=== block 1 ===
**src/rtl/a_regfile_scoreboard_if.sv**
```systemverilog
// Writeback/decode-facing bundle of the register file scoreboard.
// The master drives writeback and decode requests; the slave is the register file.
interface a_regfile_scoreboard_if #(
    parameter int DATA_W = 32
);
    logic              wb_RegWEN;
    logic [4:0]        wb_Rw;
    logic [DATA_W-1:0] wb_port_w;
    logic              wb_halt;
    logic [4:0]        rsel1;
    logic [4:0]        rsel2;
    logic [DATA_W-1:0] rdat1;
    logic [DATA_W-1:0] rdat2;
    logic              issue_en;
    logic [4:0]        issue_rd;
    logic              flush;
    logic              busy1;
    logic              busy2;
    logic              sb_overflow;
    logic              halt_out;
    logic [31:0]       write_count;

    modport master (
        output wb_RegWEN, wb_Rw, wb_port_w, wb_halt,
        output rsel1, rsel2, issue_en, issue_rd, flush,
        input  rdat1, rdat2, busy1, busy2, sb_overflow, halt_out, write_count
    );

    modport slave (
        input  wb_RegWEN, wb_Rw, wb_port_w, wb_halt,
        input  rsel1, rsel2, issue_en, issue_rd, flush,
        output rdat1, rdat2, busy1, busy2, sb_overflow, halt_out, write_count
    );
endinterface

```
**src/rtl/a_regfile_scoreboard.sv**
```systemverilog
// 32-entry register file with write-through bypass, per-register pending-write
// scoreboard for decode stalls, sticky halt latch and committed-write counter.
module a_regfile_scoreboard #(
    parameter int DATA_W = 32,
    parameter int PEND_W = 2
) (
    input  logic                   CLK,
    input  logic                   nRST,
    a_regfile_scoreboard_if.slave  bus
);
    localparam int              NREG    = 32;
    localparam logic [PEND_W-1:0] CNT_MAX = '1;
    localparam logic [PEND_W-1:0] CNT_ONE = PEND_W'(1);

    logic [DATA_W-1:0] regs_q [NREG];
    logic [DATA_W-1:0] regs_d [NREG];
    logic [PEND_W-1:0] cnt_q  [NREG];
    logic [PEND_W-1:0] cnt_d  [NREG];
    logic              halt_q, halt_d;
    logic              ovf_q,  ovf_d;
    logic [31:0]       wcnt_q, wcnt_d;

    logic              we;
    logic [NREG-1:0]   inc_vec;
    logic [NREG-1:0]   wb_vec;

    // Once halted, the writeback side is frozen: no writes, decrements or counts.
    assign we = bus.wb_RegWEN && (bus.wb_Rw != 5'd0) && !halt_q;

    // NOTE: every always_comb output gets a default first, so no path can infer a latch.
    always_comb begin
        inc_vec = '0;
        wb_vec  = '0;
        if (bus.issue_en && bus.issue_rd != 5'd0) inc_vec[bus.issue_rd] = 1'b1;
        if (we)                                   wb_vec[bus.wb_Rw]     = 1'b1;
    end

    // NOTE: combinational next-state uses blocking '='; the state registers below use '<='.
    always_comb begin
        regs_d = regs_q;
        if (we) regs_d[bus.wb_Rw] = bus.wb_port_w;
        regs_d[0] = '0;
    end

    always_comb begin
        cnt_d = cnt_q;
        ovf_d = ovf_q;
        for (int i = 1; i < NREG; i++) begin
            if (bus.flush) begin
                cnt_d[i] = '0;
            end else if (inc_vec[i] && wb_vec[i] && cnt_q[i] != '0) begin
                cnt_d[i] = cnt_q[i];
            end else if (inc_vec[i]) begin
                if (cnt_q[i] == CNT_MAX) ovf_d = 1'b1;
                else                     cnt_d[i] = cnt_q[i] + CNT_ONE;
            end else if (wb_vec[i] && cnt_q[i] != '0) begin
                cnt_d[i] = cnt_q[i] - CNT_ONE;
            end
        end
        cnt_d[0] = '0;
    end

    always_comb begin
        halt_d = halt_q || bus.wb_halt;
        wcnt_d = we ? wcnt_q + 32'd1 : wcnt_q;
    end

    // NOTE: the register array is reset because software expects every register to read 0 after reset.
    always_ff @(posedge CLK or negedge nRST) begin
        if (!nRST) begin
            for (int i = 0; i < NREG; i++) begin
                regs_q[i] <= '0;
                cnt_q[i]  <= '0;
            end
            halt_q <= 1'b0;
            ovf_q  <= 1'b0;
            wcnt_q <= '0;
        end else begin
            regs_q <= regs_d;
            cnt_q  <= cnt_d;
            halt_q <= halt_d;
            ovf_q  <= ovf_d;
            wcnt_q <= wcnt_d;
        end
    end

    // Read ports: r0 is hard zero, a same-cycle write is forwarded.
    always_comb begin
        bus.rdat1 = regs_q[bus.rsel1];
        if (we && bus.wb_Rw == bus.rsel1) bus.rdat1 = bus.wb_port_w;
        if (bus.rsel1 == 5'd0)            bus.rdat1 = '0;

        bus.rdat2 = regs_q[bus.rsel2];
        if (we && bus.wb_Rw == bus.rsel2) bus.rdat2 = bus.wb_port_w;
        if (bus.rsel2 == 5'd0)            bus.rdat2 = '0;
    end

    // A last outstanding write landing this cycle is covered by the bypass.
    always_comb begin
        bus.busy1 = (cnt_q[bus.rsel1] != '0) &&
                    !(cnt_q[bus.rsel1] == CNT_ONE && we && bus.wb_Rw == bus.rsel1);
        bus.busy2 = (cnt_q[bus.rsel2] != '0) &&
                    !(cnt_q[bus.rsel2] == CNT_ONE && we && bus.wb_Rw == bus.rsel2);
    end

    assign bus.sb_overflow = ovf_q;
    assign bus.halt_out    = halt_q;
    assign bus.write_count = wcnt_q;
endmodule

```
**src/flat_wrapper.sv**
```systemverilog
// flat-port wrapper written by rule: the top's interface ports become plain ports
module a_regfile_scoreboard_flat 
#(
    parameter int DATA_W = 32,
    parameter int PEND_W = 2
)
  (CLK, nRST, bus_wb_RegWEN, bus_wb_Rw, bus_wb_port_w, bus_wb_halt, bus_rsel1, bus_rsel2, bus_issue_en, bus_issue_rd, bus_flush, bus_rdat1, bus_rdat2, bus_busy1, bus_busy2, bus_sb_overflow, bus_halt_out, bus_write_count);
  a_regfile_scoreboard_if #(.DATA_W(DATA_W)) bus_i ();
  input  logic CLK;
  input  logic nRST;
  input wire logic [$bits(bus_i.wb_RegWEN)-1:0] bus_wb_RegWEN;
  input wire logic [$bits(bus_i.wb_Rw)-1:0] bus_wb_Rw;
  input wire logic [$bits(bus_i.wb_port_w)-1:0] bus_wb_port_w;
  input wire logic [$bits(bus_i.wb_halt)-1:0] bus_wb_halt;
  input wire logic [$bits(bus_i.rsel1)-1:0] bus_rsel1;
  input wire logic [$bits(bus_i.rsel2)-1:0] bus_rsel2;
  input wire logic [$bits(bus_i.issue_en)-1:0] bus_issue_en;
  input wire logic [$bits(bus_i.issue_rd)-1:0] bus_issue_rd;
  input wire logic [$bits(bus_i.flush)-1:0] bus_flush;
  output wire logic [$bits(bus_i.rdat1)-1:0] bus_rdat1;
  output wire logic [$bits(bus_i.rdat2)-1:0] bus_rdat2;
  output wire logic [$bits(bus_i.busy1)-1:0] bus_busy1;
  output wire logic [$bits(bus_i.busy2)-1:0] bus_busy2;
  output wire logic [$bits(bus_i.sb_overflow)-1:0] bus_sb_overflow;
  output wire logic [$bits(bus_i.halt_out)-1:0] bus_halt_out;
  output wire logic [$bits(bus_i.write_count)-1:0] bus_write_count;
  assign bus_i.wb_RegWEN = bus_wb_RegWEN;
  assign bus_i.wb_Rw = bus_wb_Rw;
  assign bus_i.wb_port_w = bus_wb_port_w;
  assign bus_i.wb_halt = bus_wb_halt;
  assign bus_i.rsel1 = bus_rsel1;
  assign bus_i.rsel2 = bus_rsel2;
  assign bus_i.issue_en = bus_issue_en;
  assign bus_i.issue_rd = bus_issue_rd;
  assign bus_i.flush = bus_flush;
  assign bus_rdat1 = bus_i.rdat1;
  assign bus_rdat2 = bus_i.rdat2;
  assign bus_busy1 = bus_i.busy1;
  assign bus_busy2 = bus_i.busy2;
  assign bus_sb_overflow = bus_i.sb_overflow;
  assign bus_halt_out = bus_i.halt_out;
  assign bus_write_count = bus_i.write_count;
  a_regfile_scoreboard #(.DATA_W(DATA_W), .PEND_W(PEND_W)) u_core (.CLK(CLK), .nRST(nRST), .bus(bus_i));
endmodule
```
**config.mk**
```make
export PLATFORM = sky130hd
export DESIGN_NAME = a_regfile_scoreboard_flat
export DESIGN_NICKNAME = d
export VERILOG_FILES = /design/src/rtl/a_regfile_scoreboard_if.sv /design/src/rtl/a_regfile_scoreboard.sv /design/src/flat_wrapper.sv
export SDC_FILE = /design/constraint.sdc
export NUM_CORES = 2
export LEC_CHECK = 0
export CAP_MARGIN = 15
export CELL_PAD_IN_SITES_DETAIL_PLACEMENT = 1
export CELL_PAD_IN_SITES_GLOBAL_PLACEMENT = 1
export CORE_MARGIN = 1
export CORE_UTILIZATION = 51
export CTS_CLUSTER_SIZE = 8
export DETAILED_ROUTE_END_ITERATION = 16
export GPL_TIMING_DRIVEN = 1
export HOLD_SLACK_MARGIN = 0.08
export PLACE_DENSITY_LB_ADDON = 0.1
export SLEW_MARGIN = 15
export SYNTH_ARGS = -nofsm -noshare
export SYNTH_HDL_FRONTEND = slang
export SYNTH_SLANG_ARGS = --single-unit
```
**constraint.sdc**
```tcl
create_clock -name CLK -period 3.6 [get_ports CLK]
set_input_delay 0.72 -clock CLK [delete_from_list [all_inputs] [get_ports CLK]]
set_output_delay 0.72 -clock CLK [all_outputs]
set_load 0.005 [all_outputs]
```
=== block 2 ===
$ cat config.mk
export PLATFORM = sky130hd
export DESIGN_NAME = spi_burst_reg_slave
export DESIGN_NICKNAME = d
export VERILOG_FILES = /design/src/rtl/spi_burst_reg_slave.sv
export SDC_FILE = /design/constraint.sdc
export NUM_CORES = 1
export LEC_CHECK = 0
export CORE_MARGIN = 2
export CORE_UTILIZATION = 30
export DETAILED_ROUTE_END_ITERATION = 6
export PLACE_DENSITY = 0.5
export SETUP_SLACK_MARGIN = 0.4
export SLEW_MARGIN = 20
export SYNTH_ARGS = -nofsm -noshare
export SYNTH_HDL_FRONTEND = slang
export SYNTH_SLANG_ARGS = --single-unit
$ cat constraint.sdc
create_clock -name clk -period 1.6 [get_ports clk]
set_input_delay 0.16 -clock clk [delete_from_list [all_inputs] [get_ports clk]]
set_output_delay 0.16 -clock clk [all_outputs]
set_load 0.005 [all_outputs]
$ cat src/rtl/spi_burst_reg_slave.sv
// ---------------------------------------------------------------------------
// spi_burst_reg_slave
//
// SPI slave bridging an external SPI master onto a byte-wide register bus.
// The first byte of every frame is a command: bit 7 selects read (1) or
// write (0) and bits [ADDR_W-1:0] give the start address. The following
// bytes are burst data with address auto-increment and wrap at NUM_REGS-1.
// Read data starts in the byte immediately after the command, with no
// dummy byte in between.
//
// Parameters:
//   ADDR_W    register address width carried in the command byte
//   NUM_REGS  number of implemented registers (1..2**ADDR_W)
//   SPI_MODE  0 or 3. mosi is sampled on rising sclk, miso shifts on falling
//
// Ports:
//   clk, rst      system clock, synchronous active-high reset
//   sclk, cs_n    SPI clock / chip select (asynchronous to clk)
//   mosi, miso    SPI data in / out, miso_oe enables the miso pad
//   bus_addr      register address
//   bus_wdata     write data, bus_we one-clk write strobe
//   bus_re        one-clk read strobe, bus_rdata valid 1 clk after bus_re
//   busy          high while a frame is active
//   addr_err      one-clk pulse when the command addresses >= NUM_REGS
//   txn_done      one-clk pulse at frame end if >= 1 full byte was received
// ---------------------------------------------------------------------------
module spi_burst_reg_slave #(
  parameter int ADDR_W   = 7,
  parameter int NUM_REGS = 128,
  parameter int SPI_MODE = 0
) (
  input  logic              clk,
  input  logic              rst,
  input  logic              sclk,
  input  logic              cs_n,
  input  logic              mosi,
  output logic              miso,
  output logic              miso_oe,
  output logic [ADDR_W-1:0] bus_addr,
  output logic [7:0]        bus_wdata,
  output logic              bus_we,
  output logic              bus_re,
  input  logic [7:0]        bus_rdata,
  output logic              busy,
  output logic              addr_err,
  output logic              txn_done
);

  typedef enum logic [1:0] {IDLE, CMD, WDATA, RDATA} state_t;

  localparam logic [ADDR_W-1:0] LAST_ADDR  = ADDR_W'(NUM_REGS - 1);
  localparam logic [ADDR_W:0]   NUM_REGS_W = (ADDR_W + 1)'(NUM_REGS);
  // In mode 0 the MSB is placed on miso as soon as the byte is loaded, so
  // the falling edge that closes the previous byte must not shift.
  localparam bit MODE0 = (SPI_MODE == 0);

  // -------------------------------------------------------------------------
  // Input synchronisers: bit 0 = sclk, bit 1 = cs_n, bit 2 = mosi
  // -------------------------------------------------------------------------
  logic [2:0] pin_in;
  logic [2:0] pin_sync;

  assign pin_in = {mosi, cs_n, sclk};

  genvar gi;
  generate
    for (gi = 0; gi < 3; gi++) begin : g_sync
      logic s1_reg;
      logic s2_reg;
      always_ff @(posedge clk) begin
        if (rst) begin
          s1_reg <= 1'b0;
          s2_reg <= 1'b0;
        end else begin
          s1_reg <= pin_in[gi];
          s2_reg <= s1_reg;
        end
      end
      assign pin_sync[gi] = s2_reg;
    end
  endgenerate

  logic sclk_s, cs_s, mosi_s;
  logic sclk_d_reg, cs_d_reg;

  assign sclk_s = pin_sync[0];
  assign cs_s   = pin_sync[1];
  assign mosi_s = pin_sync[2];

  // Delay stage for edge detection. Resetting cs_d_reg to 0 means a frame
  // already in progress at reset release cannot produce a falling edge
  // until cs_n has been seen high first.
  always_ff @(posedge clk) begin
    if (rst) begin
      sclk_d_reg <= 1'b0;
      cs_d_reg   <= 1'b0;
    end else begin
      sclk_d_reg <= sclk_s;
      cs_d_reg   <= cs_s;
    end
  end

  logic sclk_rise, sclk_fall, cs_fall, cs_rise;

  assign sclk_rise = ~cs_s &  sclk_s & ~sclk_d_reg;
  assign sclk_fall = ~cs_s & ~sclk_s &  sclk_d_reg;
  assign cs_fall   =  cs_d_reg & ~cs_s;
  assign cs_rise   = ~cs_d_reg &  cs_s;

  // -------------------------------------------------------------------------
  // Frame state machine
  // -------------------------------------------------------------------------
  state_t      state_reg;
  logic [2:0]  bit_cnt_reg;
  logic [7:0]  rx_sh_reg;
  logic [7:0]  tx_sh_reg;
  logic        inv_reg;        // command addressed a missing register
  logic        byte_seen_reg;  // at least one full byte in this frame
  logic        skip_fall_reg;  // mode 0: next falling edge must not shift
  logic        fetch1_reg;     // read strobe cycle
  logic        fetch2_reg;     // read data valid cycle

  logic [7:0]        rx_next;
  logic              byte_end;
  logic [ADDR_W-1:0] cmd_addr;
  logic              cmd_bad;
  logic [7:0]        load_byte;

  assign rx_next   = {rx_sh_reg[6:0], mosi_s};
  assign byte_end  = sclk_rise && (bit_cnt_reg == 3'd7);
  assign cmd_addr  = rx_next[ADDR_W-1:0];
  assign cmd_bad   = ({1'b0, cmd_addr} >= NUM_REGS_W);
  // Invalid-address reads return zeros without touching the bus.
  assign load_byte = inv_reg ? 8'h00 : bus_rdata;

  function automatic logic [ADDR_W-1:0] next_addr(input logic [ADDR_W-1:0] a);
    return (a == LAST_ADDR) ? '0 : a + 1'b1;
  endfunction

  always_ff @(posedge clk) begin
    if (rst) begin
      state_reg     <= IDLE;
      bit_cnt_reg   <= 3'd0;
      rx_sh_reg     <= 8'h00;
      tx_sh_reg     <= 8'h00;
      inv_reg       <= 1'b0;
      byte_seen_reg <= 1'b0;
      skip_fall_reg <= 1'b0;
      fetch1_reg    <= 1'b0;
      fetch2_reg    <= 1'b0;
      miso          <= 1'b0;
      miso_oe       <= 1'b0;
      bus_addr      <= '0;
      bus_wdata     <= 8'h00;
      bus_we        <= 1'b0;
      bus_re        <= 1'b0;
      busy          <= 1'b0;
      addr_err      <= 1'b0;
      txn_done      <= 1'b0;
    end else begin
      bus_we     <= 1'b0;
      bus_re     <= 1'b0;
      addr_err   <= 1'b0;
      txn_done   <= 1'b0;
      fetch1_reg <= 1'b0;
      fetch2_reg <= fetch1_reg;

      if (state_reg != IDLE && cs_rise) begin
        // End of frame: any partial byte is simply dropped.
        state_reg     <= IDLE;
        busy          <= 1'b0;
        miso_oe       <= 1'b0;
        miso          <= 1'b0;
        txn_done      <= byte_seen_reg;
        bit_cnt_reg   <= 3'd0;
        rx_sh_reg     <= 8'h00;
        tx_sh_reg     <= 8'h00;
        inv_reg       <= 1'b0;
        skip_fall_reg <= 1'b0;
        fetch1_reg    <= 1'b0;
        fetch2_reg    <= 1'b0;
      end else if (state_reg == IDLE) begin
        if (cs_fall) begin
          state_reg     <= CMD;
          busy          <= 1'b1;
          miso_oe       <= 1'b1;
          miso          <= 1'b0;
          bit_cnt_reg   <= 3'd0;
          rx_sh_reg     <= 8'h00;
          tx_sh_reg     <= 8'h00;
          inv_reg       <= 1'b0;
          byte_seen_reg <= 1'b0;
          skip_fall_reg <= 1'b0;
        end
      end else begin
        // Address advances the cycle after a write so the strobe sees the
        // address it belongs to.
        if (bus_we) bus_addr <= next_addr(bus_addr);

        if (sclk_rise) begin
          bit_cnt_reg <= bit_cnt_reg + 3'd1;
          rx_sh_reg   <= rx_next;
        end
        if (byte_end) byte_seen_reg <= 1'b1;

        case (state_reg)
          CMD: begin
            if (byte_end) begin
              bus_addr <= cmd_addr;
              inv_reg  <= cmd_bad;
              addr_err <= cmd_bad;
              if (rx_next[7]) begin
                state_reg     <= RDATA;
                bus_re        <= ~cmd_bad;
                fetch1_reg    <= 1'b1;
                skip_fall_reg <= MODE0;
              end else begin
                state_reg <= WDATA;
              end
            end
          end

          WDATA: begin
            if (byte_end && !inv_reg) begin
              bus_we    <= 1'b1;
              bus_wdata <= rx_next;
            end
          end

          RDATA: begin
            if (byte_end) begin
              // Prefetch the next byte so it is ready before the next MSB.
              bus_addr      <= next_addr(bus_addr);
              bus_re        <= ~inv_reg;
              fetch1_reg    <= 1'b1;
              skip_fall_reg <= MODE0;
            end
            if (fetch2_reg) begin
              if (MODE0) begin
                miso      <= load_byte[7];
                tx_sh_reg <= {load_byte[6:0], 1'b0};
              end else begin
                tx_sh_reg <= load_byte;
              end
            end else if (sclk_fall) begin
              if (skip_fall_reg) begin
                skip_fall_reg <= 1'b0;
              end else begin
                miso      <= tx_sh_reg[7];
                tx_sh_reg <= {tx_sh_reg[6:0], 1'b0};
              end
            end
          end

          default: ;
        endcase
      end
    end
  end

endmodule
Figure 1. The metal 3 layer (block 1).
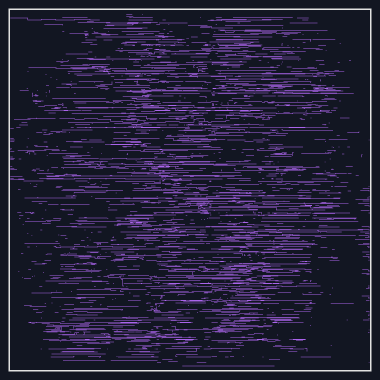
main direction: horizontal
share of all routed wire: 10%
nets with wire on the layer: 871
longest straight run: 165 um
wire length on this layer: 27.1 mm
vias: 51400
met3 GRT Util: 11.3%
wirelength, routed: 262 mm

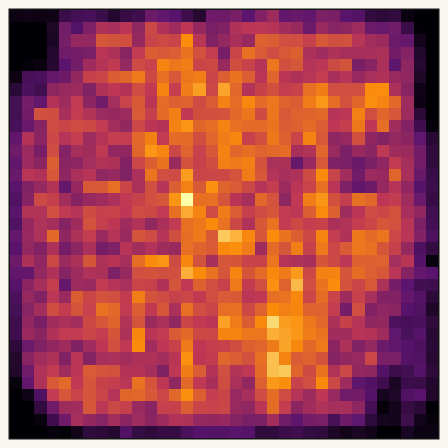
Figure 2: block 1, routed metal per tile.
The die is cut into 35 by 35 equal tiles; black is low, pale yellow is high, scaled to the fullest tile. Values are wire area over tile area, all layers added.
fullest tile: 0.85
mean over tiles: 0.39
nearly empty tiles: 3.2%
tiles over half the peak: 46%
Tot GR Track Use: 44.3%
WL per Instance: 35.9 um

==> Changelog: implementation, block 1 <==
## Implementation

- Leakage: around 0.035 uW
- Critical Path End Type: output pin
- Average size of a mapped cell: roughly 11 um2
- Non-clock buffers, area share: 11.9%
- Final Hold Slack: 0.497 ns
- IO Pins: ~160
- Setup violators final: 41
- Outcome: complete, but fails checks
- Commonest flop: dfrtp_1
- Synth Seq Share: ~45%
- Count of tool warnings: 31
- First-pass GRT wire length: 385 mm
- 1st-pass router iterations: 6
- Crit path setup slack, layout: -0.195 ns
- Failing checks: negative setup slack
- ANT nets after route: 0
[block 1: logic make-up after synthesis]
| kind of cell | Yosys count | synth area share, % |
|---|---|---|
| XOR/XNOR | 41 | 0.598 |
| AND-OR/OR-AND | 475 | 5.16 |
| adder cells (fa/ha/maj) | 1 | 0.0208 |
| flip-flops | 1088 | 45.3 |
| multiplexers | 1102 | 30.8 |
| buffers and inverters | 486 | 3.32 |
| AND/OR/NAND/NOR | 2085 | 14.8 |
[block 1: worst max-delay path: cells and delay by family]
family / cells / cell delay, ns
buffers and inverters: 5 / 1.12
AND/OR/NAND/NOR: 4 / 0.85
AND-OR/OR-AND: 2 / 0.37
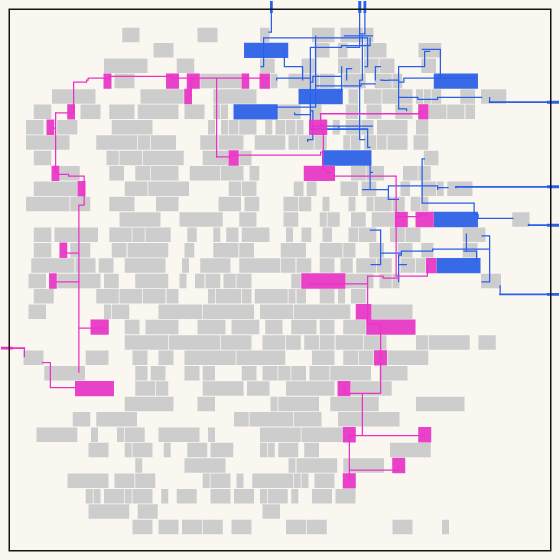
Figure 3: block 2, nets reached from selected ports.
| port | color | bits | direction | end cells | buffers | wire |
|---|---|---|---|---|---|---|
| `bus_addr` | blue | 7 | output | 7 | 13 | 404 um |
| `rst` | magenta | 1 | input | 30 | 2 | 320 um |

==> Changelog: implementation, block 2 <==
## Implementation

- Failing checks: negative setup slack
- Setup crit start kind: register
- Placement Rows: 33
- Final Util: 48.6%
- # placed instances: 448
- ANT nets after route: 0
- M2 GR Usage: between 20% and 30%
- Synth Seq Share: 39.8%
- Die Span Y: ~96 um
- Fill count: around 770
- Sw Pwr: between 800 and 900 uW
- Crit path setup slack, layout: -0.128 ns
- Async SR Flop Fraction: 0%
- First-pass GRT wire length: 11.4 mm
- Setup violators final: 15
- Area of the core: around 8200 um2
- Largest cell class by area: logic gates
- Max reg flops: 8
- Outcome: complete, but fails checks
- Average size of a mapped cell: 8.70 um2
-- block 2: how the worst max path moves through the flow --
stage / start / end / slack (ns) / cells after the start
floorplan: bit_cnt_reg[0] / bus_addr[2] / -0.08 / 7
global placement: bit_cnt_reg[1] / bus_addr[4] / -0.18 / 7
detailed placement: bit_cnt_reg[1] / bus_addr[3] / -0.19 / 7
CTS: bit_cnt_reg[1] / bus_addr[3] / -0.1 / 7
global route: bit_cnt_reg[1] / skip_fall_reg / -0.20 / 8
finish: bit_cnt_reg[1] / skip_fall_reg / -0.13 / 8

=== block 3 ===
Figure 4. Nets reached from selected ports (block 3).
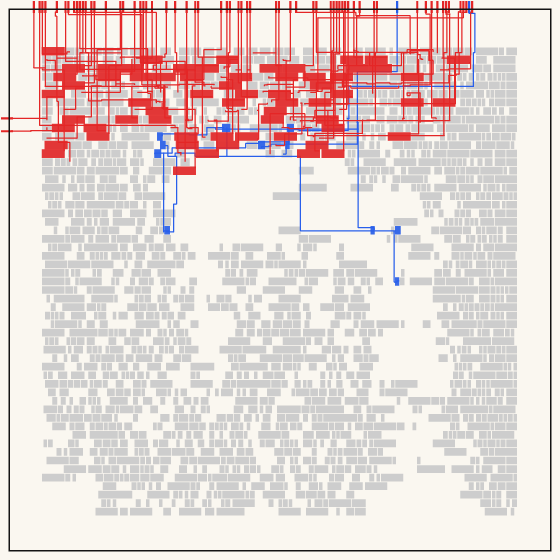

--- config.mk ---
export PLATFORM = sky130hd
export DESIGN_NAME = lsu_ctrl_flat
export DESIGN_NICKNAME = d
export VERILOG_FILES = /design/src/rtl/lsu_pkg.sv /design/src/rtl/lsu_if.sv /design/src/rtl/lsu_extend.sv /design/src/rtl/lsu_ctrl.sv /design/src/flat_wrapper.sv
export SDC_FILE = /design/constraint.sdc
export NUM_CORES = 1
export LEC_CHECK = 0
export ABC_AREA = 0
export CAP_MARGIN = 20
export CORE_MARGIN = 10
export CORE_UTILIZATION = 50
export CTS_CLUSTER_SIZE = 30
export DETAILED_ROUTE_END_ITERATION = 6
export DONT_BUFFER_PORTS = 1
export HOLD_SLACK_MARGIN = 0.15
export PLACE_DENSITY = 0.71
export SKIP_LAST_GASP = 1
export SYNTH_ARGS = -nofsm -noshare
export SYNTH_HDL_FRONTEND = slang
export SYNTH_HIERARCHICAL = 1
export SYNTH_SLANG_ARGS = --single-unit
export TNS_END_PERCENT = 100
--- constraint.sdc ---
create_clock -name clk -period 2.7 [get_ports clk]
set_input_delay 0.27 -clock clk [delete_from_list [all_inputs] [get_ports clk]]
set_output_delay 0.27 -clock clk [all_outputs]
set_load 0.1 [all_outputs]
--- src/rtl/lsu_pkg.sv ---
`default_nettype none
// ============================================================================
//  Module      : lsu_pkg
//  Description : Shared types, size codes and transfer-size helper for the LSU.
//  Revision    : 1.0 - initial release
// ============================================================================
package lsu_pkg;

    typedef enum logic [1:0] {
        IDLE = 2'd0,
        REQ  = 2'd1,
        DONE = 2'd2
    } lsu_state_t;

    typedef enum logic [1:0] {
        FAULT_OK       = 2'b00,
        FAULT_MISALIGN = 2'b01,
        FAULT_TIMEOUT  = 2'b10,
        FAULT_ILLEGAL  = 2'b11
    } lsu_fault_t;

    localparam logic [1:0] SIZE_B = 2'b00;
    localparam logic [1:0] SIZE_H = 2'b01;
    localparam logic [1:0] SIZE_W = 2'b10;
    localparam logic [1:0] SIZE_D = 2'b11;

    // Byte count of a transfer: 1, 2, 4 or 8
    function automatic logic [3:0] xfer_size(input logic [1:0] sz);
        return 4'd1 << sz;
    endfunction

endpackage
`default_nettype wire

--- src/rtl/lsu_if.sv ---
`default_nettype none
// ============================================================================
//  Module      : lsu_if
//  Description : Handshaked data-memory bus between the LSU and memory.
//  Revision    : 1.0 - initial release
// ============================================================================
interface lsu_if #(
    parameter int DATA_W = 64
);
    logic              req;
    logic              we;
    logic [DATA_W-1:0] addr;
    logic [3:0]        size;
    logic [DATA_W-1:0] wdata;
    logic              ack;
    logic [DATA_W-1:0] rdata;

    modport master (output req, we, addr, size, wdata, input  ack, rdata);
    modport slave  (input  req, we, addr, size, wdata, output ack, rdata);
endinterface
`default_nettype wire

--- src/rtl/lsu_extend.sv ---
`default_nettype none
// ============================================================================
//  Module      : lsu_extend
//  Description : Combinational size/sign extender for right-justified load data.
//  Revision    : 1.0 - initial release
// ============================================================================
module lsu_extend
    import lsu_pkg::*;
#(
    parameter int DATA_W = 64
) (
    input  logic [DATA_W-1:0] raw,
    input  logic [1:0]        size,
    input  logic              sign_ext,
    output logic [DATA_W-1:0] ext
);

    if (DATA_W == 64) begin : g_w64
        always_comb begin
            ext = raw;
            case (size)
                SIZE_B:  ext = {{(DATA_W-8){sign_ext & raw[7]}},   raw[7:0]};
                SIZE_H:  ext = {{(DATA_W-16){sign_ext & raw[15]}}, raw[15:0]};
                SIZE_W:  ext = {{(DATA_W-32){sign_ext & raw[31]}}, raw[31:0]};
                default: ext = raw;
            endcase
        end
    end else begin : g_w32
        always_comb begin
            ext = raw;
            case (size)
                SIZE_B:  ext = {{(DATA_W-8){sign_ext & raw[7]}},   raw[7:0]};
                SIZE_H:  ext = {{(DATA_W-16){sign_ext & raw[15]}}, raw[15:0]};
                default: ext = raw;
            endcase
        end
    end

endmodule
`default_nettype wire

--- src/rtl/lsu_ctrl.sv ---
`default_nettype none
// ============================================================================
//  Module      : lsu_ctrl
//  Description : Load/store unit FSM: address generation, alignment check,
//                handshaked memory transaction with ack timeout.
//  Revision    : 1.0 - initial release
// ============================================================================
module lsu_ctrl
    import lsu_pkg::*;
#(
    parameter int DATA_W  = 64,
    parameter int OFF_W   = 9,
    parameter int TIMEOUT = 16
) (
    input  logic              clk,
    input  logic              reset,
    input  logic              start,
    input  logic              is_load,
    input  logic [1:0]        size,
    input  logic              sign_ext,
    input  logic [DATA_W-1:0] base,
    input  logic [OFF_W-1:0]  offset,
    input  logic [DATA_W-1:0] store_data,
    output logic              busy,
    output logic              done,
    output logic [1:0]        fault,
    output logic [DATA_W-1:0] load_data,
    lsu_if.master             mem
);

    localparam int              CNT_W    = $clog2(TIMEOUT + 1);
    localparam logic [CNT_W-1:0] CNT_LAST = CNT_W'(TIMEOUT - 1);

    lsu_state_t        state, state_nxt;
    logic [DATA_W-1:0] ea, ea_q, wdata_q, wmask, ext_data;
    logic [3:0]        align_mask, bytes_q;
    logic [1:0]        size_q;
    logic              is_load_q, sign_q;
    logic [CNT_W-1:0]  cnt;
    logic              illegal, misaligned;
    logic              fault_we, load_we;
    lsu_fault_t        fault_nxt;

    assign ea         = base + {{(DATA_W-OFF_W){offset[OFF_W-1]}}, offset};
    assign illegal    = (DATA_W == 32) && (size == SIZE_D);
    assign align_mask = xfer_size(size) - 4'd1;
    assign misaligned = |(ea[3:0] & align_mask);

    always_comb begin
        wmask = '1;
        case (size)
            SIZE_B:  wmask = DATA_W'(8'hFF);
            SIZE_H:  wmask = DATA_W'(16'hFFFF);
            SIZE_W:  wmask = DATA_W'(32'hFFFF_FFFF);
            default: wmask = '1;
        endcase
    end

    always_ff @(posedge clk) begin
        if (reset) state <= IDLE;
        else       state <= state_nxt;
    end

    always_comb begin
        state_nxt = state;
        fault_we  = 1'b0;
        fault_nxt = FAULT_OK;
        load_we   = 1'b0;
        case (state)
            IDLE: begin
                if (start) begin
                    if (illegal) begin
                        state_nxt = DONE;
                        fault_we  = 1'b1;
                        fault_nxt = FAULT_ILLEGAL;
                    end else if (misaligned) begin
                        state_nxt = DONE;
                        fault_we  = 1'b1;
                        fault_nxt = FAULT_MISALIGN;
                    end else begin
                        state_nxt = REQ;
                    end
                end
            end
            REQ: begin
                // Ack wins over a timeout landing in the same cycle
                if (mem.ack) begin
                    state_nxt = DONE;
                    fault_we  = 1'b1;
                    fault_nxt = FAULT_OK;
                    load_we   = is_load_q;
                end else if (cnt == CNT_LAST) begin
                    state_nxt = DONE;
                    fault_we  = 1'b1;
                    fault_nxt = FAULT_TIMEOUT;
                end
            end
            DONE:    state_nxt = IDLE;
            default: state_nxt = IDLE;
        endcase
    end

    always_ff @(posedge clk) begin
        if (reset) begin
            ea_q      <= '0;
            wdata_q   <= '0;
            bytes_q   <= '0;
            size_q    <= '0;
            is_load_q <= 1'b0;
            sign_q    <= 1'b0;
            cnt       <= '0;
            fault     <= FAULT_OK;
            load_data <= '0;
        end else begin
            if (state == IDLE && start) begin
                ea_q      <= ea;
                wdata_q   <= store_data & wmask;
                bytes_q   <= xfer_size(size);
                size_q    <= size;
                is_load_q <= is_load;
                sign_q    <= sign_ext;
                cnt       <= '0;
            end else if (state == REQ) begin
                cnt <= cnt + 1'b1;
            end
            if (fault_we) fault     <= fault_nxt;
            if (load_we)  load_data <= ext_data;
        end
    end

    lsu_extend #(.DATA_W(DATA_W)) u_extend (
        .raw      (mem.rdata),
        .size     (size_q),
        .sign_ext (sign_q),
        .ext      (ext_data)
    );

    assign busy      = (state != IDLE);
    assign done      = (state == DONE);
    assign mem.req   = (state == REQ);
    assign mem.we    = (state == REQ) && !is_load_q;
    assign mem.addr  = ea_q;
    assign mem.size  = bytes_q;
    assign mem.wdata = wdata_q;

endmodule
`default_nettype wire

--- src/flat_wrapper.sv ---
// flat-port wrapper written by rule: the top's interface ports become plain ports
module lsu_ctrl_flat import lsu_pkg::*;
#(
    parameter int DATA_W  = 64,
    parameter int OFF_W   = 9,
    parameter int TIMEOUT = 16
)
  (clk, reset, start, is_load, size, sign_ext, base, offset, store_data, busy, done, fault, load_data, mem_req, mem_we, mem_addr, mem_size, mem_wdata, mem_ack, mem_rdata);
  lsu_if #(.DATA_W(DATA_W)) mem_i ();
  input  logic clk;
  input  logic reset;
  input  logic start;
  input  logic is_load;
  input  logic [1:0] size;
  input  logic sign_ext;
  input  logic [DATA_W-1:0] base;
  input  logic [OFF_W-1:0] offset;
  input  logic [DATA_W-1:0] store_data;
  output logic busy;
  output logic done;
  output logic [1:0] fault;
  output logic [DATA_W-1:0] load_data;
  output wire logic [$bits(mem_i.req)-1:0] mem_req;
  output wire logic [$bits(mem_i.we)-1:0] mem_we;
  output wire logic [$bits(mem_i.addr)-1:0] mem_addr;
  output wire logic [$bits(mem_i.size)-1:0] mem_size;
  output wire logic [$bits(mem_i.wdata)-1:0] mem_wdata;
  input wire logic [$bits(mem_i.ack)-1:0] mem_ack;
  input wire logic [$bits(mem_i.rdata)-1:0] mem_rdata;
  assign mem_req = mem_i.req;
  assign mem_we = mem_i.we;
  assign mem_addr = mem_i.addr;
  assign mem_size = mem_i.size;
  assign mem_wdata = mem_i.wdata;
  assign mem_i.ack = mem_ack;
  assign mem_i.rdata = mem_rdata;
  lsu_ctrl #(.DATA_W(DATA_W), .OFF_W(OFF_W), .TIMEOUT(TIMEOUT)) u_core (.clk(clk), .reset(reset), .start(start), .is_load(is_load), .size(size), .sign_ext(sign_ext), .base(base), .offset(offset), .store_data(store_data), .busy(busy), .done(done), .fault(fault), .load_data(load_data), .mem(mem_i));
endmodule
=== block 4 ===
## config.mk

```make
export PLATFORM = sky130hd
export DESIGN_NAME = replica_sched
export DESIGN_NICKNAME = d
export VERILOG_FILES = /design/src/rtl/replica_sched.sv
export SDC_FILE = /design/constraint.sdc
export NUM_CORES = 1
export LEC_CHECK = 0
export CAP_MARGIN = 20
export CORE_ASPECT_RATIO = 0.7
export CORE_UTILIZATION = 45
export CTS_CLUSTER_SIZE = 24
export DETAILED_ROUTE_END_ITERATION = 10
export DONT_BUFFER_PORTS = 1
export PLACE_DENSITY_LB_ADDON = 0.2
export SLEW_MARGIN = 20
export SYNTH_ARGS = -nofsm -noshare
export SYNTH_HDL_FRONTEND = slang
export SYNTH_SLANG_ARGS = --single-unit
```

## constraint.sdc

```tcl
create_clock -name clk -period 2.6 [get_ports clk]
set_input_delay 0.52 -clock clk [delete_from_list [all_inputs] [get_ports clk]]
set_output_delay 0.52 -clock clk [all_outputs]
set_load 0.005 [all_outputs]
```

## src/rtl/replica_sched.sv

```systemverilog
// Round-robin grant scheduler for the replica routing mux: one grant per cycle,
// beat counting per frame, and valid/last aligned to the router's output register.
module replica_sched #(
  parameter int unsigned REPLICA = 8,
  parameter int unsigned REPLLEN = 4,
  parameter int unsigned CNTLEN  = 10
) (
  input  logic               clk,
  input  logic               rst,
  input  logic               start,
  input  logic [CNTLEN-1:0]  frame_len,
  input  logic [REPLICA-1:0] req,
  input  logic               out_ready,
  output logic [REPLICA-1:0] grant,
  output logic [REPLLEN-1:0] mux,
  output logic               out_valid,
  output logic               out_last,
  output logic               busy,
  output logic               done
);

  localparam logic [1:0] StIdle  = 2'd0;
  localparam logic [1:0] StRun   = 2'd1;
  localparam logic [1:0] StDrain = 2'd2;
  localparam logic [1:0] StDone  = 2'd3;

  logic [1:0]         state_q, state_d;
  logic [REPLLEN-1:0] ptr_q, ptr_d;
  logic [REPLLEN-1:0] mux_q, mux_d;
  logic [CNTLEN-1:0]  cnt_q, cnt_d;
  logic [CNTLEN-1:0]  flen_q, flen_d;
  logic               out_valid_q, out_valid_d;
  logic               out_last_q, out_last_d;

  logic               found_hi;
  logic [REPLLEN-1:0] idx_hi, idx_lo;
  logic [REPLLEN-1:0] winner;
  logic [REPLLEN-1:0] ptr_inc;
  logic [CNTLEN-1:0]  cnt_inc;
  logic               grant_en;

  // Rotating priority: lowest set bit at or above ptr wins, else lowest set bit below ptr.
  always_comb begin
    found_hi = 1'b0;
    idx_hi   = '0;
    idx_lo   = '0;
    for (int i = REPLICA - 1; i >= 0; i--) begin
      if (req[i]) begin
        if (i >= int'(ptr_q)) begin
          found_hi = 1'b1;
          idx_hi   = REPLLEN'(i);
        end else begin
          idx_lo = REPLLEN'(i);
        end
      end
    end
    winner = found_hi ? idx_hi : idx_lo;
  end

  assign grant_en = (state_q == StRun) && out_ready && (|req);
  assign ptr_inc  = (winner == REPLLEN'(REPLICA - 1)) ? '0 : winner + 1'b1;
  assign cnt_inc  = cnt_q + 1'b1;

  always_comb begin
    state_d     = state_q;
    ptr_d       = ptr_q;
    mux_d       = mux_q;
    cnt_d       = cnt_q;
    flen_d      = flen_q;
    out_valid_d = grant_en;
    out_last_d  = grant_en && (cnt_inc == flen_q);
    case (state_q)
      StIdle: begin
        if (start) begin
          flen_d  = frame_len;
          cnt_d   = '0;
          state_d = (frame_len == '0) ? StDone : StRun;
        end
      end
      StRun: begin
        if (grant_en) begin
          cnt_d = cnt_inc;
          ptr_d = ptr_inc;
          mux_d = winner;
          if (cnt_inc == flen_q) begin
            state_d = StDrain;
          end
        end
      end
      StDrain: state_d = StDone;
      StDone:  state_d = StIdle;
      default: state_d = StIdle;
    endcase
  end

  always_ff @(posedge clk or posedge rst) begin
    if (rst) begin
      state_q     <= StIdle;
      ptr_q       <= '0;
      mux_q       <= '0;
      cnt_q       <= '0;
      flen_q      <= '0;
      out_valid_q <= 1'b0;
      out_last_q  <= 1'b0;
    end else begin
      state_q     <= state_d;
      ptr_q       <= ptr_d;
      mux_q       <= mux_d;
      cnt_q       <= cnt_d;
      flen_q      <= flen_d;
      out_valid_q <= out_valid_d;
      out_last_q  <= out_last_d;
    end
  end

  // Hold the last granted index on idle cycles so the router select never glitches.
  assign mux       = grant_en ? winner : mux_q;
  assign grant     = grant_en ? (REPLICA'(1) << winner) : '0;
  assign out_valid = out_valid_q;
  assign out_last  = out_last_q;
  assign busy      = (state_q != StIdle);
  assign done      = (state_q == StDone);

endmodule

```

=== block 5 ===
==> config.mk <==
export PLATFORM = sky130hd
export DESIGN_NAME = mcu_timer
export DESIGN_NICKNAME = d
export VERILOG_FILES = /design/src/rtl/mcu_timer.sv
export SDC_FILE = /design/constraint.sdc
export NUM_CORES = 1
export LEC_CHECK = 0
export ABC_AREA = 1
export CAP_MARGIN = 30
export CORE_ASPECT_RATIO = 0.5
export CORE_MARGIN = 1.5
export CORE_UTILIZATION = 25
export DETAILED_ROUTE_END_ITERATION = 8
export GPL_TIMING_DRIVEN = 1
export PLACE_DENSITY_LB_ADDON = 0.3
export RECOVER_POWER = 50
export SLEW_MARGIN = 25
export SYNTH_ARGS = -nofsm -noshare
export SYNTH_HDL_FRONTEND = slang
export SYNTH_SLANG_ARGS = --single-unit
==> constraint.sdc <==
create_clock -name clk -period 1.45 [get_ports clk]
set_input_delay 0.145 -clock clk [delete_from_list [all_inputs] [get_ports clk]]
set_output_delay 0.145 -clock clk [all_outputs]
set_load 0.03 [all_outputs]
==> src/rtl/mcu_timer.sv <==
// mcu_timer: 16-bit down-counting timer with an 8-bit prescaler, reload register,
// periodic or one-shot expiry, and a registered read snapshot.
// Ports: clk/rst (async, active-high); timer_cs gates timer_wr/timer_start/timer_rd;
//   timer_datain loads reload; timer_value = snapshot of count; timer_INT = 1-cycle expiry pulse.
module mcu_timer #(
  parameter int DIV         = 1,  // clk cycles per count tick, 1..256
  parameter int AUTO_RELOAD = 1   // 1 = periodic, 0 = one-shot
) (
  input  logic        clk,
  input  logic        rst,
  input  logic        timer_cs,
  input  logic        timer_wr,
  input  logic        timer_start,
  input  logic        timer_rd,
  input  logic [15:0] timer_datain,
  output logic [15:0] timer_value,
  output logic        timer_INT
);

  localparam logic [7:0] PRE_LAST = 8'(DIV - 1);

  localparam logic [1:0] ST_STOP = 2'd0;
  localparam logic [1:0] ST_RUN  = 2'd1;
  localparam logic [1:0] ST_DONE = 2'd2;

  logic [15:0] reload;
  logic [15:0] count;
  logic [7:0]  presc;
  logic [1:0]  state;

  logic wr_en;
  logic rd_en;
  logic run_en;
  logic tick;

  always_comb begin
    wr_en  = timer_cs & timer_wr;
    rd_en  = timer_cs & timer_rd & ~wr_en;
    // Counting happens on the very edge that takes STOP to RUN, so the first
    // expiry lands (reload+1) ticks after start is first seen.
    run_en = timer_cs & timer_start & (state != ST_DONE);
    tick   = run_en & (presc == PRE_LAST);
  end

  always_ff @(posedge clk or posedge rst) begin
    if (rst) begin
      reload      <= 16'd0;
      count       <= 16'd0;
      presc       <= 8'd0;
      state       <= ST_STOP;
      timer_value <= 16'd0;
      timer_INT   <= 1'b0;
    end else begin
      timer_INT <= 1'b0;

      if (rd_en) begin
        timer_value <= count;
      end

      if (wr_en) begin
        reload <= timer_datain;
        count  <= timer_datain;
        presc  <= 8'd0;
        state  <= ST_STOP;
      end else if (run_en) begin
        state <= ST_RUN;
        presc <= tick ? 8'd0 : presc + 8'd1;
        if (tick) begin
          if (count != 16'd0) begin
            count <= count - 16'd1;
          end else if (!timer_INT) begin
            // A tick arriving while the pulse is still high (DIV=1, reload=0)
            // does nothing, which keeps the pulse exactly one cycle wide.
            timer_INT <= 1'b1;
            count     <= reload;
            if (AUTO_RELOAD == 0) begin
              state <= ST_DONE;
            end
          end
        end
      end else if (state == ST_RUN) begin
        // Pause: count and prescaler are kept for a later resume.
        state <= ST_STOP;
      end
    end
  end

endmodule
Figure 5. Routed metal per tile (block 5).
The die is cut into 32 by 16 equal tiles; black is low, pale yellow is high, scaled to the fullest tile. Values are wire area over tile area, all layers added.
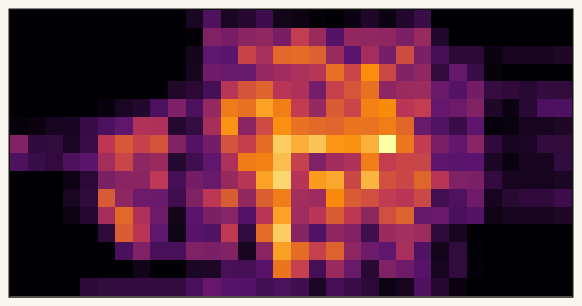
emptiest ninth of the die: north-west
tiles over half the peak: 18%
fullest tile: 0.42
nearly empty tiles: 27%
mean over tiles: 0.10

==> Changelog: implementation, block 5 <==
## Implementation

- Internal power: 4900 uW
- Hold path depth: 3
- Met1 Wirelength: 4.77 mm
- Worst slew pin tran: 0.830 ns
- Layout cells sized above 1: 30.8%
- Crit path arrival time: 1.78 ns
- PortBufs: 38
- Die Span Y: 82.2 um
- 1st-pass router iterations: 4
- Async SR Flop Fraction: 100%
- Number of setup buffers added after CTS: 4
- Setup CP Type: register to register
- Seq. pwr: between 2000 and 2500 uW
- Final min period: 1.53 ns
- Vias per Instance: ~4.2
- CP Depth: 9
- Critical path peak fanout: 7
- Top Consumer: combinational logic
- Mapped cell area: 3140 um2
- Switching share of power: a little under two fifths
- Average size of a mapped cell: ~7.3 um2
- Max VDD drop: ~630 uV
- Synth Seq Share: 45.5%
- Crit path cell chain: inv_2 -> ha_4 -> nand2_1 -> nor2_4 -> nand3_4 -> buf_12 -> nand2_8 -> nor2_1 -> a21oi_1
- Outcome: complete, but fails checks
- Routed wl met2: 3.78 mm
- Inverters: 53
- Area of the core: 12000 um2
- Residual DRC: 0
- Seq cells post-synth: ~57
- Flip-flops: about 57
- Maxcap violations: 0
- Initial DRC count: about 110
- Setup violators final: 19
- Comb area: 1730 um2
- Commonest flop: dfrtp_1
- GP Congestion: slightly above 0.8
- Antenna Diode Count: 0
- Crit path setup slack, layout: -0.0771 ns
- Number of global-route vias before repair: 2786
- Failing checks: negative setup slack
- Relative slew slack: between 40 and 50%
- # H-tree levels: 3
- Simple Share, Synth: about a third
[block 5: routing by layer]
layer / up-vias / GRT usage (%)
li1: 1590 / -
met1: 1398 / 19.5
met5: - / 0
met4: 0 / 5.28
met2: 52 / 21.5
met3: 11 / 3.90
[block 5: stage by stage]
step	TNS [ns]	hold slack (ns)	instance area, um2	worst slack, ns
global placement	-4.40	0.465	4230	-0.233
detailed placement	-5.97	0.470	4230	-0.288
CTS	-0.826	0.271	4710	-0.0758
finish	-0.954	0.365	4900	-0.0771
floorplan	0	0.232	3160	0.0118
global route	-2.90	0.388	4900	-0.165
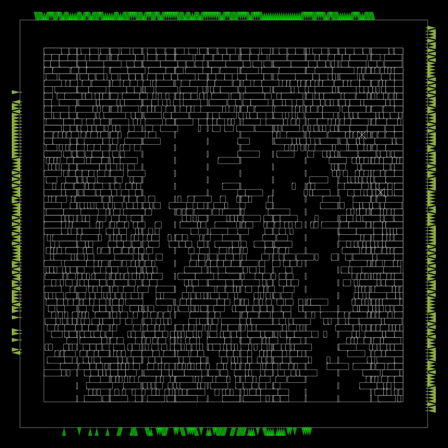
Figure 6: block 3, placed standard cells.
Seq area share: 27.7%
final std cells w/o fill: 1975
flip-flops: 209

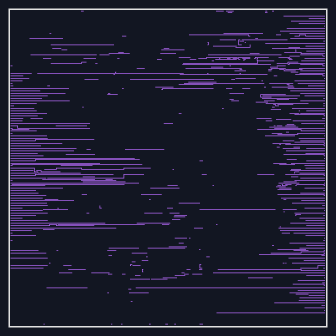
Figure 7: block 3, the metal 3 layer.
longest straight run: 103 um
nets with wire on the layer: 350

## Picture notes: Figure 4
| port | color | bits | direction | end cells | buffers | wire |
|---|---|---|---|---|---|---|
| `mem_wdata` | red | 64 | output | 64 | 27 | 3330 um |
| `size` | blue | 2 | input | 11 | 2 | 538 um |

==> Changelog: implementation, block 3 <==
## Implementation

- Outcome: complete, but fails checks
- Fraction of area in multi-input gates: 45.3%
- Setup CP Type: primary input to register
- Reg2Reg Setup Slack: around 0.60 ns
- Worst slew pin tran: 1.05 ns
- Post-cts sizing count: 0
- Pre-CTS WS: -0.201 ns
- Hold path depth: 2
- Critical path peak fanout: 8
- Met1 Wirelength: roughly 16 mm
- Relative slew slack: 29.6%
- PortBufs: 0
- Failing checks: design-rule violations
- Clock-pin transition on the worst setup and hold timing paths: 0.06 ns
- Most numerous logic cell after layout: nand2_1
- Worst r2r dst: u_core/load_data[32]
- Met3 GRT Util: 11.7%
- Synth cell count leaders: nand2_1 (314), dfxtp_1 (209), a21oi_1 (182)
- Layout area overhead: 30.3%
- CP Depth: 10
- # H-tree levels: 1
- Clock buffer cells: 33
- Final Hold Slack: approximately 0.16 ns
- Clock buffer depth: 3
- Largest net degree at the start of global routing: 126
- Most used routing layer in global routing: met2
- Seq cells post-synth: 209
- Top cells excl fill/tap: nand2_1 (313), dfxtp_1 (208), a21oi_1 (182), buf_4 (163), dlygate4sd3_1 (144)
- Post-layout period usage of the worst path: between 90% and 100%
- Max Clk Rate: 0.391 GHz
- Root Buffer: clkbuf_16
- Num CTS Buffers: 25
- IO Pins: 411
- Distinct cells, synth: 79
- Highest metal used: met4
- Number of well taps: 285
- Crit path buf inv count: 1
- CP max-delay cell: dlygate4sd3_1
- Residual DRC: 2
- Leakage: 0.00626 uW
- Antenna Diode Count: 7
- Final Util: 66.5%
[block 3: power by group through the flow]
stage | Sequential, uW | Combinational (uW) | Clock [uW]
2_1_floorplan | 4580 | 1270 | 0
3_3_place_gp | 4170 | 2230 | 0
3_5_place_dp | 4170 | 2250 | 0
4_1_cts | 4110 | 2490 | 3690
5_1_grt | 4130 | 2710 | 3800
6_report | 4110 | 2530 | 3640
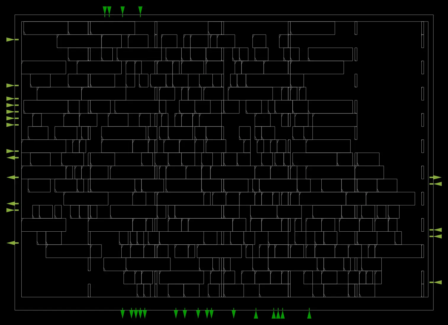
Figure 8: block 4, placed standard cells.
Placement Rows: 21
flip-flops: 32

==> Changelog: implementation, block 4 <==
## Implementation

- Outcome: complete, but fails checks
- Failing checks: negative setup slack
- Inverters: 19
- Clock share of power: between 10% and 20%
- WL per Instance: between 15 and 20 um
- Sequential share of power: 23.6%
- MUX area fraction: 6.82%
- Synth Seq Share: 35.5%
- Mapped cell area: 2260 um2
- Area of the core: between 4000 and 5000 um2
- Post-cts sizing count: 43
- Final Hold Slack: 0.202 ns
- Setup violators final: 9
- Crit path setup slack, layout: -0.150 ns
- Seq area share: 26.9%
- Pwr dens: 1240 nW/um2
- Maxcap violations: 0
- Clock buffer depth: 2
- Yosys top cell area share: 35.5%
- Average size of a mapped cell: 8.68 um2
- Wire length on met3: 490 um
## block 4: cells in the mapped netlist, types with 2 or more instances
library cell   n
a22oi_1        2
inv_1         19
nor3_1         6
o21a_1         2
and2_1         6
nor2b_1        2
nor4_1         5
o21bai_1       2
xnor2_1        8
ha_1          12
o2bb2ai_1      2
buf_2          7
a21oi_1        9
a2111oi_0      2
mux2i_1        3
a22o_1         3
nor2_1        24
nand2b_1       2
o211ai_1       2
mux2_2        11
o21ai_0       22
o31ai_1        2
a21boi_0       3
buf_4          2
or3_1          2
o22ai_1        3
dfrtp_1       32
nand3_1        2
xor2_1         4
nand2_1       34
a221oi_1       2

=== block 6 ===
Figure 9. Nets reached from selected ports (block 6).
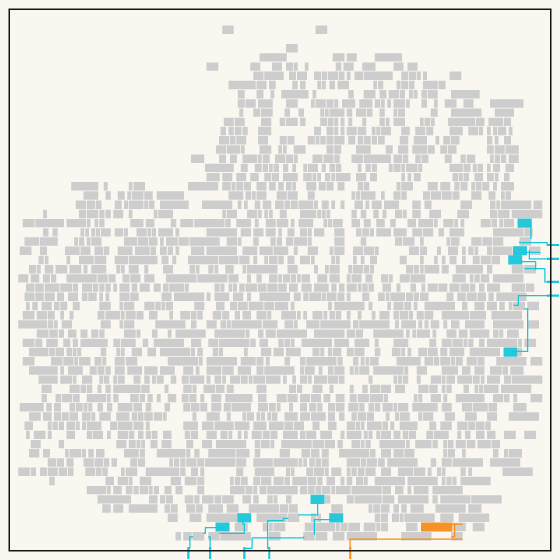

File: config.mk
export PLATFORM = sky130hd
export DESIGN_NAME = cdm_pipe_param
export DESIGN_NICKNAME = d
export VERILOG_FILES = /design/src/rtl/cdm_pipe_param.sv
export SDC_FILE = /design/constraint.sdc
export NUM_CORES = 1
export LEC_CHECK = 0
export CAP_MARGIN = 20
export CORE_MARGIN = 2
export CORE_UTILIZATION = 50
export CTS_CLUSTER_DIAMETER = 120
export DETAILED_ROUTE_END_ITERATION = 7
export PLACE_DENSITY = 0.77
export SYNTH_ARGS = -nofsm -noshare
export SYNTH_HDL_FRONTEND = slang
export SYNTH_SLANG_ARGS = --single-unit
File: constraint.sdc
create_clock -name clk -period 21.1 [get_ports clk]
set_input_delay 6.33 -clock clk [delete_from_list [all_inputs] [get_ports clk]]
set_output_delay 6.33 -clock clk [all_outputs]
set_load 0.01 [all_outputs]
File: src/rtl/cdm_pipe_param.sv
// cdm_pipe_param: three-stage pipelined carry-disregard approximate multiplier.
// B is split into two halves. Each half forms a partial product in which the lowest K
// columns keep only their XOR (parity) bit and the upper columns are summed exactly.
// The two partial products are then added exactly.
module cdm_pipe_param #(
    parameter int unsigned WIDTH = 8,
    parameter int unsigned K_LO  = 9,
    parameter int unsigned K_HI  = 5
) (
    input  logic               clk,
    input  logic               rst_n,
    input  logic               in_valid,
    output logic               in_ready,
    input  logic [WIDTH-1:0]   in_a,
    input  logic [WIDTH-1:0]   in_b,
    input  logic               in_mode,
    output logic               out_valid,
    input  logic               out_ready,
    output logic [2*WIDTH-1:0] out_r,
    output logic               out_mode
);

    localparam int unsigned H  = WIDTH / 2;
    localparam int unsigned PW = WIDTH + H;
    localparam int unsigned RW = 2 * WIDTH;

    // Half partial product. Columns below k keep only their parity bit; columns at or
    // above k are summed exactly. The exact part only produces multiples of 2^k, so it
    // never overlaps the parity bits and the two parts can simply be OR-ed together.
    function automatic logic [PW-1:0] half_prod(input logic [WIDTH-1:0] a,
                                                input logic [H-1:0]     bh,
                                                input int unsigned      k);
        logic [PW-1:0] xr;
        logic [PW-1:0] ex;
        xr = '0;
        ex = '0;
        for (int unsigned i = 0; i < WIDTH; i++) begin
            for (int unsigned j = 0; j < H; j++) begin
                if (a[i] && bh[j]) begin
                    if ((i + j) < k) xr[i+j] = ~xr[i+j];
                    else             ex = ex + (PW'(1) << (i + j));
                end
            end
        end
        return xr | ex;
    endfunction

    logic             v1, v2;
    logic [WIDTH-1:0] a1, b1;
    logic             m1, m2;
    logic [PW-1:0]    plo2, phi2;
    logic             en1, en2, en3;
    logic [PW-1:0]    plo_c, phi_c;
    logic [RW-1:0]    sum_c;

    // Stage enables: a stage loads when it is empty or the stage after it moves.
    always_comb begin
        en3      = !out_valid || out_ready;
        en2      = !v2 || en3;
        en1      = !v1 || en2;
        in_ready = en1;
    end

    // Partial products from stage-1 operands and the exact final addition.
    always_comb begin
        plo_c = half_prod(a1, b1[H-1:0],     m1 ? K_LO : 32'd0);
        phi_c = half_prod(a1, b1[WIDTH-1:H], m1 ? K_HI : 32'd0);
        sum_c = RW'(plo2) + (RW'(phi2) << H);
    end

    // Stage 1: operand capture.
    always_ff @(posedge clk or negedge rst_n) begin
        if (!rst_n) begin
            v1 <= 1'b0;
            a1 <= '0;
            b1 <= '0;
            m1 <= 1'b0;
        end else if (en1) begin
            v1 <= in_valid;
            if (in_valid) begin
                a1 <= in_a;
                b1 <= in_b;
                m1 <= in_mode;
            end
        end
    end

    // Stage 2: half partial products.
    always_ff @(posedge clk or negedge rst_n) begin
        if (!rst_n) begin
            v2   <= 1'b0;
            plo2 <= '0;
            phi2 <= '0;
            m2   <= 1'b0;
        end else if (en2) begin
            v2 <= v1;
            if (v1) begin
                plo2 <= plo_c;
                phi2 <= phi_c;
                m2   <= m1;
            end
        end
    end

    // Stage 3: final sum, held while the consumer stalls.
    always_ff @(posedge clk or negedge rst_n) begin
        if (!rst_n) begin
            out_valid <= 1'b0;
            out_r     <= '0;
            out_mode  <= 1'b0;
        end else if (en3) begin
            out_valid <= v2;
            if (v2) begin
                out_r    <= sum_c;
                out_mode <= m2;
            end
        end
    end

endmodule

=== block 7 ===
===== src/rtl/dma_pkg.sv =====
// Shared definitions for the DMA burst engine: FSM state encoding and default geometry.
package dma_pkg;

  localparam int DMA_WORD_SIZE   = 16;
  localparam int DMA_BLOCK_WORDS = 4;
  localparam int DMA_LEN_W       = 8;

  typedef enum logic [1:0] {
    DMA_IDLE = 2'd0,
    DMA_XFER = 2'd1,
    DMA_DONE = 2'd2
  } dma_state_e;

endpackage : dma_pkg


===== src/rtl/dma_xfer_counter.sv =====
// Address / word-offset / remaining-block counters for one DMA transfer.
// Loads on command acceptance, advances once per written word, flags the final word.
module dma_xfer_counter
  import dma_pkg::*;
#(
  parameter int  WORD_SIZE   = DMA_WORD_SIZE,
  parameter int  BLOCK_WORDS = DMA_BLOCK_WORDS,
  parameter int  LEN_W       = DMA_LEN_W,
  localparam int OFF_W       = $clog2(BLOCK_WORDS)
) (
  input  logic                 CLK,
  input  logic                 RST,
  input  logic                 load,
  input  logic [WORD_SIZE-1:0] load_addr,
  input  logic [LEN_W-1:0]     load_len,
  input  logic                 advance,
  output logic [WORD_SIZE-1:0] addr,
  output logic [OFF_W-1:0]     offset,
  output logic                 last_word
);

  localparam logic [OFF_W-1:0] OFF_LAST = OFF_W'(BLOCK_WORDS - 1);

  logic [LEN_W-1:0] blk_left;

  // NOTE: sequential state uses non-blocking assignments so every register samples pre-edge values.
  always_ff @(posedge CLK) begin
    if (RST) begin
      addr     <= '0;
      offset   <= '0;
      blk_left <= '0;
    end else if (load) begin
      addr     <= load_addr;
      offset   <= '0;
      blk_left <= load_len;
    end else if (advance) begin
      // addr and offset wrap naturally at their widths; BLOCK_WORDS is a power of two
      addr   <= addr + WORD_SIZE'(1);
      offset <= offset + OFF_W'(1);
      if (offset == OFF_LAST)
        blk_left <= blk_left - LEN_W'(1);
    end
  end

  assign last_word = (offset == OFF_LAST) && (blk_left == LEN_W'(1));

endmodule : dma_xfer_counter


===== src/rtl/dma_burst_engine.sv =====
// DMA burst engine: requests the bus, copies cmd_len device blocks into memory
// starting at cmd_addr while BG is held, then pulses interrupt for one cycle.
module dma_burst_engine
  import dma_pkg::*;
#(
  parameter int  WORD_SIZE   = DMA_WORD_SIZE,
  parameter int  BLOCK_WORDS = DMA_BLOCK_WORDS,
  parameter int  LEN_W       = DMA_LEN_W,
  localparam int OFF_W       = $clog2(BLOCK_WORDS)
) (
  input  logic                             CLK,
  input  logic                             RST,
  input  logic                             cmd_valid,
  output logic                             cmd_ready,
  input  logic [WORD_SIZE-1:0]             cmd_addr,
  input  logic [LEN_W-1:0]                 cmd_len,
  input  logic                             BG,
  input  logic [BLOCK_WORDS*WORD_SIZE-1:0] edata,
  output logic                             BR,
  output logic                             WRITE,
  output logic [WORD_SIZE-1:0]             addr,
  output logic [WORD_SIZE-1:0]             data,
  output logic [OFF_W-1:0]                 offset,
  output logic                             interrupt,
  output logic                             busy
);

  dma_state_e state;
  logic       accept;
  logic       last_word;

  assign accept    = (state == DMA_IDLE) && cmd_valid;
  assign cmd_ready = (state == DMA_IDLE);
  assign busy      = (state != DMA_IDLE);
  // BG arrives already qualified by the arbiter, so it strobes the write directly
  assign WRITE     = (state == DMA_XFER) && BG;

  dma_xfer_counter #(
    .WORD_SIZE   (WORD_SIZE),
    .BLOCK_WORDS (BLOCK_WORDS),
    .LEN_W       (LEN_W)
  ) u_counter (
    .CLK       (CLK),
    .RST       (RST),
    .load      (accept),
    .load_addr (cmd_addr),
    .load_len  (cmd_len),
    .advance   (WRITE),
    .addr      (addr),
    .offset    (offset),
    .last_word (last_word)
  );

  always_ff @(posedge CLK) begin
    if (RST) begin
      state     <= DMA_IDLE;
      BR        <= 1'b0;
      interrupt <= 1'b0;
    end else begin
      case (state)
        DMA_IDLE: begin
          interrupt <= 1'b0;
          if (cmd_valid) begin
            if (cmd_len != '0) begin
              state <= DMA_XFER;
              BR    <= 1'b1;
            end else begin
              state     <= DMA_DONE;
              interrupt <= 1'b1;
            end
          end
        end
        DMA_XFER: begin
          if (BG && last_word) begin
            state     <= DMA_DONE;
            BR        <= 1'b0;
            interrupt <= 1'b1;
          end
        end
        DMA_DONE: begin
          state     <= DMA_IDLE;
          interrupt <= 1'b0;
        end
        default: begin
          state     <= DMA_IDLE;
          BR        <= 1'b0;
          interrupt <= 1'b0;
        end
      endcase
    end
  end

  // NOTE: every always_comb output gets a default first so no latch is inferred.
  always_comb begin
    data = '0;
    for (int i = 0; i < BLOCK_WORDS; i++) begin
      if (offset == OFF_W'(i))
        data = edata[i*WORD_SIZE +: WORD_SIZE];
    end
  end

endmodule : dma_burst_engine


===== config.mk =====
export PLATFORM = sky130hd
export DESIGN_NAME = dma_burst_engine
export DESIGN_NICKNAME = d
export VERILOG_FILES = /design/src/rtl/dma_pkg.sv /design/src/rtl/dma_xfer_counter.sv /design/src/rtl/dma_burst_engine.sv
export SDC_FILE = /design/constraint.sdc
export NUM_CORES = 1
export LEC_CHECK = 0
export CAP_MARGIN = 0
export CORE_MARGIN = 2
export CORE_UTILIZATION = 30
export CTS_CLUSTER_DIAMETER = 30
export DETAILED_ROUTE_END_ITERATION = 6
export GPL_TIMING_DRIVEN = 1
export HOLD_SLACK_MARGIN = 0.03
export PLACE_DENSITY = 0.79
export SYNTH_ARGS = -nofsm -noshare
export SYNTH_HDL_FRONTEND = slang
export SYNTH_SLANG_ARGS = --single-unit

===== constraint.sdc =====
create_clock -name CLK -period 2.4 [get_ports CLK]
set_clock_uncertainty 0.15 [all_clocks]
set_input_delay 0.24 -clock CLK [delete_from_list [all_inputs] [get_ports CLK]]
set_output_delay 0.24 -clock CLK [all_outputs]
set_load 0.01 [all_outputs]


## Gallery

Placed standard cells.
(a)
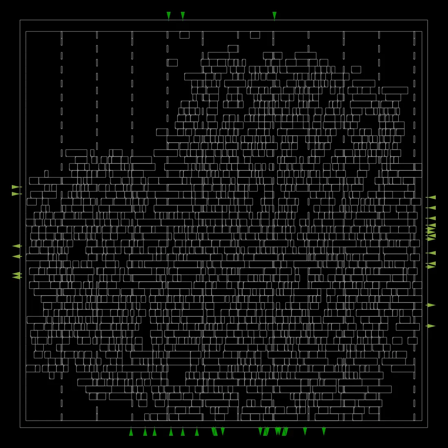
(b)
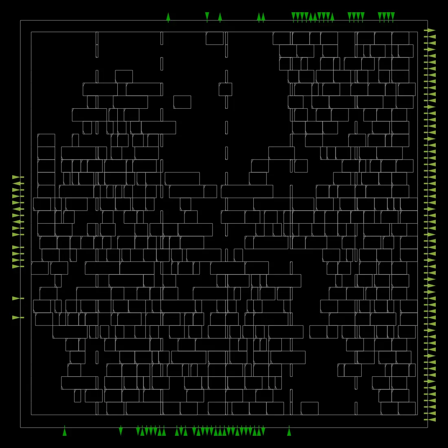
Of these, most cells: (a)
Of these, most sequential cells: (a)
block 6: (a)
block 7: (b)

Figure 10. Where the registers sit (block 7).
Other sequential cells in the stronger gray, the rest of the logic in the fainter gray.
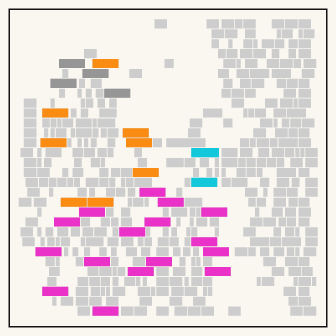
| signal | color | placed flops |
|---|---|---|
| `u_counter.offset` | cyan | 2 |
| `u_counter.addr` | magenta | 16 |
| `u_counter.blk_left` | orange | 8 |
not colored: 4
Seq. pwr: 577 uW
Seq area share: 16.5%
Final Util: 54.4%
register area: 602 um2

==> Changelog: implementation, block 7 <==
## Implementation

- 1st-pass router iterations: 5
- M2 GR Usage: 35.1%
- Leakage: 0.00129 uW
- Tot GR Track Use: 19.2%
- Outcome: completed
- Multi-input gate count: 214
- FF-to-FF Start: u_counter.offset[1]
- Post-synthesis instance total: 272
- Mapped cell area: 2060 um2
- Leading area contributor after synthesis: dfxtp_1
- Relative slew slack: around three fifths
- Floorplan Nets: 371
- Final Hold Slack: 0.361 ns
- Critical path peak fanout: 15
- Aoi/oai-family share of the synthesized area: 28.1%
- # H-tree levels: 2
- Reg2Reg Setup Slack: 0.24 ns
block 7: registers in the layout (all words and copies together) (netlist names):
name                cells
state                   2
u_counter.blk_left      8
u_counter.offset        2
u_counter.addr         16
interrupt               1
BR                      1
block 7: how the worst min path moves through the flow:
stage / to / slack [ns] / depth (start not counted)
detailed placement: u_counter.blk_left[5] / 0.35 / 2
global route: BR / 0.40 / 2
global placement: u_counter.blk_left[5] / 0.34 / 2
floorplan: u_counter.blk_left[2] / 0.24 / 2
finish: u_counter.blk_left[5] / 0.36 / 2
CTS: u_counter.blk_left[5] / 0.36 / 2
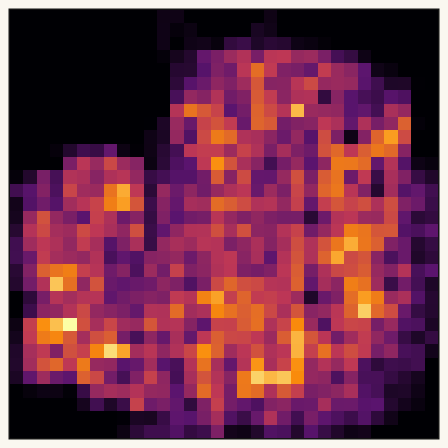
Figure 11: block 6, routed metal per tile.
The die is cut into 32 by 32 equal tiles; black is low, pale yellow is high, scaled to the fullest tile. Values are wire area over tile area, all layers added.
densest ninth of the die: south
nearly empty tiles: 22%
fullest tile: 0.67
mean over tiles: 0.20
emptiest ninth of the die: north-west
tiles over half the peak: 20%

## Picture notes: Figure 9
| port | color | bits | direction | end cells | buffers | wire |
|---|---|---|---|---|---|---|
| `out_mode` | orange | 1 | output | 1 | 1 | 43.9 um |
| `in_b` | cyan | 8 | input | 8 | 8 | 166 um |
IO Pins: 40
PortBufs: 39

==> Changelog: implementation, block 6 <==
## Implementation

- Vias per Instance: 6.28
- Sequential share of power: 20.1%
- Distinct cells, synth: between 100 and 150
- Clock buffer depth: 2
- Register area: 1550 um2
- Aoi/oai-family share of the synthesized area: 23.2%
- Internal power: 519 uW
- Comb area: 10000 um2
- Post-cts sizing count: 0
- Largest cell class by area: logic gates
- Outcome: completed
- Clock buffer cells: 11
- Placed wire-length estimate: 24.3 mm
- Crit path setup slack, layout: 2.14 ns
- Grt ovf: 0
- RSZ-0062 raised after global routing: no
## block 6: routing by layer
metal  track usage, %  vias to the layer above  part of all wire, %
li1                 -                     5725                    -
met1             33.6                     5572                   46
met2             42.3                      347                   47
met3             2.42                       54                  4.7
met4             7.19                        0                  1.9
met5                0                        -                    0
## block 6: per-stage QoR
step / hold slack, ns / power, uW
6_report: 0.473 / 985
5_1_grt: 0.500 / 1080
4_1_cts: 0.479 / 979
3_5_place_dp: 0.466 / 835
3_3_place_gp: 0.460 / 813
2_1_floorplan: 0.446 / 676

=== block 8 ===
Figure 12. Nets reached from selected ports (block 8).
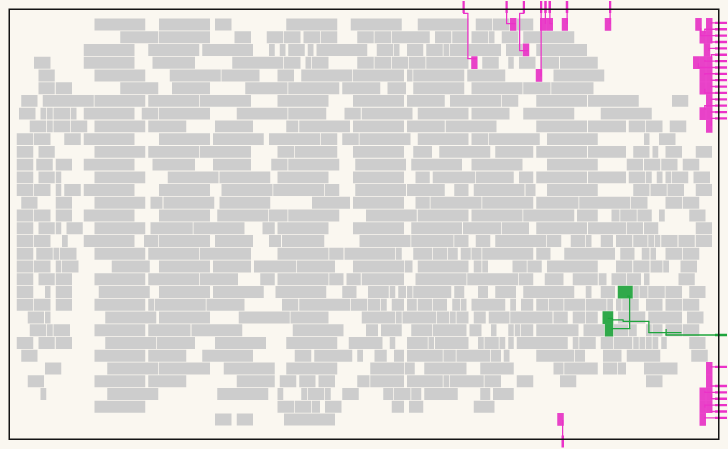

### config.mk
export PLATFORM = sky130hd
export DESIGN_NAME = wb_write_arbiter_flat
export DESIGN_NICKNAME = d
export VERILOG_FILES = /design/src/rtl/wb_write_arbiter_pkg.sv /design/src/rtl/wb_write_arbiter_if.sv /design/src/rtl/wb_write_arbiter_fifo.sv /design/src/rtl/wb_write_arbiter.sv /design/src/flat_wrapper.sv
export SDC_FILE = /design/constraint.sdc
export NUM_CORES = 1
export LEC_CHECK = 0
export CORE_ASPECT_RATIO = 0.6
export CORE_UTILIZATION = 56
export DETAILED_ROUTE_END_ITERATION = 12
export PLACE_DENSITY = 0.95
export SYNTH_ARGS = -nofsm -noshare
export SYNTH_HDL_FRONTEND = slang
export SYNTH_SLANG_ARGS = --single-unit
### constraint.sdc
create_clock -name clk -period 13.7 [get_ports clk]
set_clock_uncertainty 0.2 [all_clocks]
set_input_delay 4.11 -clock clk [delete_from_list [all_inputs] [get_ports clk]]
set_output_delay 4.11 -clock clk [all_outputs]
set_load 0.01 [all_outputs]
### src/rtl/wb_write_arbiter_pkg.sv
// wb_write_arbiter_pkg
//   Shared constants and types for the register-file writeback arbiter.
//   Provides the default geometry (data width, register address width,
//   register count, MDU queue depth), the register-zero address and the
//   enum naming which source owns the write port in a given cycle.
package wb_write_arbiter_pkg;

  localparam int WIDTH_DEF             = 32;
  localparam int REG_ADDRESS_WIDTH_DEF = 5;
  localparam int NO_OF_REG_DEF         = 32;
  localparam int DEPTH_DEF             = 4;
  localparam logic [REG_ADDRESS_WIDTH_DEF-1:0] REG_ZERO = '0;

  typedef enum logic [1:0] {
    SRC_NONE  = 2'd0,
    SRC_PIPE  = 2'd1,
    SRC_QUEUE = 2'd2,
    SRC_MDU   = 2'd3
  } wb_src_e;

endpackage

### src/rtl/wb_write_arbiter_if.sv
// wb_write_arbiter_if
//   Bundles the writeback sources (pipeline, MDU valid/ready handshake) and
//   the register-file write port plus queue status.
//   modport slave  : the arbiter (consumes pipe/MDU, drives WE3/A3/WD3,
//                    mdu_ready, q_count, pend_mask)
//   modport master : the environment (WB stage, MDU, register file, hazard unit)
interface wb_write_arbiter_if
  import wb_write_arbiter_pkg::*;
#(
  parameter int WIDTH             = WIDTH_DEF,
  parameter int REG_ADDRESS_WIDTH = REG_ADDRESS_WIDTH_DEF,
  parameter int NO_OF_REG         = NO_OF_REG_DEF,
  parameter int DEPTH             = DEPTH_DEF
);
  logic                         pipe_we;
  logic [REG_ADDRESS_WIDTH-1:0] pipe_addr;
  logic [WIDTH-1:0]             pipe_data;
  logic                         mdu_valid;
  logic                         mdu_ready;
  logic [REG_ADDRESS_WIDTH-1:0] mdu_addr;
  logic [WIDTH-1:0]             mdu_data;
  logic                         WE3;
  logic [REG_ADDRESS_WIDTH-1:0] A3;
  logic [WIDTH-1:0]             WD3;
  logic [$clog2(DEPTH):0]       q_count;
  logic [NO_OF_REG-1:0]         pend_mask;

  modport slave (
    input  pipe_we, pipe_addr, pipe_data, mdu_valid, mdu_addr, mdu_data,
    output mdu_ready, WE3, A3, WD3, q_count, pend_mask
  );

  modport master (
    output pipe_we, pipe_addr, pipe_data, mdu_valid, mdu_addr, mdu_data,
    input  mdu_ready, WE3, A3, WD3, q_count, pend_mask
  );
endinterface

### src/rtl/wb_write_arbiter_fifo.sv
// wb_fifo
//   DEPTH-entry circular buffer of queued MDU writes. Each entry carries a
//   valid bit (occupied) and a live bit (still allowed to write). A kill
//   request clears the live bit of every occupied entry whose address
//   matches. Optional macro WB_PEND_MASK_EN builds pend_mask from the live
//   entries; otherwise pend_mask is tied to 0.
//   Ports: clk, rst_n (sync, active low), push/push_addr/push_data,
//   pop, kill_en/kill_addr, head_live/head_addr/head_data, count, pend_mask.
module wb_fifo #(
  parameter int WIDTH = 32,
  parameter int AW    = 5,
  parameter int NREG  = 32,
  parameter int DEPTH = 4
) (
  input  logic                     clk,
  input  logic                     rst_n,
  input  logic                     push,
  input  logic [AW-1:0]            push_addr,
  input  logic [WIDTH-1:0]         push_data,
  input  logic                     pop,
  input  logic                     kill_en,
  input  logic [AW-1:0]            kill_addr,
  output logic                     head_live,
  output logic [AW-1:0]            head_addr,
  output logic [WIDTH-1:0]         head_data,
  output logic [$clog2(DEPTH):0]   count,
  output logic [NREG-1:0]          pend_mask
);
  localparam int PW = $clog2(DEPTH);

  logic [DEPTH-1:0] valid_q, live_q;
  logic [AW-1:0]    addr_q [DEPTH];
  logic [WIDTH-1:0] data_q [DEPTH];
  logic [PW-1:0]    head_q, tail_q;
  logic [PW:0]      count_q;

  always_ff @(posedge clk) begin
    if (!rst_n) begin
      valid_q <= '0;
      live_q  <= '0;
      head_q  <= '0;
      tail_q  <= '0;
      count_q <= '0;
    end else begin
      for (int i = 0; i < DEPTH; i++) begin
        if (kill_en && valid_q[i] && (addr_q[i] == kill_addr))
          live_q[i] <= 1'b0;
      end
      // push and pop never target the same slot: that needs count 0 or DEPTH
      if (pop) begin
        valid_q[head_q] <= 1'b0;
        live_q[head_q]  <= 1'b0;
        head_q          <= head_q + PW'(1);
      end
      if (push) begin
        valid_q[tail_q] <= 1'b1;
        live_q[tail_q]  <= 1'b1;
        tail_q          <= tail_q + PW'(1);
      end
      case ({push, pop})
        2'b10:   count_q <= count_q + (PW+1)'(1);
        2'b01:   count_q <= count_q - (PW+1)'(1);
        default: count_q <= count_q;
      endcase
    end
  end

  always_ff @(posedge clk) begin
    if (push) begin
      addr_q[tail_q] <= push_addr;
      data_q[tail_q] <= push_data;
    end
  end

  assign head_live = live_q[head_q];
  assign head_addr = addr_q[head_q];
  assign head_data = data_q[head_q];
  assign count     = count_q;

`ifdef WB_PEND_MASK_EN
  always_comb begin
    pend_mask = '0;
    for (int i = 0; i < DEPTH; i++) begin
      if (valid_q[i] && live_q[i] && (addr_q[i] != '0))
        pend_mask[addr_q[i]] = 1'b1;
    end
  end
`else
  assign pend_mask = '0;
`endif

endmodule

### src/rtl/wb_write_arbiter.sv
// wb_write_arbiter
//   Sole driver of the register-file write port. Each cycle the pipeline
//   writeback wins, then the head of the MDU queue, then a direct MDU
//   result when the queue is empty. MDU results that lose are queued;
//   a pipeline write kills older queued writes to the same register and
//   drops a same-cycle MDU result to that register. Writes to register 0
//   are suppressed. Optional macro WB_PEND_MASK_EN enables pend_mask.
//   Ports: clk, rst_n (sync, active low), bus (wb_write_arbiter_if.slave).
module wb_write_arbiter
  import wb_write_arbiter_pkg::*;
#(
  parameter int WIDTH             = WIDTH_DEF,
  parameter int REG_ADDRESS_WIDTH = REG_ADDRESS_WIDTH_DEF,
  parameter int NO_OF_REG         = NO_OF_REG_DEF,
  parameter int DEPTH             = DEPTH_DEF
) (
  input  logic                clk,
  input  logic                rst_n,
  wb_write_arbiter_if.slave   bus
);
  localparam int CW = $clog2(DEPTH) + 1;

  logic                         head_live;
  logic [REG_ADDRESS_WIDTH-1:0] head_addr;
  logic [WIDTH-1:0]             head_data;
  logic [CW-1:0]                count;
  logic [NO_OF_REG-1:0]         fifo_pend;
  logic                         ready, xfer, push, pop;
  wb_src_e                      src;
  logic                         we;
  logic [REG_ADDRESS_WIDTH-1:0] waddr;
  logic [WIDTH-1:0]             wdata;

  // ready depends only on registered occupancy, never on a same-cycle pop
  assign ready = rst_n && (count != CW'(DEPTH));
  assign xfer  = bus.mdu_valid && ready;

  always_comb begin
    src = SRC_NONE;
    if (bus.pipe_we)        src = SRC_PIPE;
    else if (count != '0)   src = SRC_QUEUE;
    else if (xfer)          src = SRC_MDU;
  end

  always_comb begin
    push  = 1'b0;
    pop   = 1'b0;
    we    = 1'b0;
    waddr = '0;
    wdata = '0;
    case (src)
      SRC_PIPE: begin
        we    = 1'b1;
        waddr = bus.pipe_addr;
        wdata = bus.pipe_data;
        // an MDU result to the same register is older than this write
        push  = xfer && (bus.mdu_addr != bus.pipe_addr);
      end
      SRC_QUEUE: begin
        pop   = 1'b1;
        we    = head_live;
        waddr = head_addr;
        wdata = head_data;
        push  = xfer;
      end
      SRC_MDU: begin
        we    = 1'b1;
        waddr = bus.mdu_addr;
        wdata = bus.mdu_data;
      end
      default: ;
    endcase
    if (waddr == '0) we = 1'b0;
    if (!rst_n) begin
      we    = 1'b0;
      waddr = '0;
      wdata = '0;
    end
  end

  wb_fifo #(
    .WIDTH (WIDTH),
    .AW    (REG_ADDRESS_WIDTH),
    .NREG  (NO_OF_REG),
    .DEPTH (DEPTH)
  ) u_fifo (
    .clk       (clk),
    .rst_n     (rst_n),
    .push      (push),
    .push_addr (bus.mdu_addr),
    .push_data (bus.mdu_data),
    .pop       (pop),
    .kill_en   (bus.pipe_we),
    .kill_addr (bus.pipe_addr),
    .head_live (head_live),
    .head_addr (head_addr),
    .head_data (head_data),
    .count     (count),
    .pend_mask (fifo_pend)
  );

  assign bus.mdu_ready = ready;
  assign bus.WE3       = we;
  assign bus.A3        = waddr;
  assign bus.WD3       = wdata;
  assign bus.q_count   = count;
  assign bus.pend_mask = rst_n ? fifo_pend : '0;

endmodule

### src/flat_wrapper.sv
// flat-port wrapper written by rule: the top's interface ports become plain ports
module wb_write_arbiter_flat import wb_write_arbiter_pkg::*;
#(
  parameter int WIDTH             = WIDTH_DEF,
  parameter int REG_ADDRESS_WIDTH = REG_ADDRESS_WIDTH_DEF,
  parameter int NO_OF_REG         = NO_OF_REG_DEF,
  parameter int DEPTH             = DEPTH_DEF
)
  (clk, rst_n, bus_pipe_we, bus_pipe_addr, bus_pipe_data, bus_mdu_valid, bus_mdu_addr, bus_mdu_data, bus_mdu_ready, bus_WE3, bus_A3, bus_WD3, bus_q_count, bus_pend_mask);
  wb_write_arbiter_if #(.WIDTH(WIDTH), .REG_ADDRESS_WIDTH(REG_ADDRESS_WIDTH), .NO_OF_REG(NO_OF_REG), .DEPTH(DEPTH)) bus_i ();
  input  logic clk;
  input  logic rst_n;
  input wire logic [$bits(bus_i.pipe_we)-1:0] bus_pipe_we;
  input wire logic [$bits(bus_i.pipe_addr)-1:0] bus_pipe_addr;
  input wire logic [$bits(bus_i.pipe_data)-1:0] bus_pipe_data;
  input wire logic [$bits(bus_i.mdu_valid)-1:0] bus_mdu_valid;
  input wire logic [$bits(bus_i.mdu_addr)-1:0] bus_mdu_addr;
  input wire logic [$bits(bus_i.mdu_data)-1:0] bus_mdu_data;
  output wire logic [$bits(bus_i.mdu_ready)-1:0] bus_mdu_ready;
  output wire logic [$bits(bus_i.WE3)-1:0] bus_WE3;
  output wire logic [$bits(bus_i.A3)-1:0] bus_A3;
  output wire logic [$bits(bus_i.WD3)-1:0] bus_WD3;
  output wire logic [$bits(bus_i.q_count)-1:0] bus_q_count;
  output wire logic [$bits(bus_i.pend_mask)-1:0] bus_pend_mask;
  assign bus_i.pipe_we = bus_pipe_we;
  assign bus_i.pipe_addr = bus_pipe_addr;
  assign bus_i.pipe_data = bus_pipe_data;
  assign bus_i.mdu_valid = bus_mdu_valid;
  assign bus_i.mdu_addr = bus_mdu_addr;
  assign bus_i.mdu_data = bus_mdu_data;
  assign bus_mdu_ready = bus_i.mdu_ready;
  assign bus_WE3 = bus_i.WE3;
  assign bus_A3 = bus_i.A3;
  assign bus_WD3 = bus_i.WD3;
  assign bus_q_count = bus_i.q_count;
  assign bus_pend_mask = bus_i.pend_mask;
  wb_write_arbiter #(.WIDTH(WIDTH), .REG_ADDRESS_WIDTH(REG_ADDRESS_WIDTH), .NO_OF_REG(NO_OF_REG), .DEPTH(DEPTH)) u_core (.clk(clk), .rst_n(rst_n), .bus(bus_i));
endmodule
=== block 9 ===
[config.mk]
export PLATFORM = sky130hd
export DESIGN_NAME = truth_table_scanner
export DESIGN_NICKNAME = d
export VERILOG_FILES = /design/src/rtl/truth_table_scanner.sv
export SDC_FILE = /design/constraint.sdc
export NUM_CORES = 1
export LEC_CHECK = 0
export CORE_UTILIZATION = 35
export CTS_CLUSTER_SIZE = 20
export DETAILED_ROUTE_END_ITERATION = 12
export SKIP_LAST_GASP = 1
export SYNTH_ARGS = -nofsm -noshare
export SYNTH_HDL_FRONTEND = slang
export SYNTH_SLANG_ARGS = --single-unit
[constraint.sdc]
create_clock -name clk -period 3.37 [get_ports clk]
set_input_delay 0.674 -clock clk [delete_from_list [all_inputs] [get_ports clk]]
set_output_delay 0.674 -clock clk [all_outputs]
set_load 0.01 [all_outputs]
[src/rtl/truth_table_scanner.sv]
// ---------------------------------------------------------------------------
// truth_table_scanner
//
// Purpose:
//   Sequencer and capture stage wrapped around a combinational N-input logic
//   cell. On start it walks the cell inputs through every vector 0..2^N-1 in
//   ascending order. Each vector is held for SETTLE_CYCLES cycles before the
//   cell output is sampled. The samples are assembled into a 2^N-bit minterm
//   mask, and the minterms are counted alongside.
//
// Parameters:
//   N_INPUTS       number of cell inputs; mask width is 2^N_INPUTS
//   SETTLE_CYCLES  cycles each vector is held before sampling (>= 1)
//
// Ports:
//   clk       rising-edge clock
//   reset     synchronous, active-high reset
//   start     begin a scan (accepted only when idle or done)
//   abort     cancel a scan in progress
//   s_in      output of the logic cell under scan
//   vec       drive to the cell; vec[N-1] is the MSB input
//   busy      high while a scan is in progress
//   done      one-cycle pulse when mask/ones_cnt are final
//   mask      mask[i] = s_in sampled while vec == i
//   ones_cnt  number of 1 bits in mask
// ---------------------------------------------------------------------------
module truth_table_scanner #(
  parameter int N_INPUTS      = 3,
  parameter int SETTLE_CYCLES = 1
) (
  input  logic                       clk,
  input  logic                       reset,
  input  logic                       start,
  input  logic                       abort,
  input  logic                       s_in,
  output logic [N_INPUTS-1:0]        vec,
  output logic                       busy,
  output logic                       done,
  output logic [(1<<N_INPUTS)-1:0]   mask,
  output logic [N_INPUTS:0]          ones_cnt
);

  // The settle counter only ever needs to reach SETTLE_CYCLES-1 before the
  // sample step; it is reloaded on every new vector, so any overflow past
  // that value is never observed.
  localparam int CNT_W = (SETTLE_CYCLES > 1) ? $clog2(SETTLE_CYCLES) : 1;
  localparam logic [CNT_W-1:0]    CNT_LAST = CNT_W'(SETTLE_CYCLES - 1);
  localparam logic [N_INPUTS-1:0] IDX_LAST = '1;

  typedef enum logic [1:0] {
    IDLE,
    DRIVE,
    SAMPLE,
    DONE
  } state_t;

  state_t               state;
  logic [N_INPUTS-1:0]  index;
  logic [CNT_W-1:0]     settle_cnt;

  // The cell is driven straight from the scan index, so vec is registered
  // and stays stable through the whole DRIVE/SAMPLE period of one vector.
  assign vec = index;

  // Single sequencer process. Abort is handled ahead of the per-state logic
  // so it beats both a pending sample write and any start request; abort
  // outside a scan falls through to the state logic and does nothing there.
  always_ff @(posedge clk) begin
    if (reset) begin
      state      <= IDLE;
      index      <= '0;
      settle_cnt <= '0;
      busy       <= 1'b0;
      done       <= 1'b0;
      mask       <= '0;
      ones_cnt   <= '0;
    end else if (abort && (state == DRIVE || state == SAMPLE)) begin
      state      <= IDLE;
      index      <= '0;
      settle_cnt <= '0;
      busy       <= 1'b0;
      done       <= 1'b0;
      mask       <= '0;
      ones_cnt   <= '0;
    end else begin
      case (state)
        IDLE, DONE: begin
          done <= 1'b0;
          if (start) begin
            state      <= DRIVE;
            busy       <= 1'b1;
            index      <= '0;
            settle_cnt <= '0;
            mask       <= '0;
            ones_cnt   <= '0;
          end
        end

        DRIVE: begin
          settle_cnt <= settle_cnt + 1'b1;
          if (settle_cnt == CNT_LAST) begin
            state <= SAMPLE;
          end
        end

        SAMPLE: begin
          mask[index] <= s_in;
          ones_cnt    <= ones_cnt + {{N_INPUTS{1'b0}}, s_in};
          // The last vector ends the scan instead of wrapping the index.
          if (index == IDX_LAST) begin
            state <= DONE;
            busy  <= 1'b0;
            done  <= 1'b1;
          end else begin
            state      <= DRIVE;
            index      <= index + 1'b1;
            settle_cnt <= '0;
          end
        end

        default: begin
          state <= IDLE;
          busy  <= 1'b0;
          done  <= 1'b0;
        end
      endcase
    end
  end

endmodule

=== block 10 ===
File: config.mk
export PLATFORM = sky130hd
export DESIGN_NAME = forward_registered_slice_flat
export DESIGN_NICKNAME = d
export VERILOG_FILES = /design/src/rtl/handshake_pkg.sv /design/src/rtl/forward_registered_slice_if.sv /design/src/rtl/forward_registered_slice.sv /design/src/flat_wrapper.sv
export SDC_FILE = /design/constraint.sdc
export NUM_CORES = 1
export LEC_CHECK = 0
export ABC_AREA = 1
export CAP_MARGIN = 20
export CORE_MARGIN = 5
export CORE_UTILIZATION = 40
export CTS_CLUSTER_SIZE = 16
export DETAILED_ROUTE_END_ITERATION = 10
export GPL_TIMING_DRIVEN = 0
export PLACE_DENSITY = 0.69
export SLEW_MARGIN = 40
export SYNTH_ARGS = -nofsm -noshare
export SYNTH_HDL_FRONTEND = slang
export SYNTH_SLANG_ARGS = --single-unit
File: constraint.sdc
create_clock -name clk -period 3.8 [get_ports clk]
set_clock_uncertainty 0.2 [all_clocks]
set_input_delay 0.76 -clock clk [delete_from_list [all_inputs] [get_ports clk]]
set_output_delay 0.76 -clock clk [all_outputs]
set_load 0.005 [all_outputs]
File: src/rtl/handshake_pkg.sv
// handshake_pkg: state encoding shared by the valid/ready handshake slices
package handshake_pkg;
  typedef enum logic [1:0] {EMPTY = 2'd0, ONE = 2'd1, FULL = 2'd2} state_t;
endpackage

File: src/rtl/forward_registered_slice_if.sv
// forward_registered_slice_if: valid/ready/data channel; master drives vaild+data and samples ready, slave the reverse
interface forward_registered_slice_if #(
  parameter int WIDTH = 8
);
  logic vaild;
  logic [WIDTH-1:0] data;
  logic ready;
  modport master (output vaild, data, input ready);
  modport slave (input vaild, data, output ready);
endinterface

File: src/rtl/forward_registered_slice.sv
// forward_registered_slice: two-entry fully registered valid/ready slice; ports clk, s_rst (sync active-low), src (slave side), dst (master side), occupancy (entries held)
module forward_registered_slice
  import handshake_pkg::*;
#(
  parameter int WIDTH = 8
) (
  input  logic clk,
  input  logic s_rst,
  forward_registered_slice_if.slave  src,
  forward_registered_slice_if.master dst,
  output logic [1:0] occupancy
);
  state_t state, state_n;
  logic [WIDTH-1:0] main_q, main_n, skid_q, skid_n;
  logic src_ready_q, dst_vaild_q, acc, xfr;
  assign acc = src.vaild & src_ready_q;
  assign xfr = dst_vaild_q & dst.ready;
  always_comb begin
    state_n = state;
    main_n = main_q;
    skid_n = skid_q;
    case (state)
      EMPTY: if (acc) begin
        main_n = src.data;
        state_n = ONE;
      end
      ONE: if (acc && xfr) main_n = src.data;
      else if (acc) begin
        skid_n = src.data;
        state_n = FULL;
      end
      else if (xfr) state_n = EMPTY;
      FULL: if (xfr) begin
        main_n = skid_q;
        state_n = ONE;
      end
      default: state_n = EMPTY;
    endcase
  end
  // handshake flags are registered from the next state so no output depends combinationally on an input
  always_ff @(posedge clk) begin
    if (!s_rst) begin
      state <= EMPTY;
      main_q <= '0;
      skid_q <= '0;
      src_ready_q <= 1'b1;
      dst_vaild_q <= 1'b0;
    end else begin
      state <= state_n;
      main_q <= main_n;
      skid_q <= skid_n;
      src_ready_q <= state_n != FULL;
      dst_vaild_q <= state_n != EMPTY;
    end
  end
  assign src.ready = src_ready_q;
  assign dst.vaild = dst_vaild_q;
  assign dst.data = main_q;
  assign occupancy = state;
endmodule

File: src/flat_wrapper.sv
// flat-port wrapper written by rule: the top's interface ports become plain ports
module forward_registered_slice_flat import handshake_pkg::*;
#(
  parameter int WIDTH = 8
)
  (clk, s_rst, occupancy, src_vaild, src_data, src_ready, dst_vaild, dst_data, dst_ready);
  forward_registered_slice_if #(.WIDTH(WIDTH)) src_i ();
  forward_registered_slice_if #(.WIDTH(WIDTH)) dst_i ();
  input  logic clk;
  input  logic s_rst;
  output logic [1:0] occupancy;
  input wire logic [$bits(src_i.vaild)-1:0] src_vaild;
  input wire logic [$bits(src_i.data)-1:0] src_data;
  output wire logic [$bits(src_i.ready)-1:0] src_ready;
  output wire logic [$bits(dst_i.vaild)-1:0] dst_vaild;
  output wire logic [$bits(dst_i.data)-1:0] dst_data;
  input wire logic [$bits(dst_i.ready)-1:0] dst_ready;
  assign src_i.vaild = src_vaild;
  assign src_i.data = src_data;
  assign src_ready = src_i.ready;
  assign dst_vaild = dst_i.vaild;
  assign dst_data = dst_i.data;
  assign dst_i.ready = dst_ready;
  forward_registered_slice #(.WIDTH(WIDTH)) u_core (.clk(clk), .s_rst(s_rst), .src(src_i), .dst(dst_i), .occupancy(occupancy));
endmodule

==> layout pictures side by side <==
The metal 3 layer.
picture 1
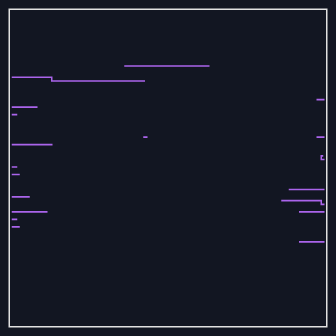
picture 2
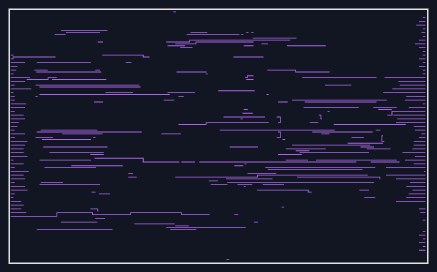
picture 3
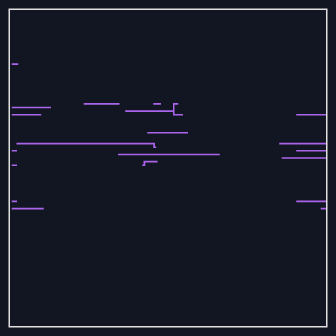
- picture 1 = block 9
- picture 2 = block 8
- picture 3 = block 10

Figure 13. Placed standard cells (block 10).
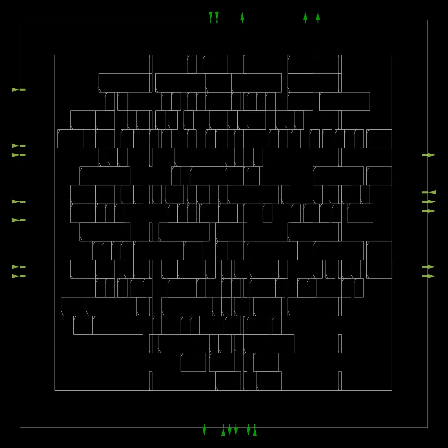
Placement Rows: 18
number of well taps: 30
area of the core: 2410 um2
Final Util: 52.9%
final std cells w/o fill: 200

==> Changelog: implementation, block 10 <==
## Implementation

- Outcome: completed
- Num CTS Buffers: 3
- Clock buffer depth: 2
- Switching share of power: 31.5%
- Pwr dens: 443 nW/um2
- Layout cells sized above 1: between 10% and 20%
- Hold path depth: 2
- Max Clk Rate: around 0.45 GHz
- Clock buffer cells: 4
- Post-synth EDFFs: 0
- Synth cell count leaders: nand2_1 (47), nor2_1 (32), dfxtp_1 (20)
- Seq. pwr: 254 uW
- Wirelength, routed: ~2.1 mm
- Vias per Instance: 4.56
- Reg2Reg Setup Slack: between 2 and 2.5 ns
- Yosys cell count: 144
- Seq area share: about a third
- Final total power: 564 uW
- Die Span Y: just under 60 um
- Critical path peak fanout: 4
- Number of setup buffers added after CTS: 0
- Internal power: 387 uW
- Register area: around 400 um2
- Clock-pin transition on the worst setup and hold timing paths: 0.11 ns
- RSZ-0062 raised after global routing: no
- Yosys adder share: 0%
- 1st-pass router iterations: 4
- Mapped cell area: 980 um2
- Setup violators final: 0
- Top cells excl fill/tap: nand2_1 (47), nor2_1 (32), clkdlybuf4s50_1 (22), dfxtp_1 (20), inv_1 (12)
- Wire length on met3: 131 um
-- block 10: through the flow --
stage | cell area, um2 | hold WS [ns] | worst slack [ns] | cells
2_1_floorplan | 980 | 0.256 | 2.17 | 144
3_3_place_gp | 1240 | 0.264 | 1.60 | 196
3_5_place_dp | 1240 | 0.275 | 1.55 | 196
4_1_cts | 1270 | 0.297 | 1.56 | 200
5_1_grt | 1270 | 0.311 | 1.51 | 200
6_report | 1270 | 0.296 | 1.57 | 200
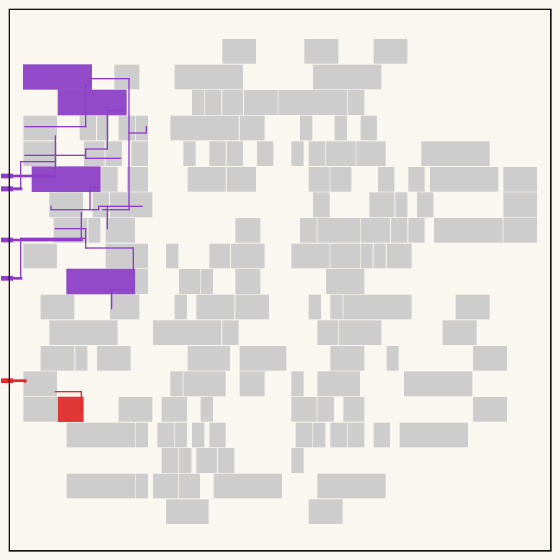
Figure 14: block 9, nets reached from selected ports.
| port | color | bits | direction | end cells | buffers | wire |
|---|---|---|---|---|---|---|
| `abort` | red | 1 | input | 1 | 1 | 6.10 um |
| `ones_cnt` | purple | 4 | output | 4 | 4 | 126 um |

==> Changelog: implementation, block 9 <==
## Implementation

- Simple Share, Synth: 21.7%
- Max VDD drop: 172 uV
- Commonest flop: dfxtp_1
- Cts hold-fix bufs: 0
- Residual DRC: 1
- Flip-flops: 20
- Failing checks: design-rule violations
- Clock share of power: 28.4%
- Synth warn: 0
- Die Area: 3300 um2
- IO Pins: 22
- Internal power: 353 uW
- Worst r2r dst: mask[4]
- # H-tree levels: 1
- CTS tree: built
- Post-synth EDFFs: 0
- Seq. pwr: between 200 and 300 uW
- Aoi/oai-family share of the synthesized area: 20.0%
- Fin Setup TNS: 0 ns
- Crit path launch: vec[0]
- Layout area overhead: 23.6%
- Outcome: complete, but fails checks
- Met1 Wirelength: 1.17 mm
- Clock buffer cells: 4
- Largest cells by area: dfxtp_1 (37%), ha_1 (8.1%), o21ai_0 (5.6%)
- Critical path peak fanout: 17
- Leading area contributor after synthesis: dfxtp_1
- Area of the core: 2830 um2
- Yosys top cell area share: 37.2%
- Final Hold Viols: 0
- Number of global-route vias before repair: roughly 870
- Wirelength, routed: 2.31 mm
- Multi-input gate count: 97
- FF-to-FF Start: state[0]
## block 9: flip-flops by register name, indices dropped and copies added (netlist names)
register / cells
ones_cnt: 4
done: 1
busy: 1
state: 2
vec: 3
mask: 8
settle_cnt: 1
## block 9: through the flow
stage	area, um2	std cells	util [%]	setup slack [ns]
6_report	1330	178	47.0	1.11
5_1_grt	1330	178	47.0	0.975
4_1_cts	1330	178	47.0	1.09
3_5_place_dp	1290	174	45.7	1.04
3_3_place_gp	1290	174	45.7	1.08
2_1_floorplan	1080	130	-	1.63
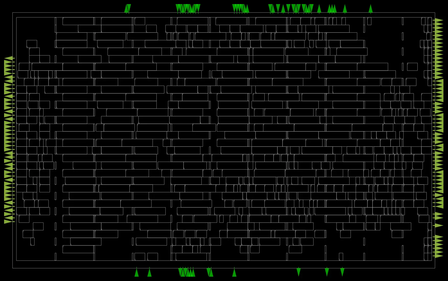
Figure 15: block 8, placed standard cells.
flip-flops: 165
fill count: 790
Seq area share: 51.8%

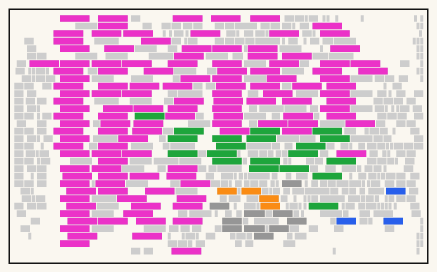
Figure 16: block 8, where the registers sit.
Other sequential cells in the stronger gray, the rest of the logic in the fainter gray.
| signal | color | placed flops |
|---|---|---|
| `u_core.u_fifo.data_q` | magenta | 128 |
| `u_core.u_fifo.count` | blue | 3 |
| `u_core.u_fifo.live_q` | orange | 4 |
| `u_core.u_fifo.addr_q` | green | 20 |
not colored: 10
Final Util: 71.5%
Seq. pwr: 560 uW

## Picture notes: Figure 12
| port | color | bits | direction | end cells | buffers | wire |
|---|---|---|---|---|---|---|
| `bus_mdu_valid` | green | 1 | input | 3 | 1 | 41.5 um |
| `bus_pend_mask` | magenta | 32 | output | 32 | 0 | 102 um |

==> Changelog: implementation, block 8 <==
## Implementation

- Outcome: completed
- Placed wire-length estimate: ~11 mm
- Die x size: 151 um
- Clock-pin transition on the worst setup and hold timing paths: 0.07 ns
- Comb. pwr: between 100 and 150 uW
- Placement Rows: 32
- IO Pins: 152
- Reg2reg path depth: 10
- Non-clock buffer count: 127
- Skew-Pair Late Insertion Delay: around 0.43 ns
- Yosys top cell area share: 59.5%
- Crit path launch: rst_n
- Comb area: between 2000 and 2500 um2
- Sequential share of power: 48.6%
- Switching share of power: 24.9%
- Max stage delay on crit path: between 0.9 and 1 ns
- Setup violators final: 0
- CTS tree: built
- Grt met1 use: 36.4%
- Leakage: 0.00302 uW
- MUX area fraction: 12.1%
- Worst slew pin tran: 1.02 ns
- Reg2Reg Setup Slack: 10.22 ns
- First-pass GRT wire length: 25.3 mm
- Setup crit start kind: primary input
- Final Hold Slack: 0.291 ns
- Clk sinks: 165
- Multi-input gate count: 258
- Pwr dens: 125 nW/um2
- Leading area contributor after synthesis: edfxtp_1
- Top cells excl fill/tap: edfxtp_1 (148), clkdlybuf4s50_1 (118), nor2_1 (39), mux4_2 (38), a222oi_1 (37)
- Critical path peak fanout: 24
- Slew Viols, Final: 0
- Yosys adder share: under 10%
- Non-clock buffers, area share: between 10% and 20%
- Wirelength, routed: 16.8 mm
- YS chip area: about 7500 um2
- Max VDD drop: ~70 uV
[block 8: state kept, by name (all words and copies together) (netlist names), named ones only]
| signal | cells |
|---|---|
| u_core.u_fifo.data_q | 128 |
| u_core.u_fifo.live_q | 4 |
| u_core.u_fifo.head_q | 2 |
| u_core.u_fifo.count | 3 |
| u_core.u_fifo.valid_q | 4 |
| u_core.u_fifo.tail_q | 2 |
| u_core.u_fifo.addr_q | 20 |
[block 8: per-layer routing]
metal,vias up,routed length (um)
met2,354,7630
met3,40,2220
met1,2269,6570
li1,2024,-
met4,0,367
met5,-,0

=== block 11 ===
### src/rtl/vgachargen_apb_bridge.sv
// APB slave bridging the CPU to the character-generator memories (ch_map, col_map, glyph RAM).
// Latency: map write 0 wait states, any read 1 wait state, glyph write (read-modify-write) 2 wait states.
// Backpressure: pready_o low during wait states; dropping psel_i mid-transfer aborts without writing.
//
// Ports:
//   clk_i, arstn_i                  clock, async active-low reset
//   psel_i/penable_i/pwrite_i/
//   paddr_i/pwdata_i                APB request
//   pready_o/prdata_o/pslverr_o     APB response
//   ch_map_*   : 8-bit character map port A (addr/data/wen out, rdata in, 1-cycle read latency)
//   col_map_*  : 8-bit colour map port (same shape as ch_map)
//   ch_t_rw_*  : 128-bit writable glyph table, written 32 bits at a time via read-modify-write
module vgachargen_apb_bridge #(
  parameter int CH_MAP_DEPTH = 2400,
  parameter int CH_T_DEPTH   = 128
) (
  input  logic         clk_i,
  input  logic         arstn_i,
  input  logic         psel_i,
  input  logic         penable_i,
  input  logic         pwrite_i,
  input  logic [31:0]  paddr_i,
  input  logic [31:0]  pwdata_i,
  output logic         pready_o,
  output logic [31:0]  prdata_o,
  output logic         pslverr_o,
  output logic [11:0]  ch_map_addr_o,
  output logic [7:0]   ch_map_data_o,
  output logic         ch_map_wen_o,
  input  logic [7:0]   ch_map_rdata_i,
  output logic [11:0]  col_map_addr_o,
  output logic [7:0]   col_map_data_o,
  output logic         col_map_wen_o,
  input  logic [7:0]   col_map_rdata_i,
  output logic [6:0]   ch_t_rw_addr_o,
  output logic [127:0] ch_t_rw_data_o,
  output logic         ch_t_rw_wen_o,
  input  logic [127:0] ch_t_rw_rdata_i
);

  typedef enum logic [2:0] {
    S_IDLE, S_WR, S_RD1, S_RD2, S_RMW1, S_RMW2, S_RMW3, S_ERR
  } state_t;

  localparam logic [1:0] TGT_CH_MAP  = 2'd0;
  localparam logic [1:0] TGT_COL_MAP = 2'd1;
  localparam logic [1:0] TGT_CH_T    = 2'd2;

  state_t state_q, state_d;

  logic [1:0]   tgt_q;
  logic [1:0]   lane_q;
  logic [31:0]  wdata_q;
  logic [11:0]  ch_map_addr_q, col_map_addr_q;
  logic [7:0]   ch_map_data_q, col_map_data_q;
  logic [6:0]   ch_t_addr_q;
  logic [127:0] ch_t_data_q;

  // Address decode; only bits [15:2] are meaningful.
  logic [1:0]  region;
  logic [11:0] map_idx;
  logic [6:0]  glyph;
  logic        map_oob, glyph_oob, dec_err;
  logic        setup, access;
  logic        unused_paddr;

  assign unused_paddr = ^{paddr_i[31:16], paddr_i[1:0]};

  assign region    = paddr_i[15:14];
  assign map_idx   = paddr_i[13:2];
  assign glyph     = paddr_i[10:4];
  assign map_oob   = {20'd0, map_idx} >= 32'(CH_MAP_DEPTH);
  assign glyph_oob = {25'd0, glyph} >= 32'(CH_T_DEPTH);
  assign dec_err   = (region == 2'd3)
                   | ((region == TGT_CH_MAP || region == TGT_COL_MAP) && map_oob)
                   | ((region == TGT_CH_T) && ((paddr_i[13:11] != 3'd0) || glyph_oob));

  assign setup  = psel_i && !penable_i && (state_q == S_IDLE);
  assign access = psel_i && penable_i;

  // Glyph word with the addressed 32-bit lane replaced by the APB write data.
  logic [127:0] merged;
  always_comb begin
    merged = ch_t_rw_rdata_i;
    merged[{lane_q, 5'd0} +: 32] = wdata_q;
  end

  always_ff @(posedge clk_i or negedge arstn_i) begin
    if (!arstn_i) begin
      state_q        <= S_IDLE;
      tgt_q          <= 2'd0;
      lane_q         <= 2'd0;
      wdata_q        <= 32'd0;
      ch_map_addr_q  <= 12'd0;
      ch_map_data_q  <= 8'd0;
      col_map_addr_q <= 12'd0;
      col_map_data_q <= 8'd0;
      ch_t_addr_q    <= 7'd0;
      ch_t_data_q    <= 128'd0;
    end else begin
      state_q <= state_d;
      if (setup && !dec_err) begin
        tgt_q   <= region;
        lane_q  <= paddr_i[3:2];
        wdata_q <= pwdata_i;
        case (region)
          TGT_CH_MAP: begin
            ch_map_addr_q <= map_idx;
            if (pwrite_i) ch_map_data_q <= pwdata_i[7:0];
          end
          TGT_COL_MAP: begin
            col_map_addr_q <= map_idx;
            if (pwrite_i) col_map_data_q <= pwdata_i[7:0];
          end
          default: ch_t_addr_q <= glyph;
        endcase
      end
      // Glyph RAM output is valid in RMW2 (address was presented since setup).
      if (state_q == S_RMW2 && psel_i) ch_t_data_q <= merged;
    end
  end

  always_comb begin
    state_d = state_q;
    case (state_q)
      S_IDLE: begin
        if (setup) begin
          if (dec_err)                   state_d = S_ERR;
          else if (!pwrite_i)            state_d = S_RD1;
          else if (region == TGT_CH_T)   state_d = S_RMW1;
          else                           state_d = S_WR;
        end
      end
      S_RD1:   state_d = S_RD2;
      S_RMW1:  state_d = S_RMW2;
      S_RMW2:  state_d = S_RMW3;
      default: state_d = S_IDLE; // WR, RD2, RMW3, ERR complete in one cycle
    endcase
    // Master abandoned the transfer: return to IDLE without writing.
    if (state_q != S_IDLE && !psel_i) state_d = S_IDLE;
  end

  logic [31:0] rd_sel;
  always_comb begin
    rd_sel = 32'd0;
    case (tgt_q)
      TGT_CH_MAP:  rd_sel = {24'd0, ch_map_rdata_i};
      TGT_COL_MAP: rd_sel = {24'd0, col_map_rdata_i};
      default:     rd_sel = ch_t_rw_rdata_i[{lane_q, 5'd0} +: 32];
    endcase
  end

  assign pready_o  = (state_q == S_WR) || (state_q == S_RD2) ||
                     (state_q == S_RMW3) || (state_q == S_ERR);
  assign pslverr_o = (state_q == S_ERR);
  assign prdata_o  = (state_q == S_RD2) ? rd_sel : 32'd0;

  assign ch_map_wen_o  = (state_q == S_WR) && (tgt_q == TGT_CH_MAP) && access;
  assign col_map_wen_o = (state_q == S_WR) && (tgt_q == TGT_COL_MAP) && access;
  assign ch_t_rw_wen_o = (state_q == S_RMW3) && access;

  assign ch_map_addr_o  = ch_map_addr_q;
  assign ch_map_data_o  = ch_map_data_q;
  assign col_map_addr_o = col_map_addr_q;
  assign col_map_data_o = col_map_data_q;
  assign ch_t_rw_addr_o = ch_t_addr_q;
  assign ch_t_rw_data_o = ch_t_data_q;

endmodule

### config.mk
export PLATFORM = sky130hd
export DESIGN_NAME = vgachargen_apb_bridge
export DESIGN_NICKNAME = d
export VERILOG_FILES = /design/src/rtl/vgachargen_apb_bridge.sv
export SDC_FILE = /design/constraint.sdc
export NUM_CORES = 1
export LEC_CHECK = 0
export ABC_AREA = 1
export CAP_MARGIN = 10
export CORE_AREA = 2 2 166 168
export DETAILED_ROUTE_END_ITERATION = 12
export DIE_AREA = 0 0 168 170
export GPL_ROUTABILITY_DRIVEN = 0
export PLACE_DENSITY_LB_ADDON = 0.15
export RECOVER_POWER = 100
export REMOVE_ABC_BUFFERS = 1
export SYNTH_ARGS = -nofsm -noshare
export SYNTH_HDL_FRONTEND = slang
export SYNTH_SLANG_ARGS = --single-unit
### constraint.sdc
create_clock -name clk_i -period 2.6 [get_ports clk_i]
set_input_delay 0.78 -clock clk_i [delete_from_list [all_inputs] [get_ports clk_i]]
set_output_delay 0.78 -clock clk_i [all_outputs]
set_load 0.01 [all_outputs]
=== block 12 ===
==> src/rtl/serial_pattern_gen_pkg.sv <==
// Shared constants for the serial pattern generator and checker.
// Stream width defaults and generator FSM encodings.
package serial_pattern_gen_pkg;

    localparam int SPG_WIDTH = 8;
    localparam int SPG_CNT_W = 4;

    localparam logic [1:0] ST_IDLE   = 2'b00;
    localparam logic [1:0] ST_SHIFT  = 2'b01;
    localparam logic [1:0] ST_FINISH = 2'b10;

endpackage

==> src/rtl/serial_pattern_gen.sv <==
// Serializes a captured pattern word MSB-first, repeated
// repeat_n+1 times back-to-back, with abort and busy/done status.
module serial_pattern_gen
    import serial_pattern_gen_pkg::*;
#(
    parameter int WIDTH = SPG_WIDTH,
    parameter int CNT_W = SPG_CNT_W
) (
    input  logic             clk,
    input  logic             n_rst,
    input  logic             start,
    input  logic             stop,
    input  logic [WIDTH-1:0] pattern,
    input  logic [CNT_W-1:0] repeat_n,
    output logic             x,
    output logic             x_valid,
    output logic             busy,
    output logic             done
);

    localparam int IDX_W = $clog2(WIDTH);
    localparam logic [IDX_W-1:0] IDX_TOP = IDX_W'(WIDTH - 1);

    logic [1:0]       state_q, state_d;
    logic [WIDTH-1:0] shreg_q, shreg_d;
    logic [WIDTH-1:0] copy_q, copy_d;
    logic [IDX_W-1:0] idx_q, idx_d;
    logic [CNT_W-1:0] pass_q, pass_d;
    logic             x_q, x_d;
    logic             xv_q, xv_d;
    logic             busy_q, busy_d;
    logic             done_q, done_d;

    // Next-state and next-output decode; outputs default low so that
    // abort, FINISH exit and the unused encoding all land quietly in IDLE.
    always_comb begin
        state_d = state_q;
        shreg_d = shreg_q;
        copy_d  = copy_q;
        idx_d   = idx_q;
        pass_d  = pass_q;
        x_d     = 1'b0;
        xv_d    = 1'b0;
        busy_d  = 1'b0;
        done_d  = 1'b0;
        case (state_q)
            ST_IDLE: begin
                if (start && !stop) begin
                    state_d = ST_SHIFT;
                    shreg_d = pattern;
                    copy_d  = pattern;
                    pass_d  = repeat_n;
                    idx_d   = IDX_TOP;
                    x_d     = pattern[WIDTH-1];
                    xv_d    = 1'b1;
                    busy_d  = 1'b1;
                end
            end
            ST_SHIFT: begin
                if (stop) begin
                    state_d = ST_IDLE;
                end else if (idx_q != '0) begin
                    shreg_d = {shreg_q[WIDTH-2:0], 1'b0};
                    x_d     = shreg_q[WIDTH-2];
                    idx_d   = idx_q - IDX_W'(1);
                    xv_d    = 1'b1;
                    busy_d  = 1'b1;
                end else if (pass_q != '0) begin
                    pass_d  = pass_q - CNT_W'(1);
                    shreg_d = copy_q;
                    x_d     = copy_q[WIDTH-1];
                    idx_d   = IDX_TOP;
                    xv_d    = 1'b1;
                    busy_d  = 1'b1;
                end else begin
                    state_d = ST_FINISH;
                    done_d  = 1'b1;
                    busy_d  = 1'b1;
                end
            end
            ST_FINISH: begin
                state_d = ST_IDLE;
            end
            default: begin
                state_d = ST_IDLE;
            end
        endcase
    end

    // State, datapath and registered outputs.
    always_ff @(posedge clk or negedge n_rst) begin
        if (!n_rst) begin
            state_q <= ST_IDLE;
            shreg_q <= '0;
            copy_q  <= '0;
            idx_q   <= '0;
            pass_q  <= '0;
            x_q     <= 1'b0;
            xv_q    <= 1'b0;
            busy_q  <= 1'b0;
            done_q  <= 1'b0;
        end else begin
            state_q <= state_d;
            shreg_q <= shreg_d;
            copy_q  <= copy_d;
            idx_q   <= idx_d;
            pass_q  <= pass_d;
            x_q     <= x_d;
            xv_q    <= xv_d;
            busy_q  <= busy_d;
            done_q  <= done_d;
        end
    end

    assign x       = x_q;
    assign x_valid = xv_q;
    assign busy    = busy_q;
    assign done    = done_q;

endmodule

==> config.mk <==
export PLATFORM = sky130hd
export DESIGN_NAME = serial_pattern_gen
export DESIGN_NICKNAME = d
export VERILOG_FILES = /design/src/rtl/serial_pattern_gen_pkg.sv /design/src/rtl/serial_pattern_gen.sv
export SDC_FILE = /design/constraint.sdc
export NUM_CORES = 1
export LEC_CHECK = 0
export CELL_PAD_IN_SITES_DETAIL_PLACEMENT = 1
export CELL_PAD_IN_SITES_GLOBAL_PLACEMENT = 1
export CORE_MARGIN = 10
export CORE_UTILIZATION = 38
export DETAILED_ROUTE_END_ITERATION = 10
export GPL_ROUTABILITY_DRIVEN = 1
export PLACE_DENSITY = 0.8
export SYNTH_ARGS = -nofsm -noshare
export SYNTH_HDL_FRONTEND = slang
export SYNTH_SLANG_ARGS = --single-unit
export TNS_END_PERCENT = 100
==> constraint.sdc <==
create_clock -name clk -period 1.9 [get_ports clk]
set_input_delay 0.57 -clock clk [delete_from_list [all_inputs] [get_ports clk]]
set_output_delay 0.57 -clock clk [all_outputs]
set_load 0.005 [all_outputs]
Figure 17. Placed standard cells (block 11).
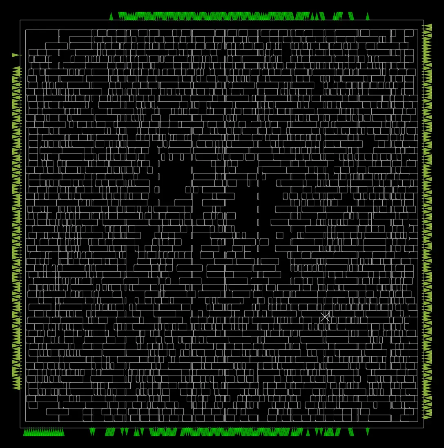
flip-flops: 214
final std cells w/o fill: 2302
number of well taps: 341

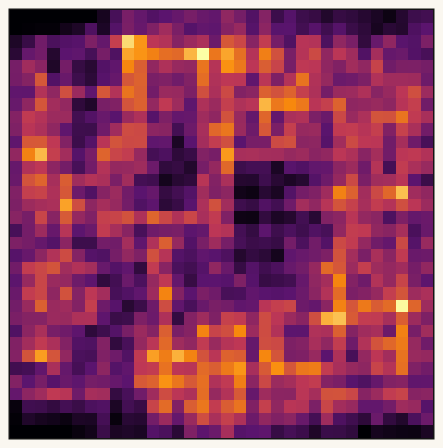
Figure 18: block 11, routed metal per tile.
The die is cut into 34 by 34 equal tiles; black is low, pale yellow is high, scaled to the fullest tile. Values are wire area over tile area, all layers added.
nearly empty tiles: 1.6%
mean over tiles: 0.28
tiles over half the peak: 22%
fullest tile: 0.77

==> Changelog: implementation, block 11 <==
## Implementation

- Outcome: complete, but fails checks
- Failing checks: design-rule violations, max-capacitance violations, max-slew violations, negative setup slack
- Register area: 5360 um2
- Yosys top cell area share: 47.8%
- Residual DRC: 2
- Crit path buf inv count: 3
- Maxcap violations: 1
- Slew Viols, Final: 64
- Routed wl met2: 22.6 mm
- Yosys adder share: 0.559%
- Relative slew slack: -18.2%
- Crit path setup slack, layout: -0.157 ns
- Setup violators final: 34
- CP Depth: 7
- Pre-CTS WS: -0.532 ns
- # H-tree levels: 1
- Num CTS Buffers: 24
- Root Buffer: clkbuf_16
- Tot GR Track Use: 32.1%
- Cts hold-fix bufs: 0
- # placed instances: 2222
- Layout area overhead: 61.3%
[block 11: worst register-to-register path, stage by stage, from the launching register on]
cell and delay, ns:
dfrtp_1 0.39, buf_4 0.13, clkbuf_1 0.18, nor2_1 0.17
nand2_1 0.09, clkinv_1 0.06, nand3_1 0.06, nor2_1 0.41
nand2_1 0.44, nand2_1 0.16, nand2_1 0.07
[block 11: where the power goes]
group	switching, uW	internal, uW
clock network	1420	2140
registers	846	4720
logic	5660	5090
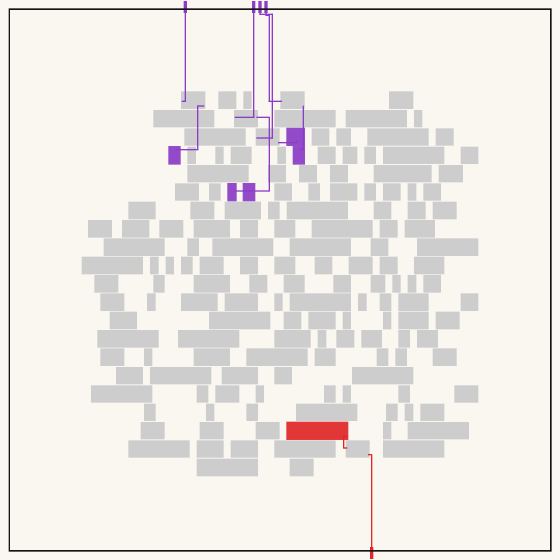
Figure 19: block 12, nets reached from selected ports.
| port | color | bits | direction | end cells | buffers | wire |
|---|---|---|---|---|---|---|
| `x_valid` | red | 1 | output | 1 | 1 | 16.9 um |
| `repeat_n` | purple | 4 | input | 5 | 4 | 109 um |

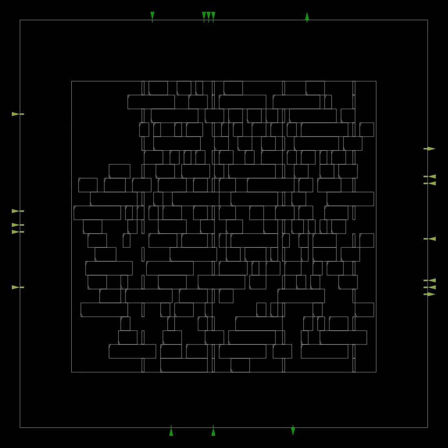
Figure 20: block 12, placed standard cells.
fill count: 381
final std cells w/o fill: 203
Final Util: 52.7%
area of the core: 3420 um2
Placement Rows: 21

==> Changelog: implementation, block 12 <==
## Implementation

- Outcome: completed
- Synth cell count leaders: dfrtp_1 (28), o21ai_0 (13), nand2_1 (12)
- Inverters: 7
- First-pass GRT wire length: 5.82 mm
- Comb. pwr: 670 uW
- Critical Path End Type: register
- WL per Instance: 17.0 um
- Clock-pin transition on the worst setup and hold timing paths: 0.16 ns
- Largest net degree at the start of global routing: 29
- CP Depth: 7
- Post-synthesis instance total: ~120
- Initial DRC count: 37
- Leading area contributor after synthesis: dfrtp_1
- Initial antenna violation count: 0
- Largest cells by area: dfrtp_1 (51%), mux2_4 (7.7%), mux2_2 (5.8%)
- Crit path cell chain: inv_2 -> ha_4 -> or3b_4 -> o21ai_2 -> and2b_4 -> inv_6 -> mux2_4
- Vias: 1059
- Setup CP Type: register to register
- Crit path buf inv count: 2
- # placed instances: 191
- Hold_sp: copy_q[2]
- Flip-flops: 28
- Sw Pwr: 592 uW
- Combinational Power Share: between 30% and 40%
- Vias per Instance: 5.22
- Max VDD drop: ~400 uV
- Pre-CTS WS: -0.402 ns
- Setup violators final: 0
- Clk sinks: 28
- Post-layout period usage of the worst path: 98.3%
- Reg2Reg Setup Slack: 0.03 ns
- Yosys cell count: 121
- Power Clock: 301 uW
- PortBufs: 19
- CTS tree: built
- Maxcap violations: 0
- Skew-Pair Late Insertion Delay: about 0.33 ns
- Pwr dens: 1030 nW/um2
- Yosys top cell by instances: dfrtp_1
[block 12: layer usage]
metal / global-route usage [%] / vias up / part of all wire [%] / wire (um)
li1: - / 500 / - / -
met1: 12.9 / 531 / 42 / 1460
met2: 19.7 / 20 / 52 / 1790
met3: 2.36 / 8 / 4.0 / 137
met4: 4.75 / 0 / 2.1 / 72
met5: 0 / - / 0 / 0
[block 12: metrics by stage]
step,utilization [%],instance area (um2)
detailed placement,49.0,1670
CTS,51.6,1760
global placement,49.0,1670
global route,52.7,1800
finish,52.7,1800
floorplan,-,1370

==> notes/layouts.md <==
Pictures saved along the way, in no particular order.

The metal 3 layer.
panel A
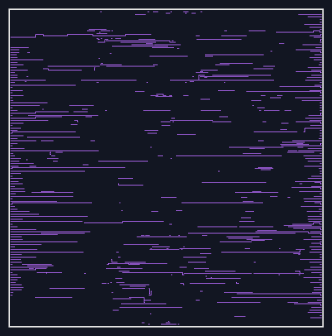
panel B
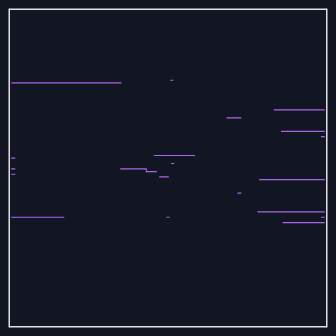
- panel A = block 11
- panel B = block 12



==> notes/layouts.md <==
Pictures saved along the way, in no particular order.

Nets reached from selected ports.
shot_01.png
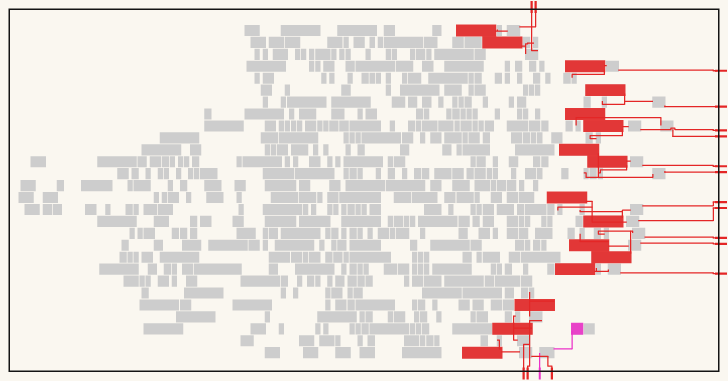
shot_02.png
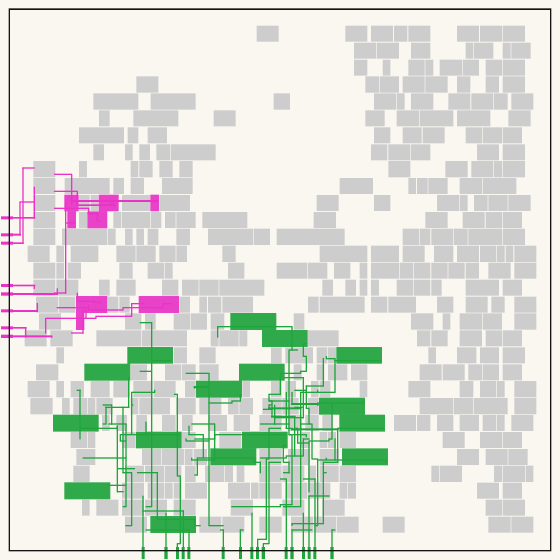
shot_03.png
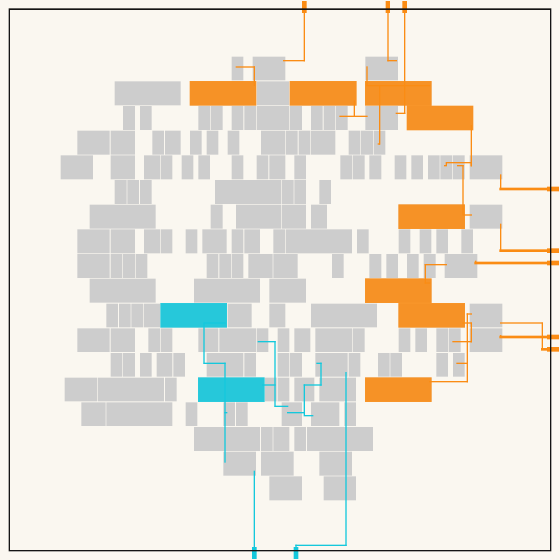
shot_04.png
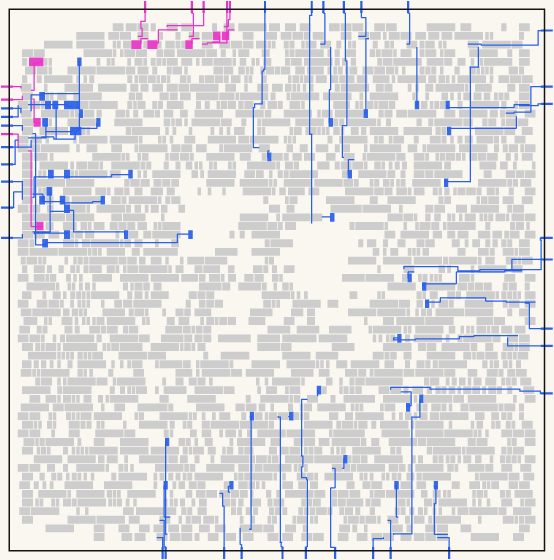
shot_05.png
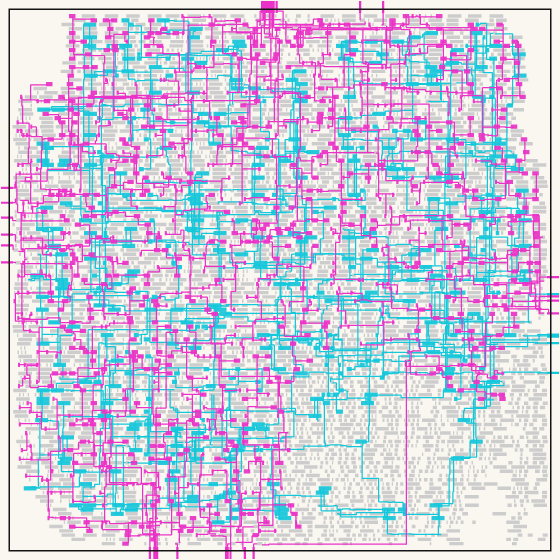
shot_06.png
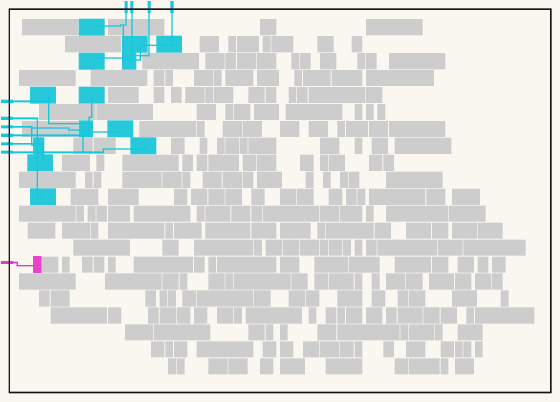
shot_03.png: block 10
shot_02.png: block 7
shot_04.png: block 11
shot_01.png: block 5
shot_05.png: block 1
shot_06.png: block 4


==> screenshots <==
The metal 3 layer.
Plate I
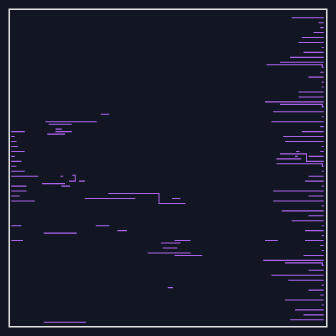
Plate II
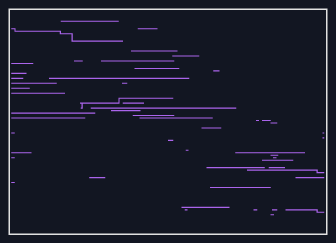
Plate III
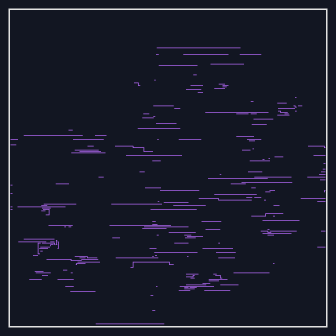
Plate IV
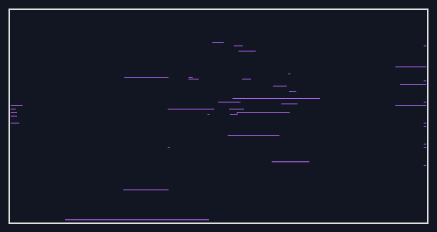
Plate V
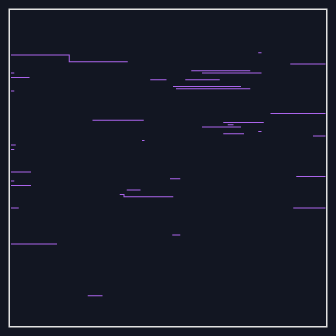
block 4: Plate II
block 6: Plate III
block 2: Plate V
block 7: Plate I
block 5: Plate IV

Key to Plate III:
longest straight run: 41.9 um
main direction: horizontal
wire length on this layer: 1520 um

Power and IR drop assume default switching activity.
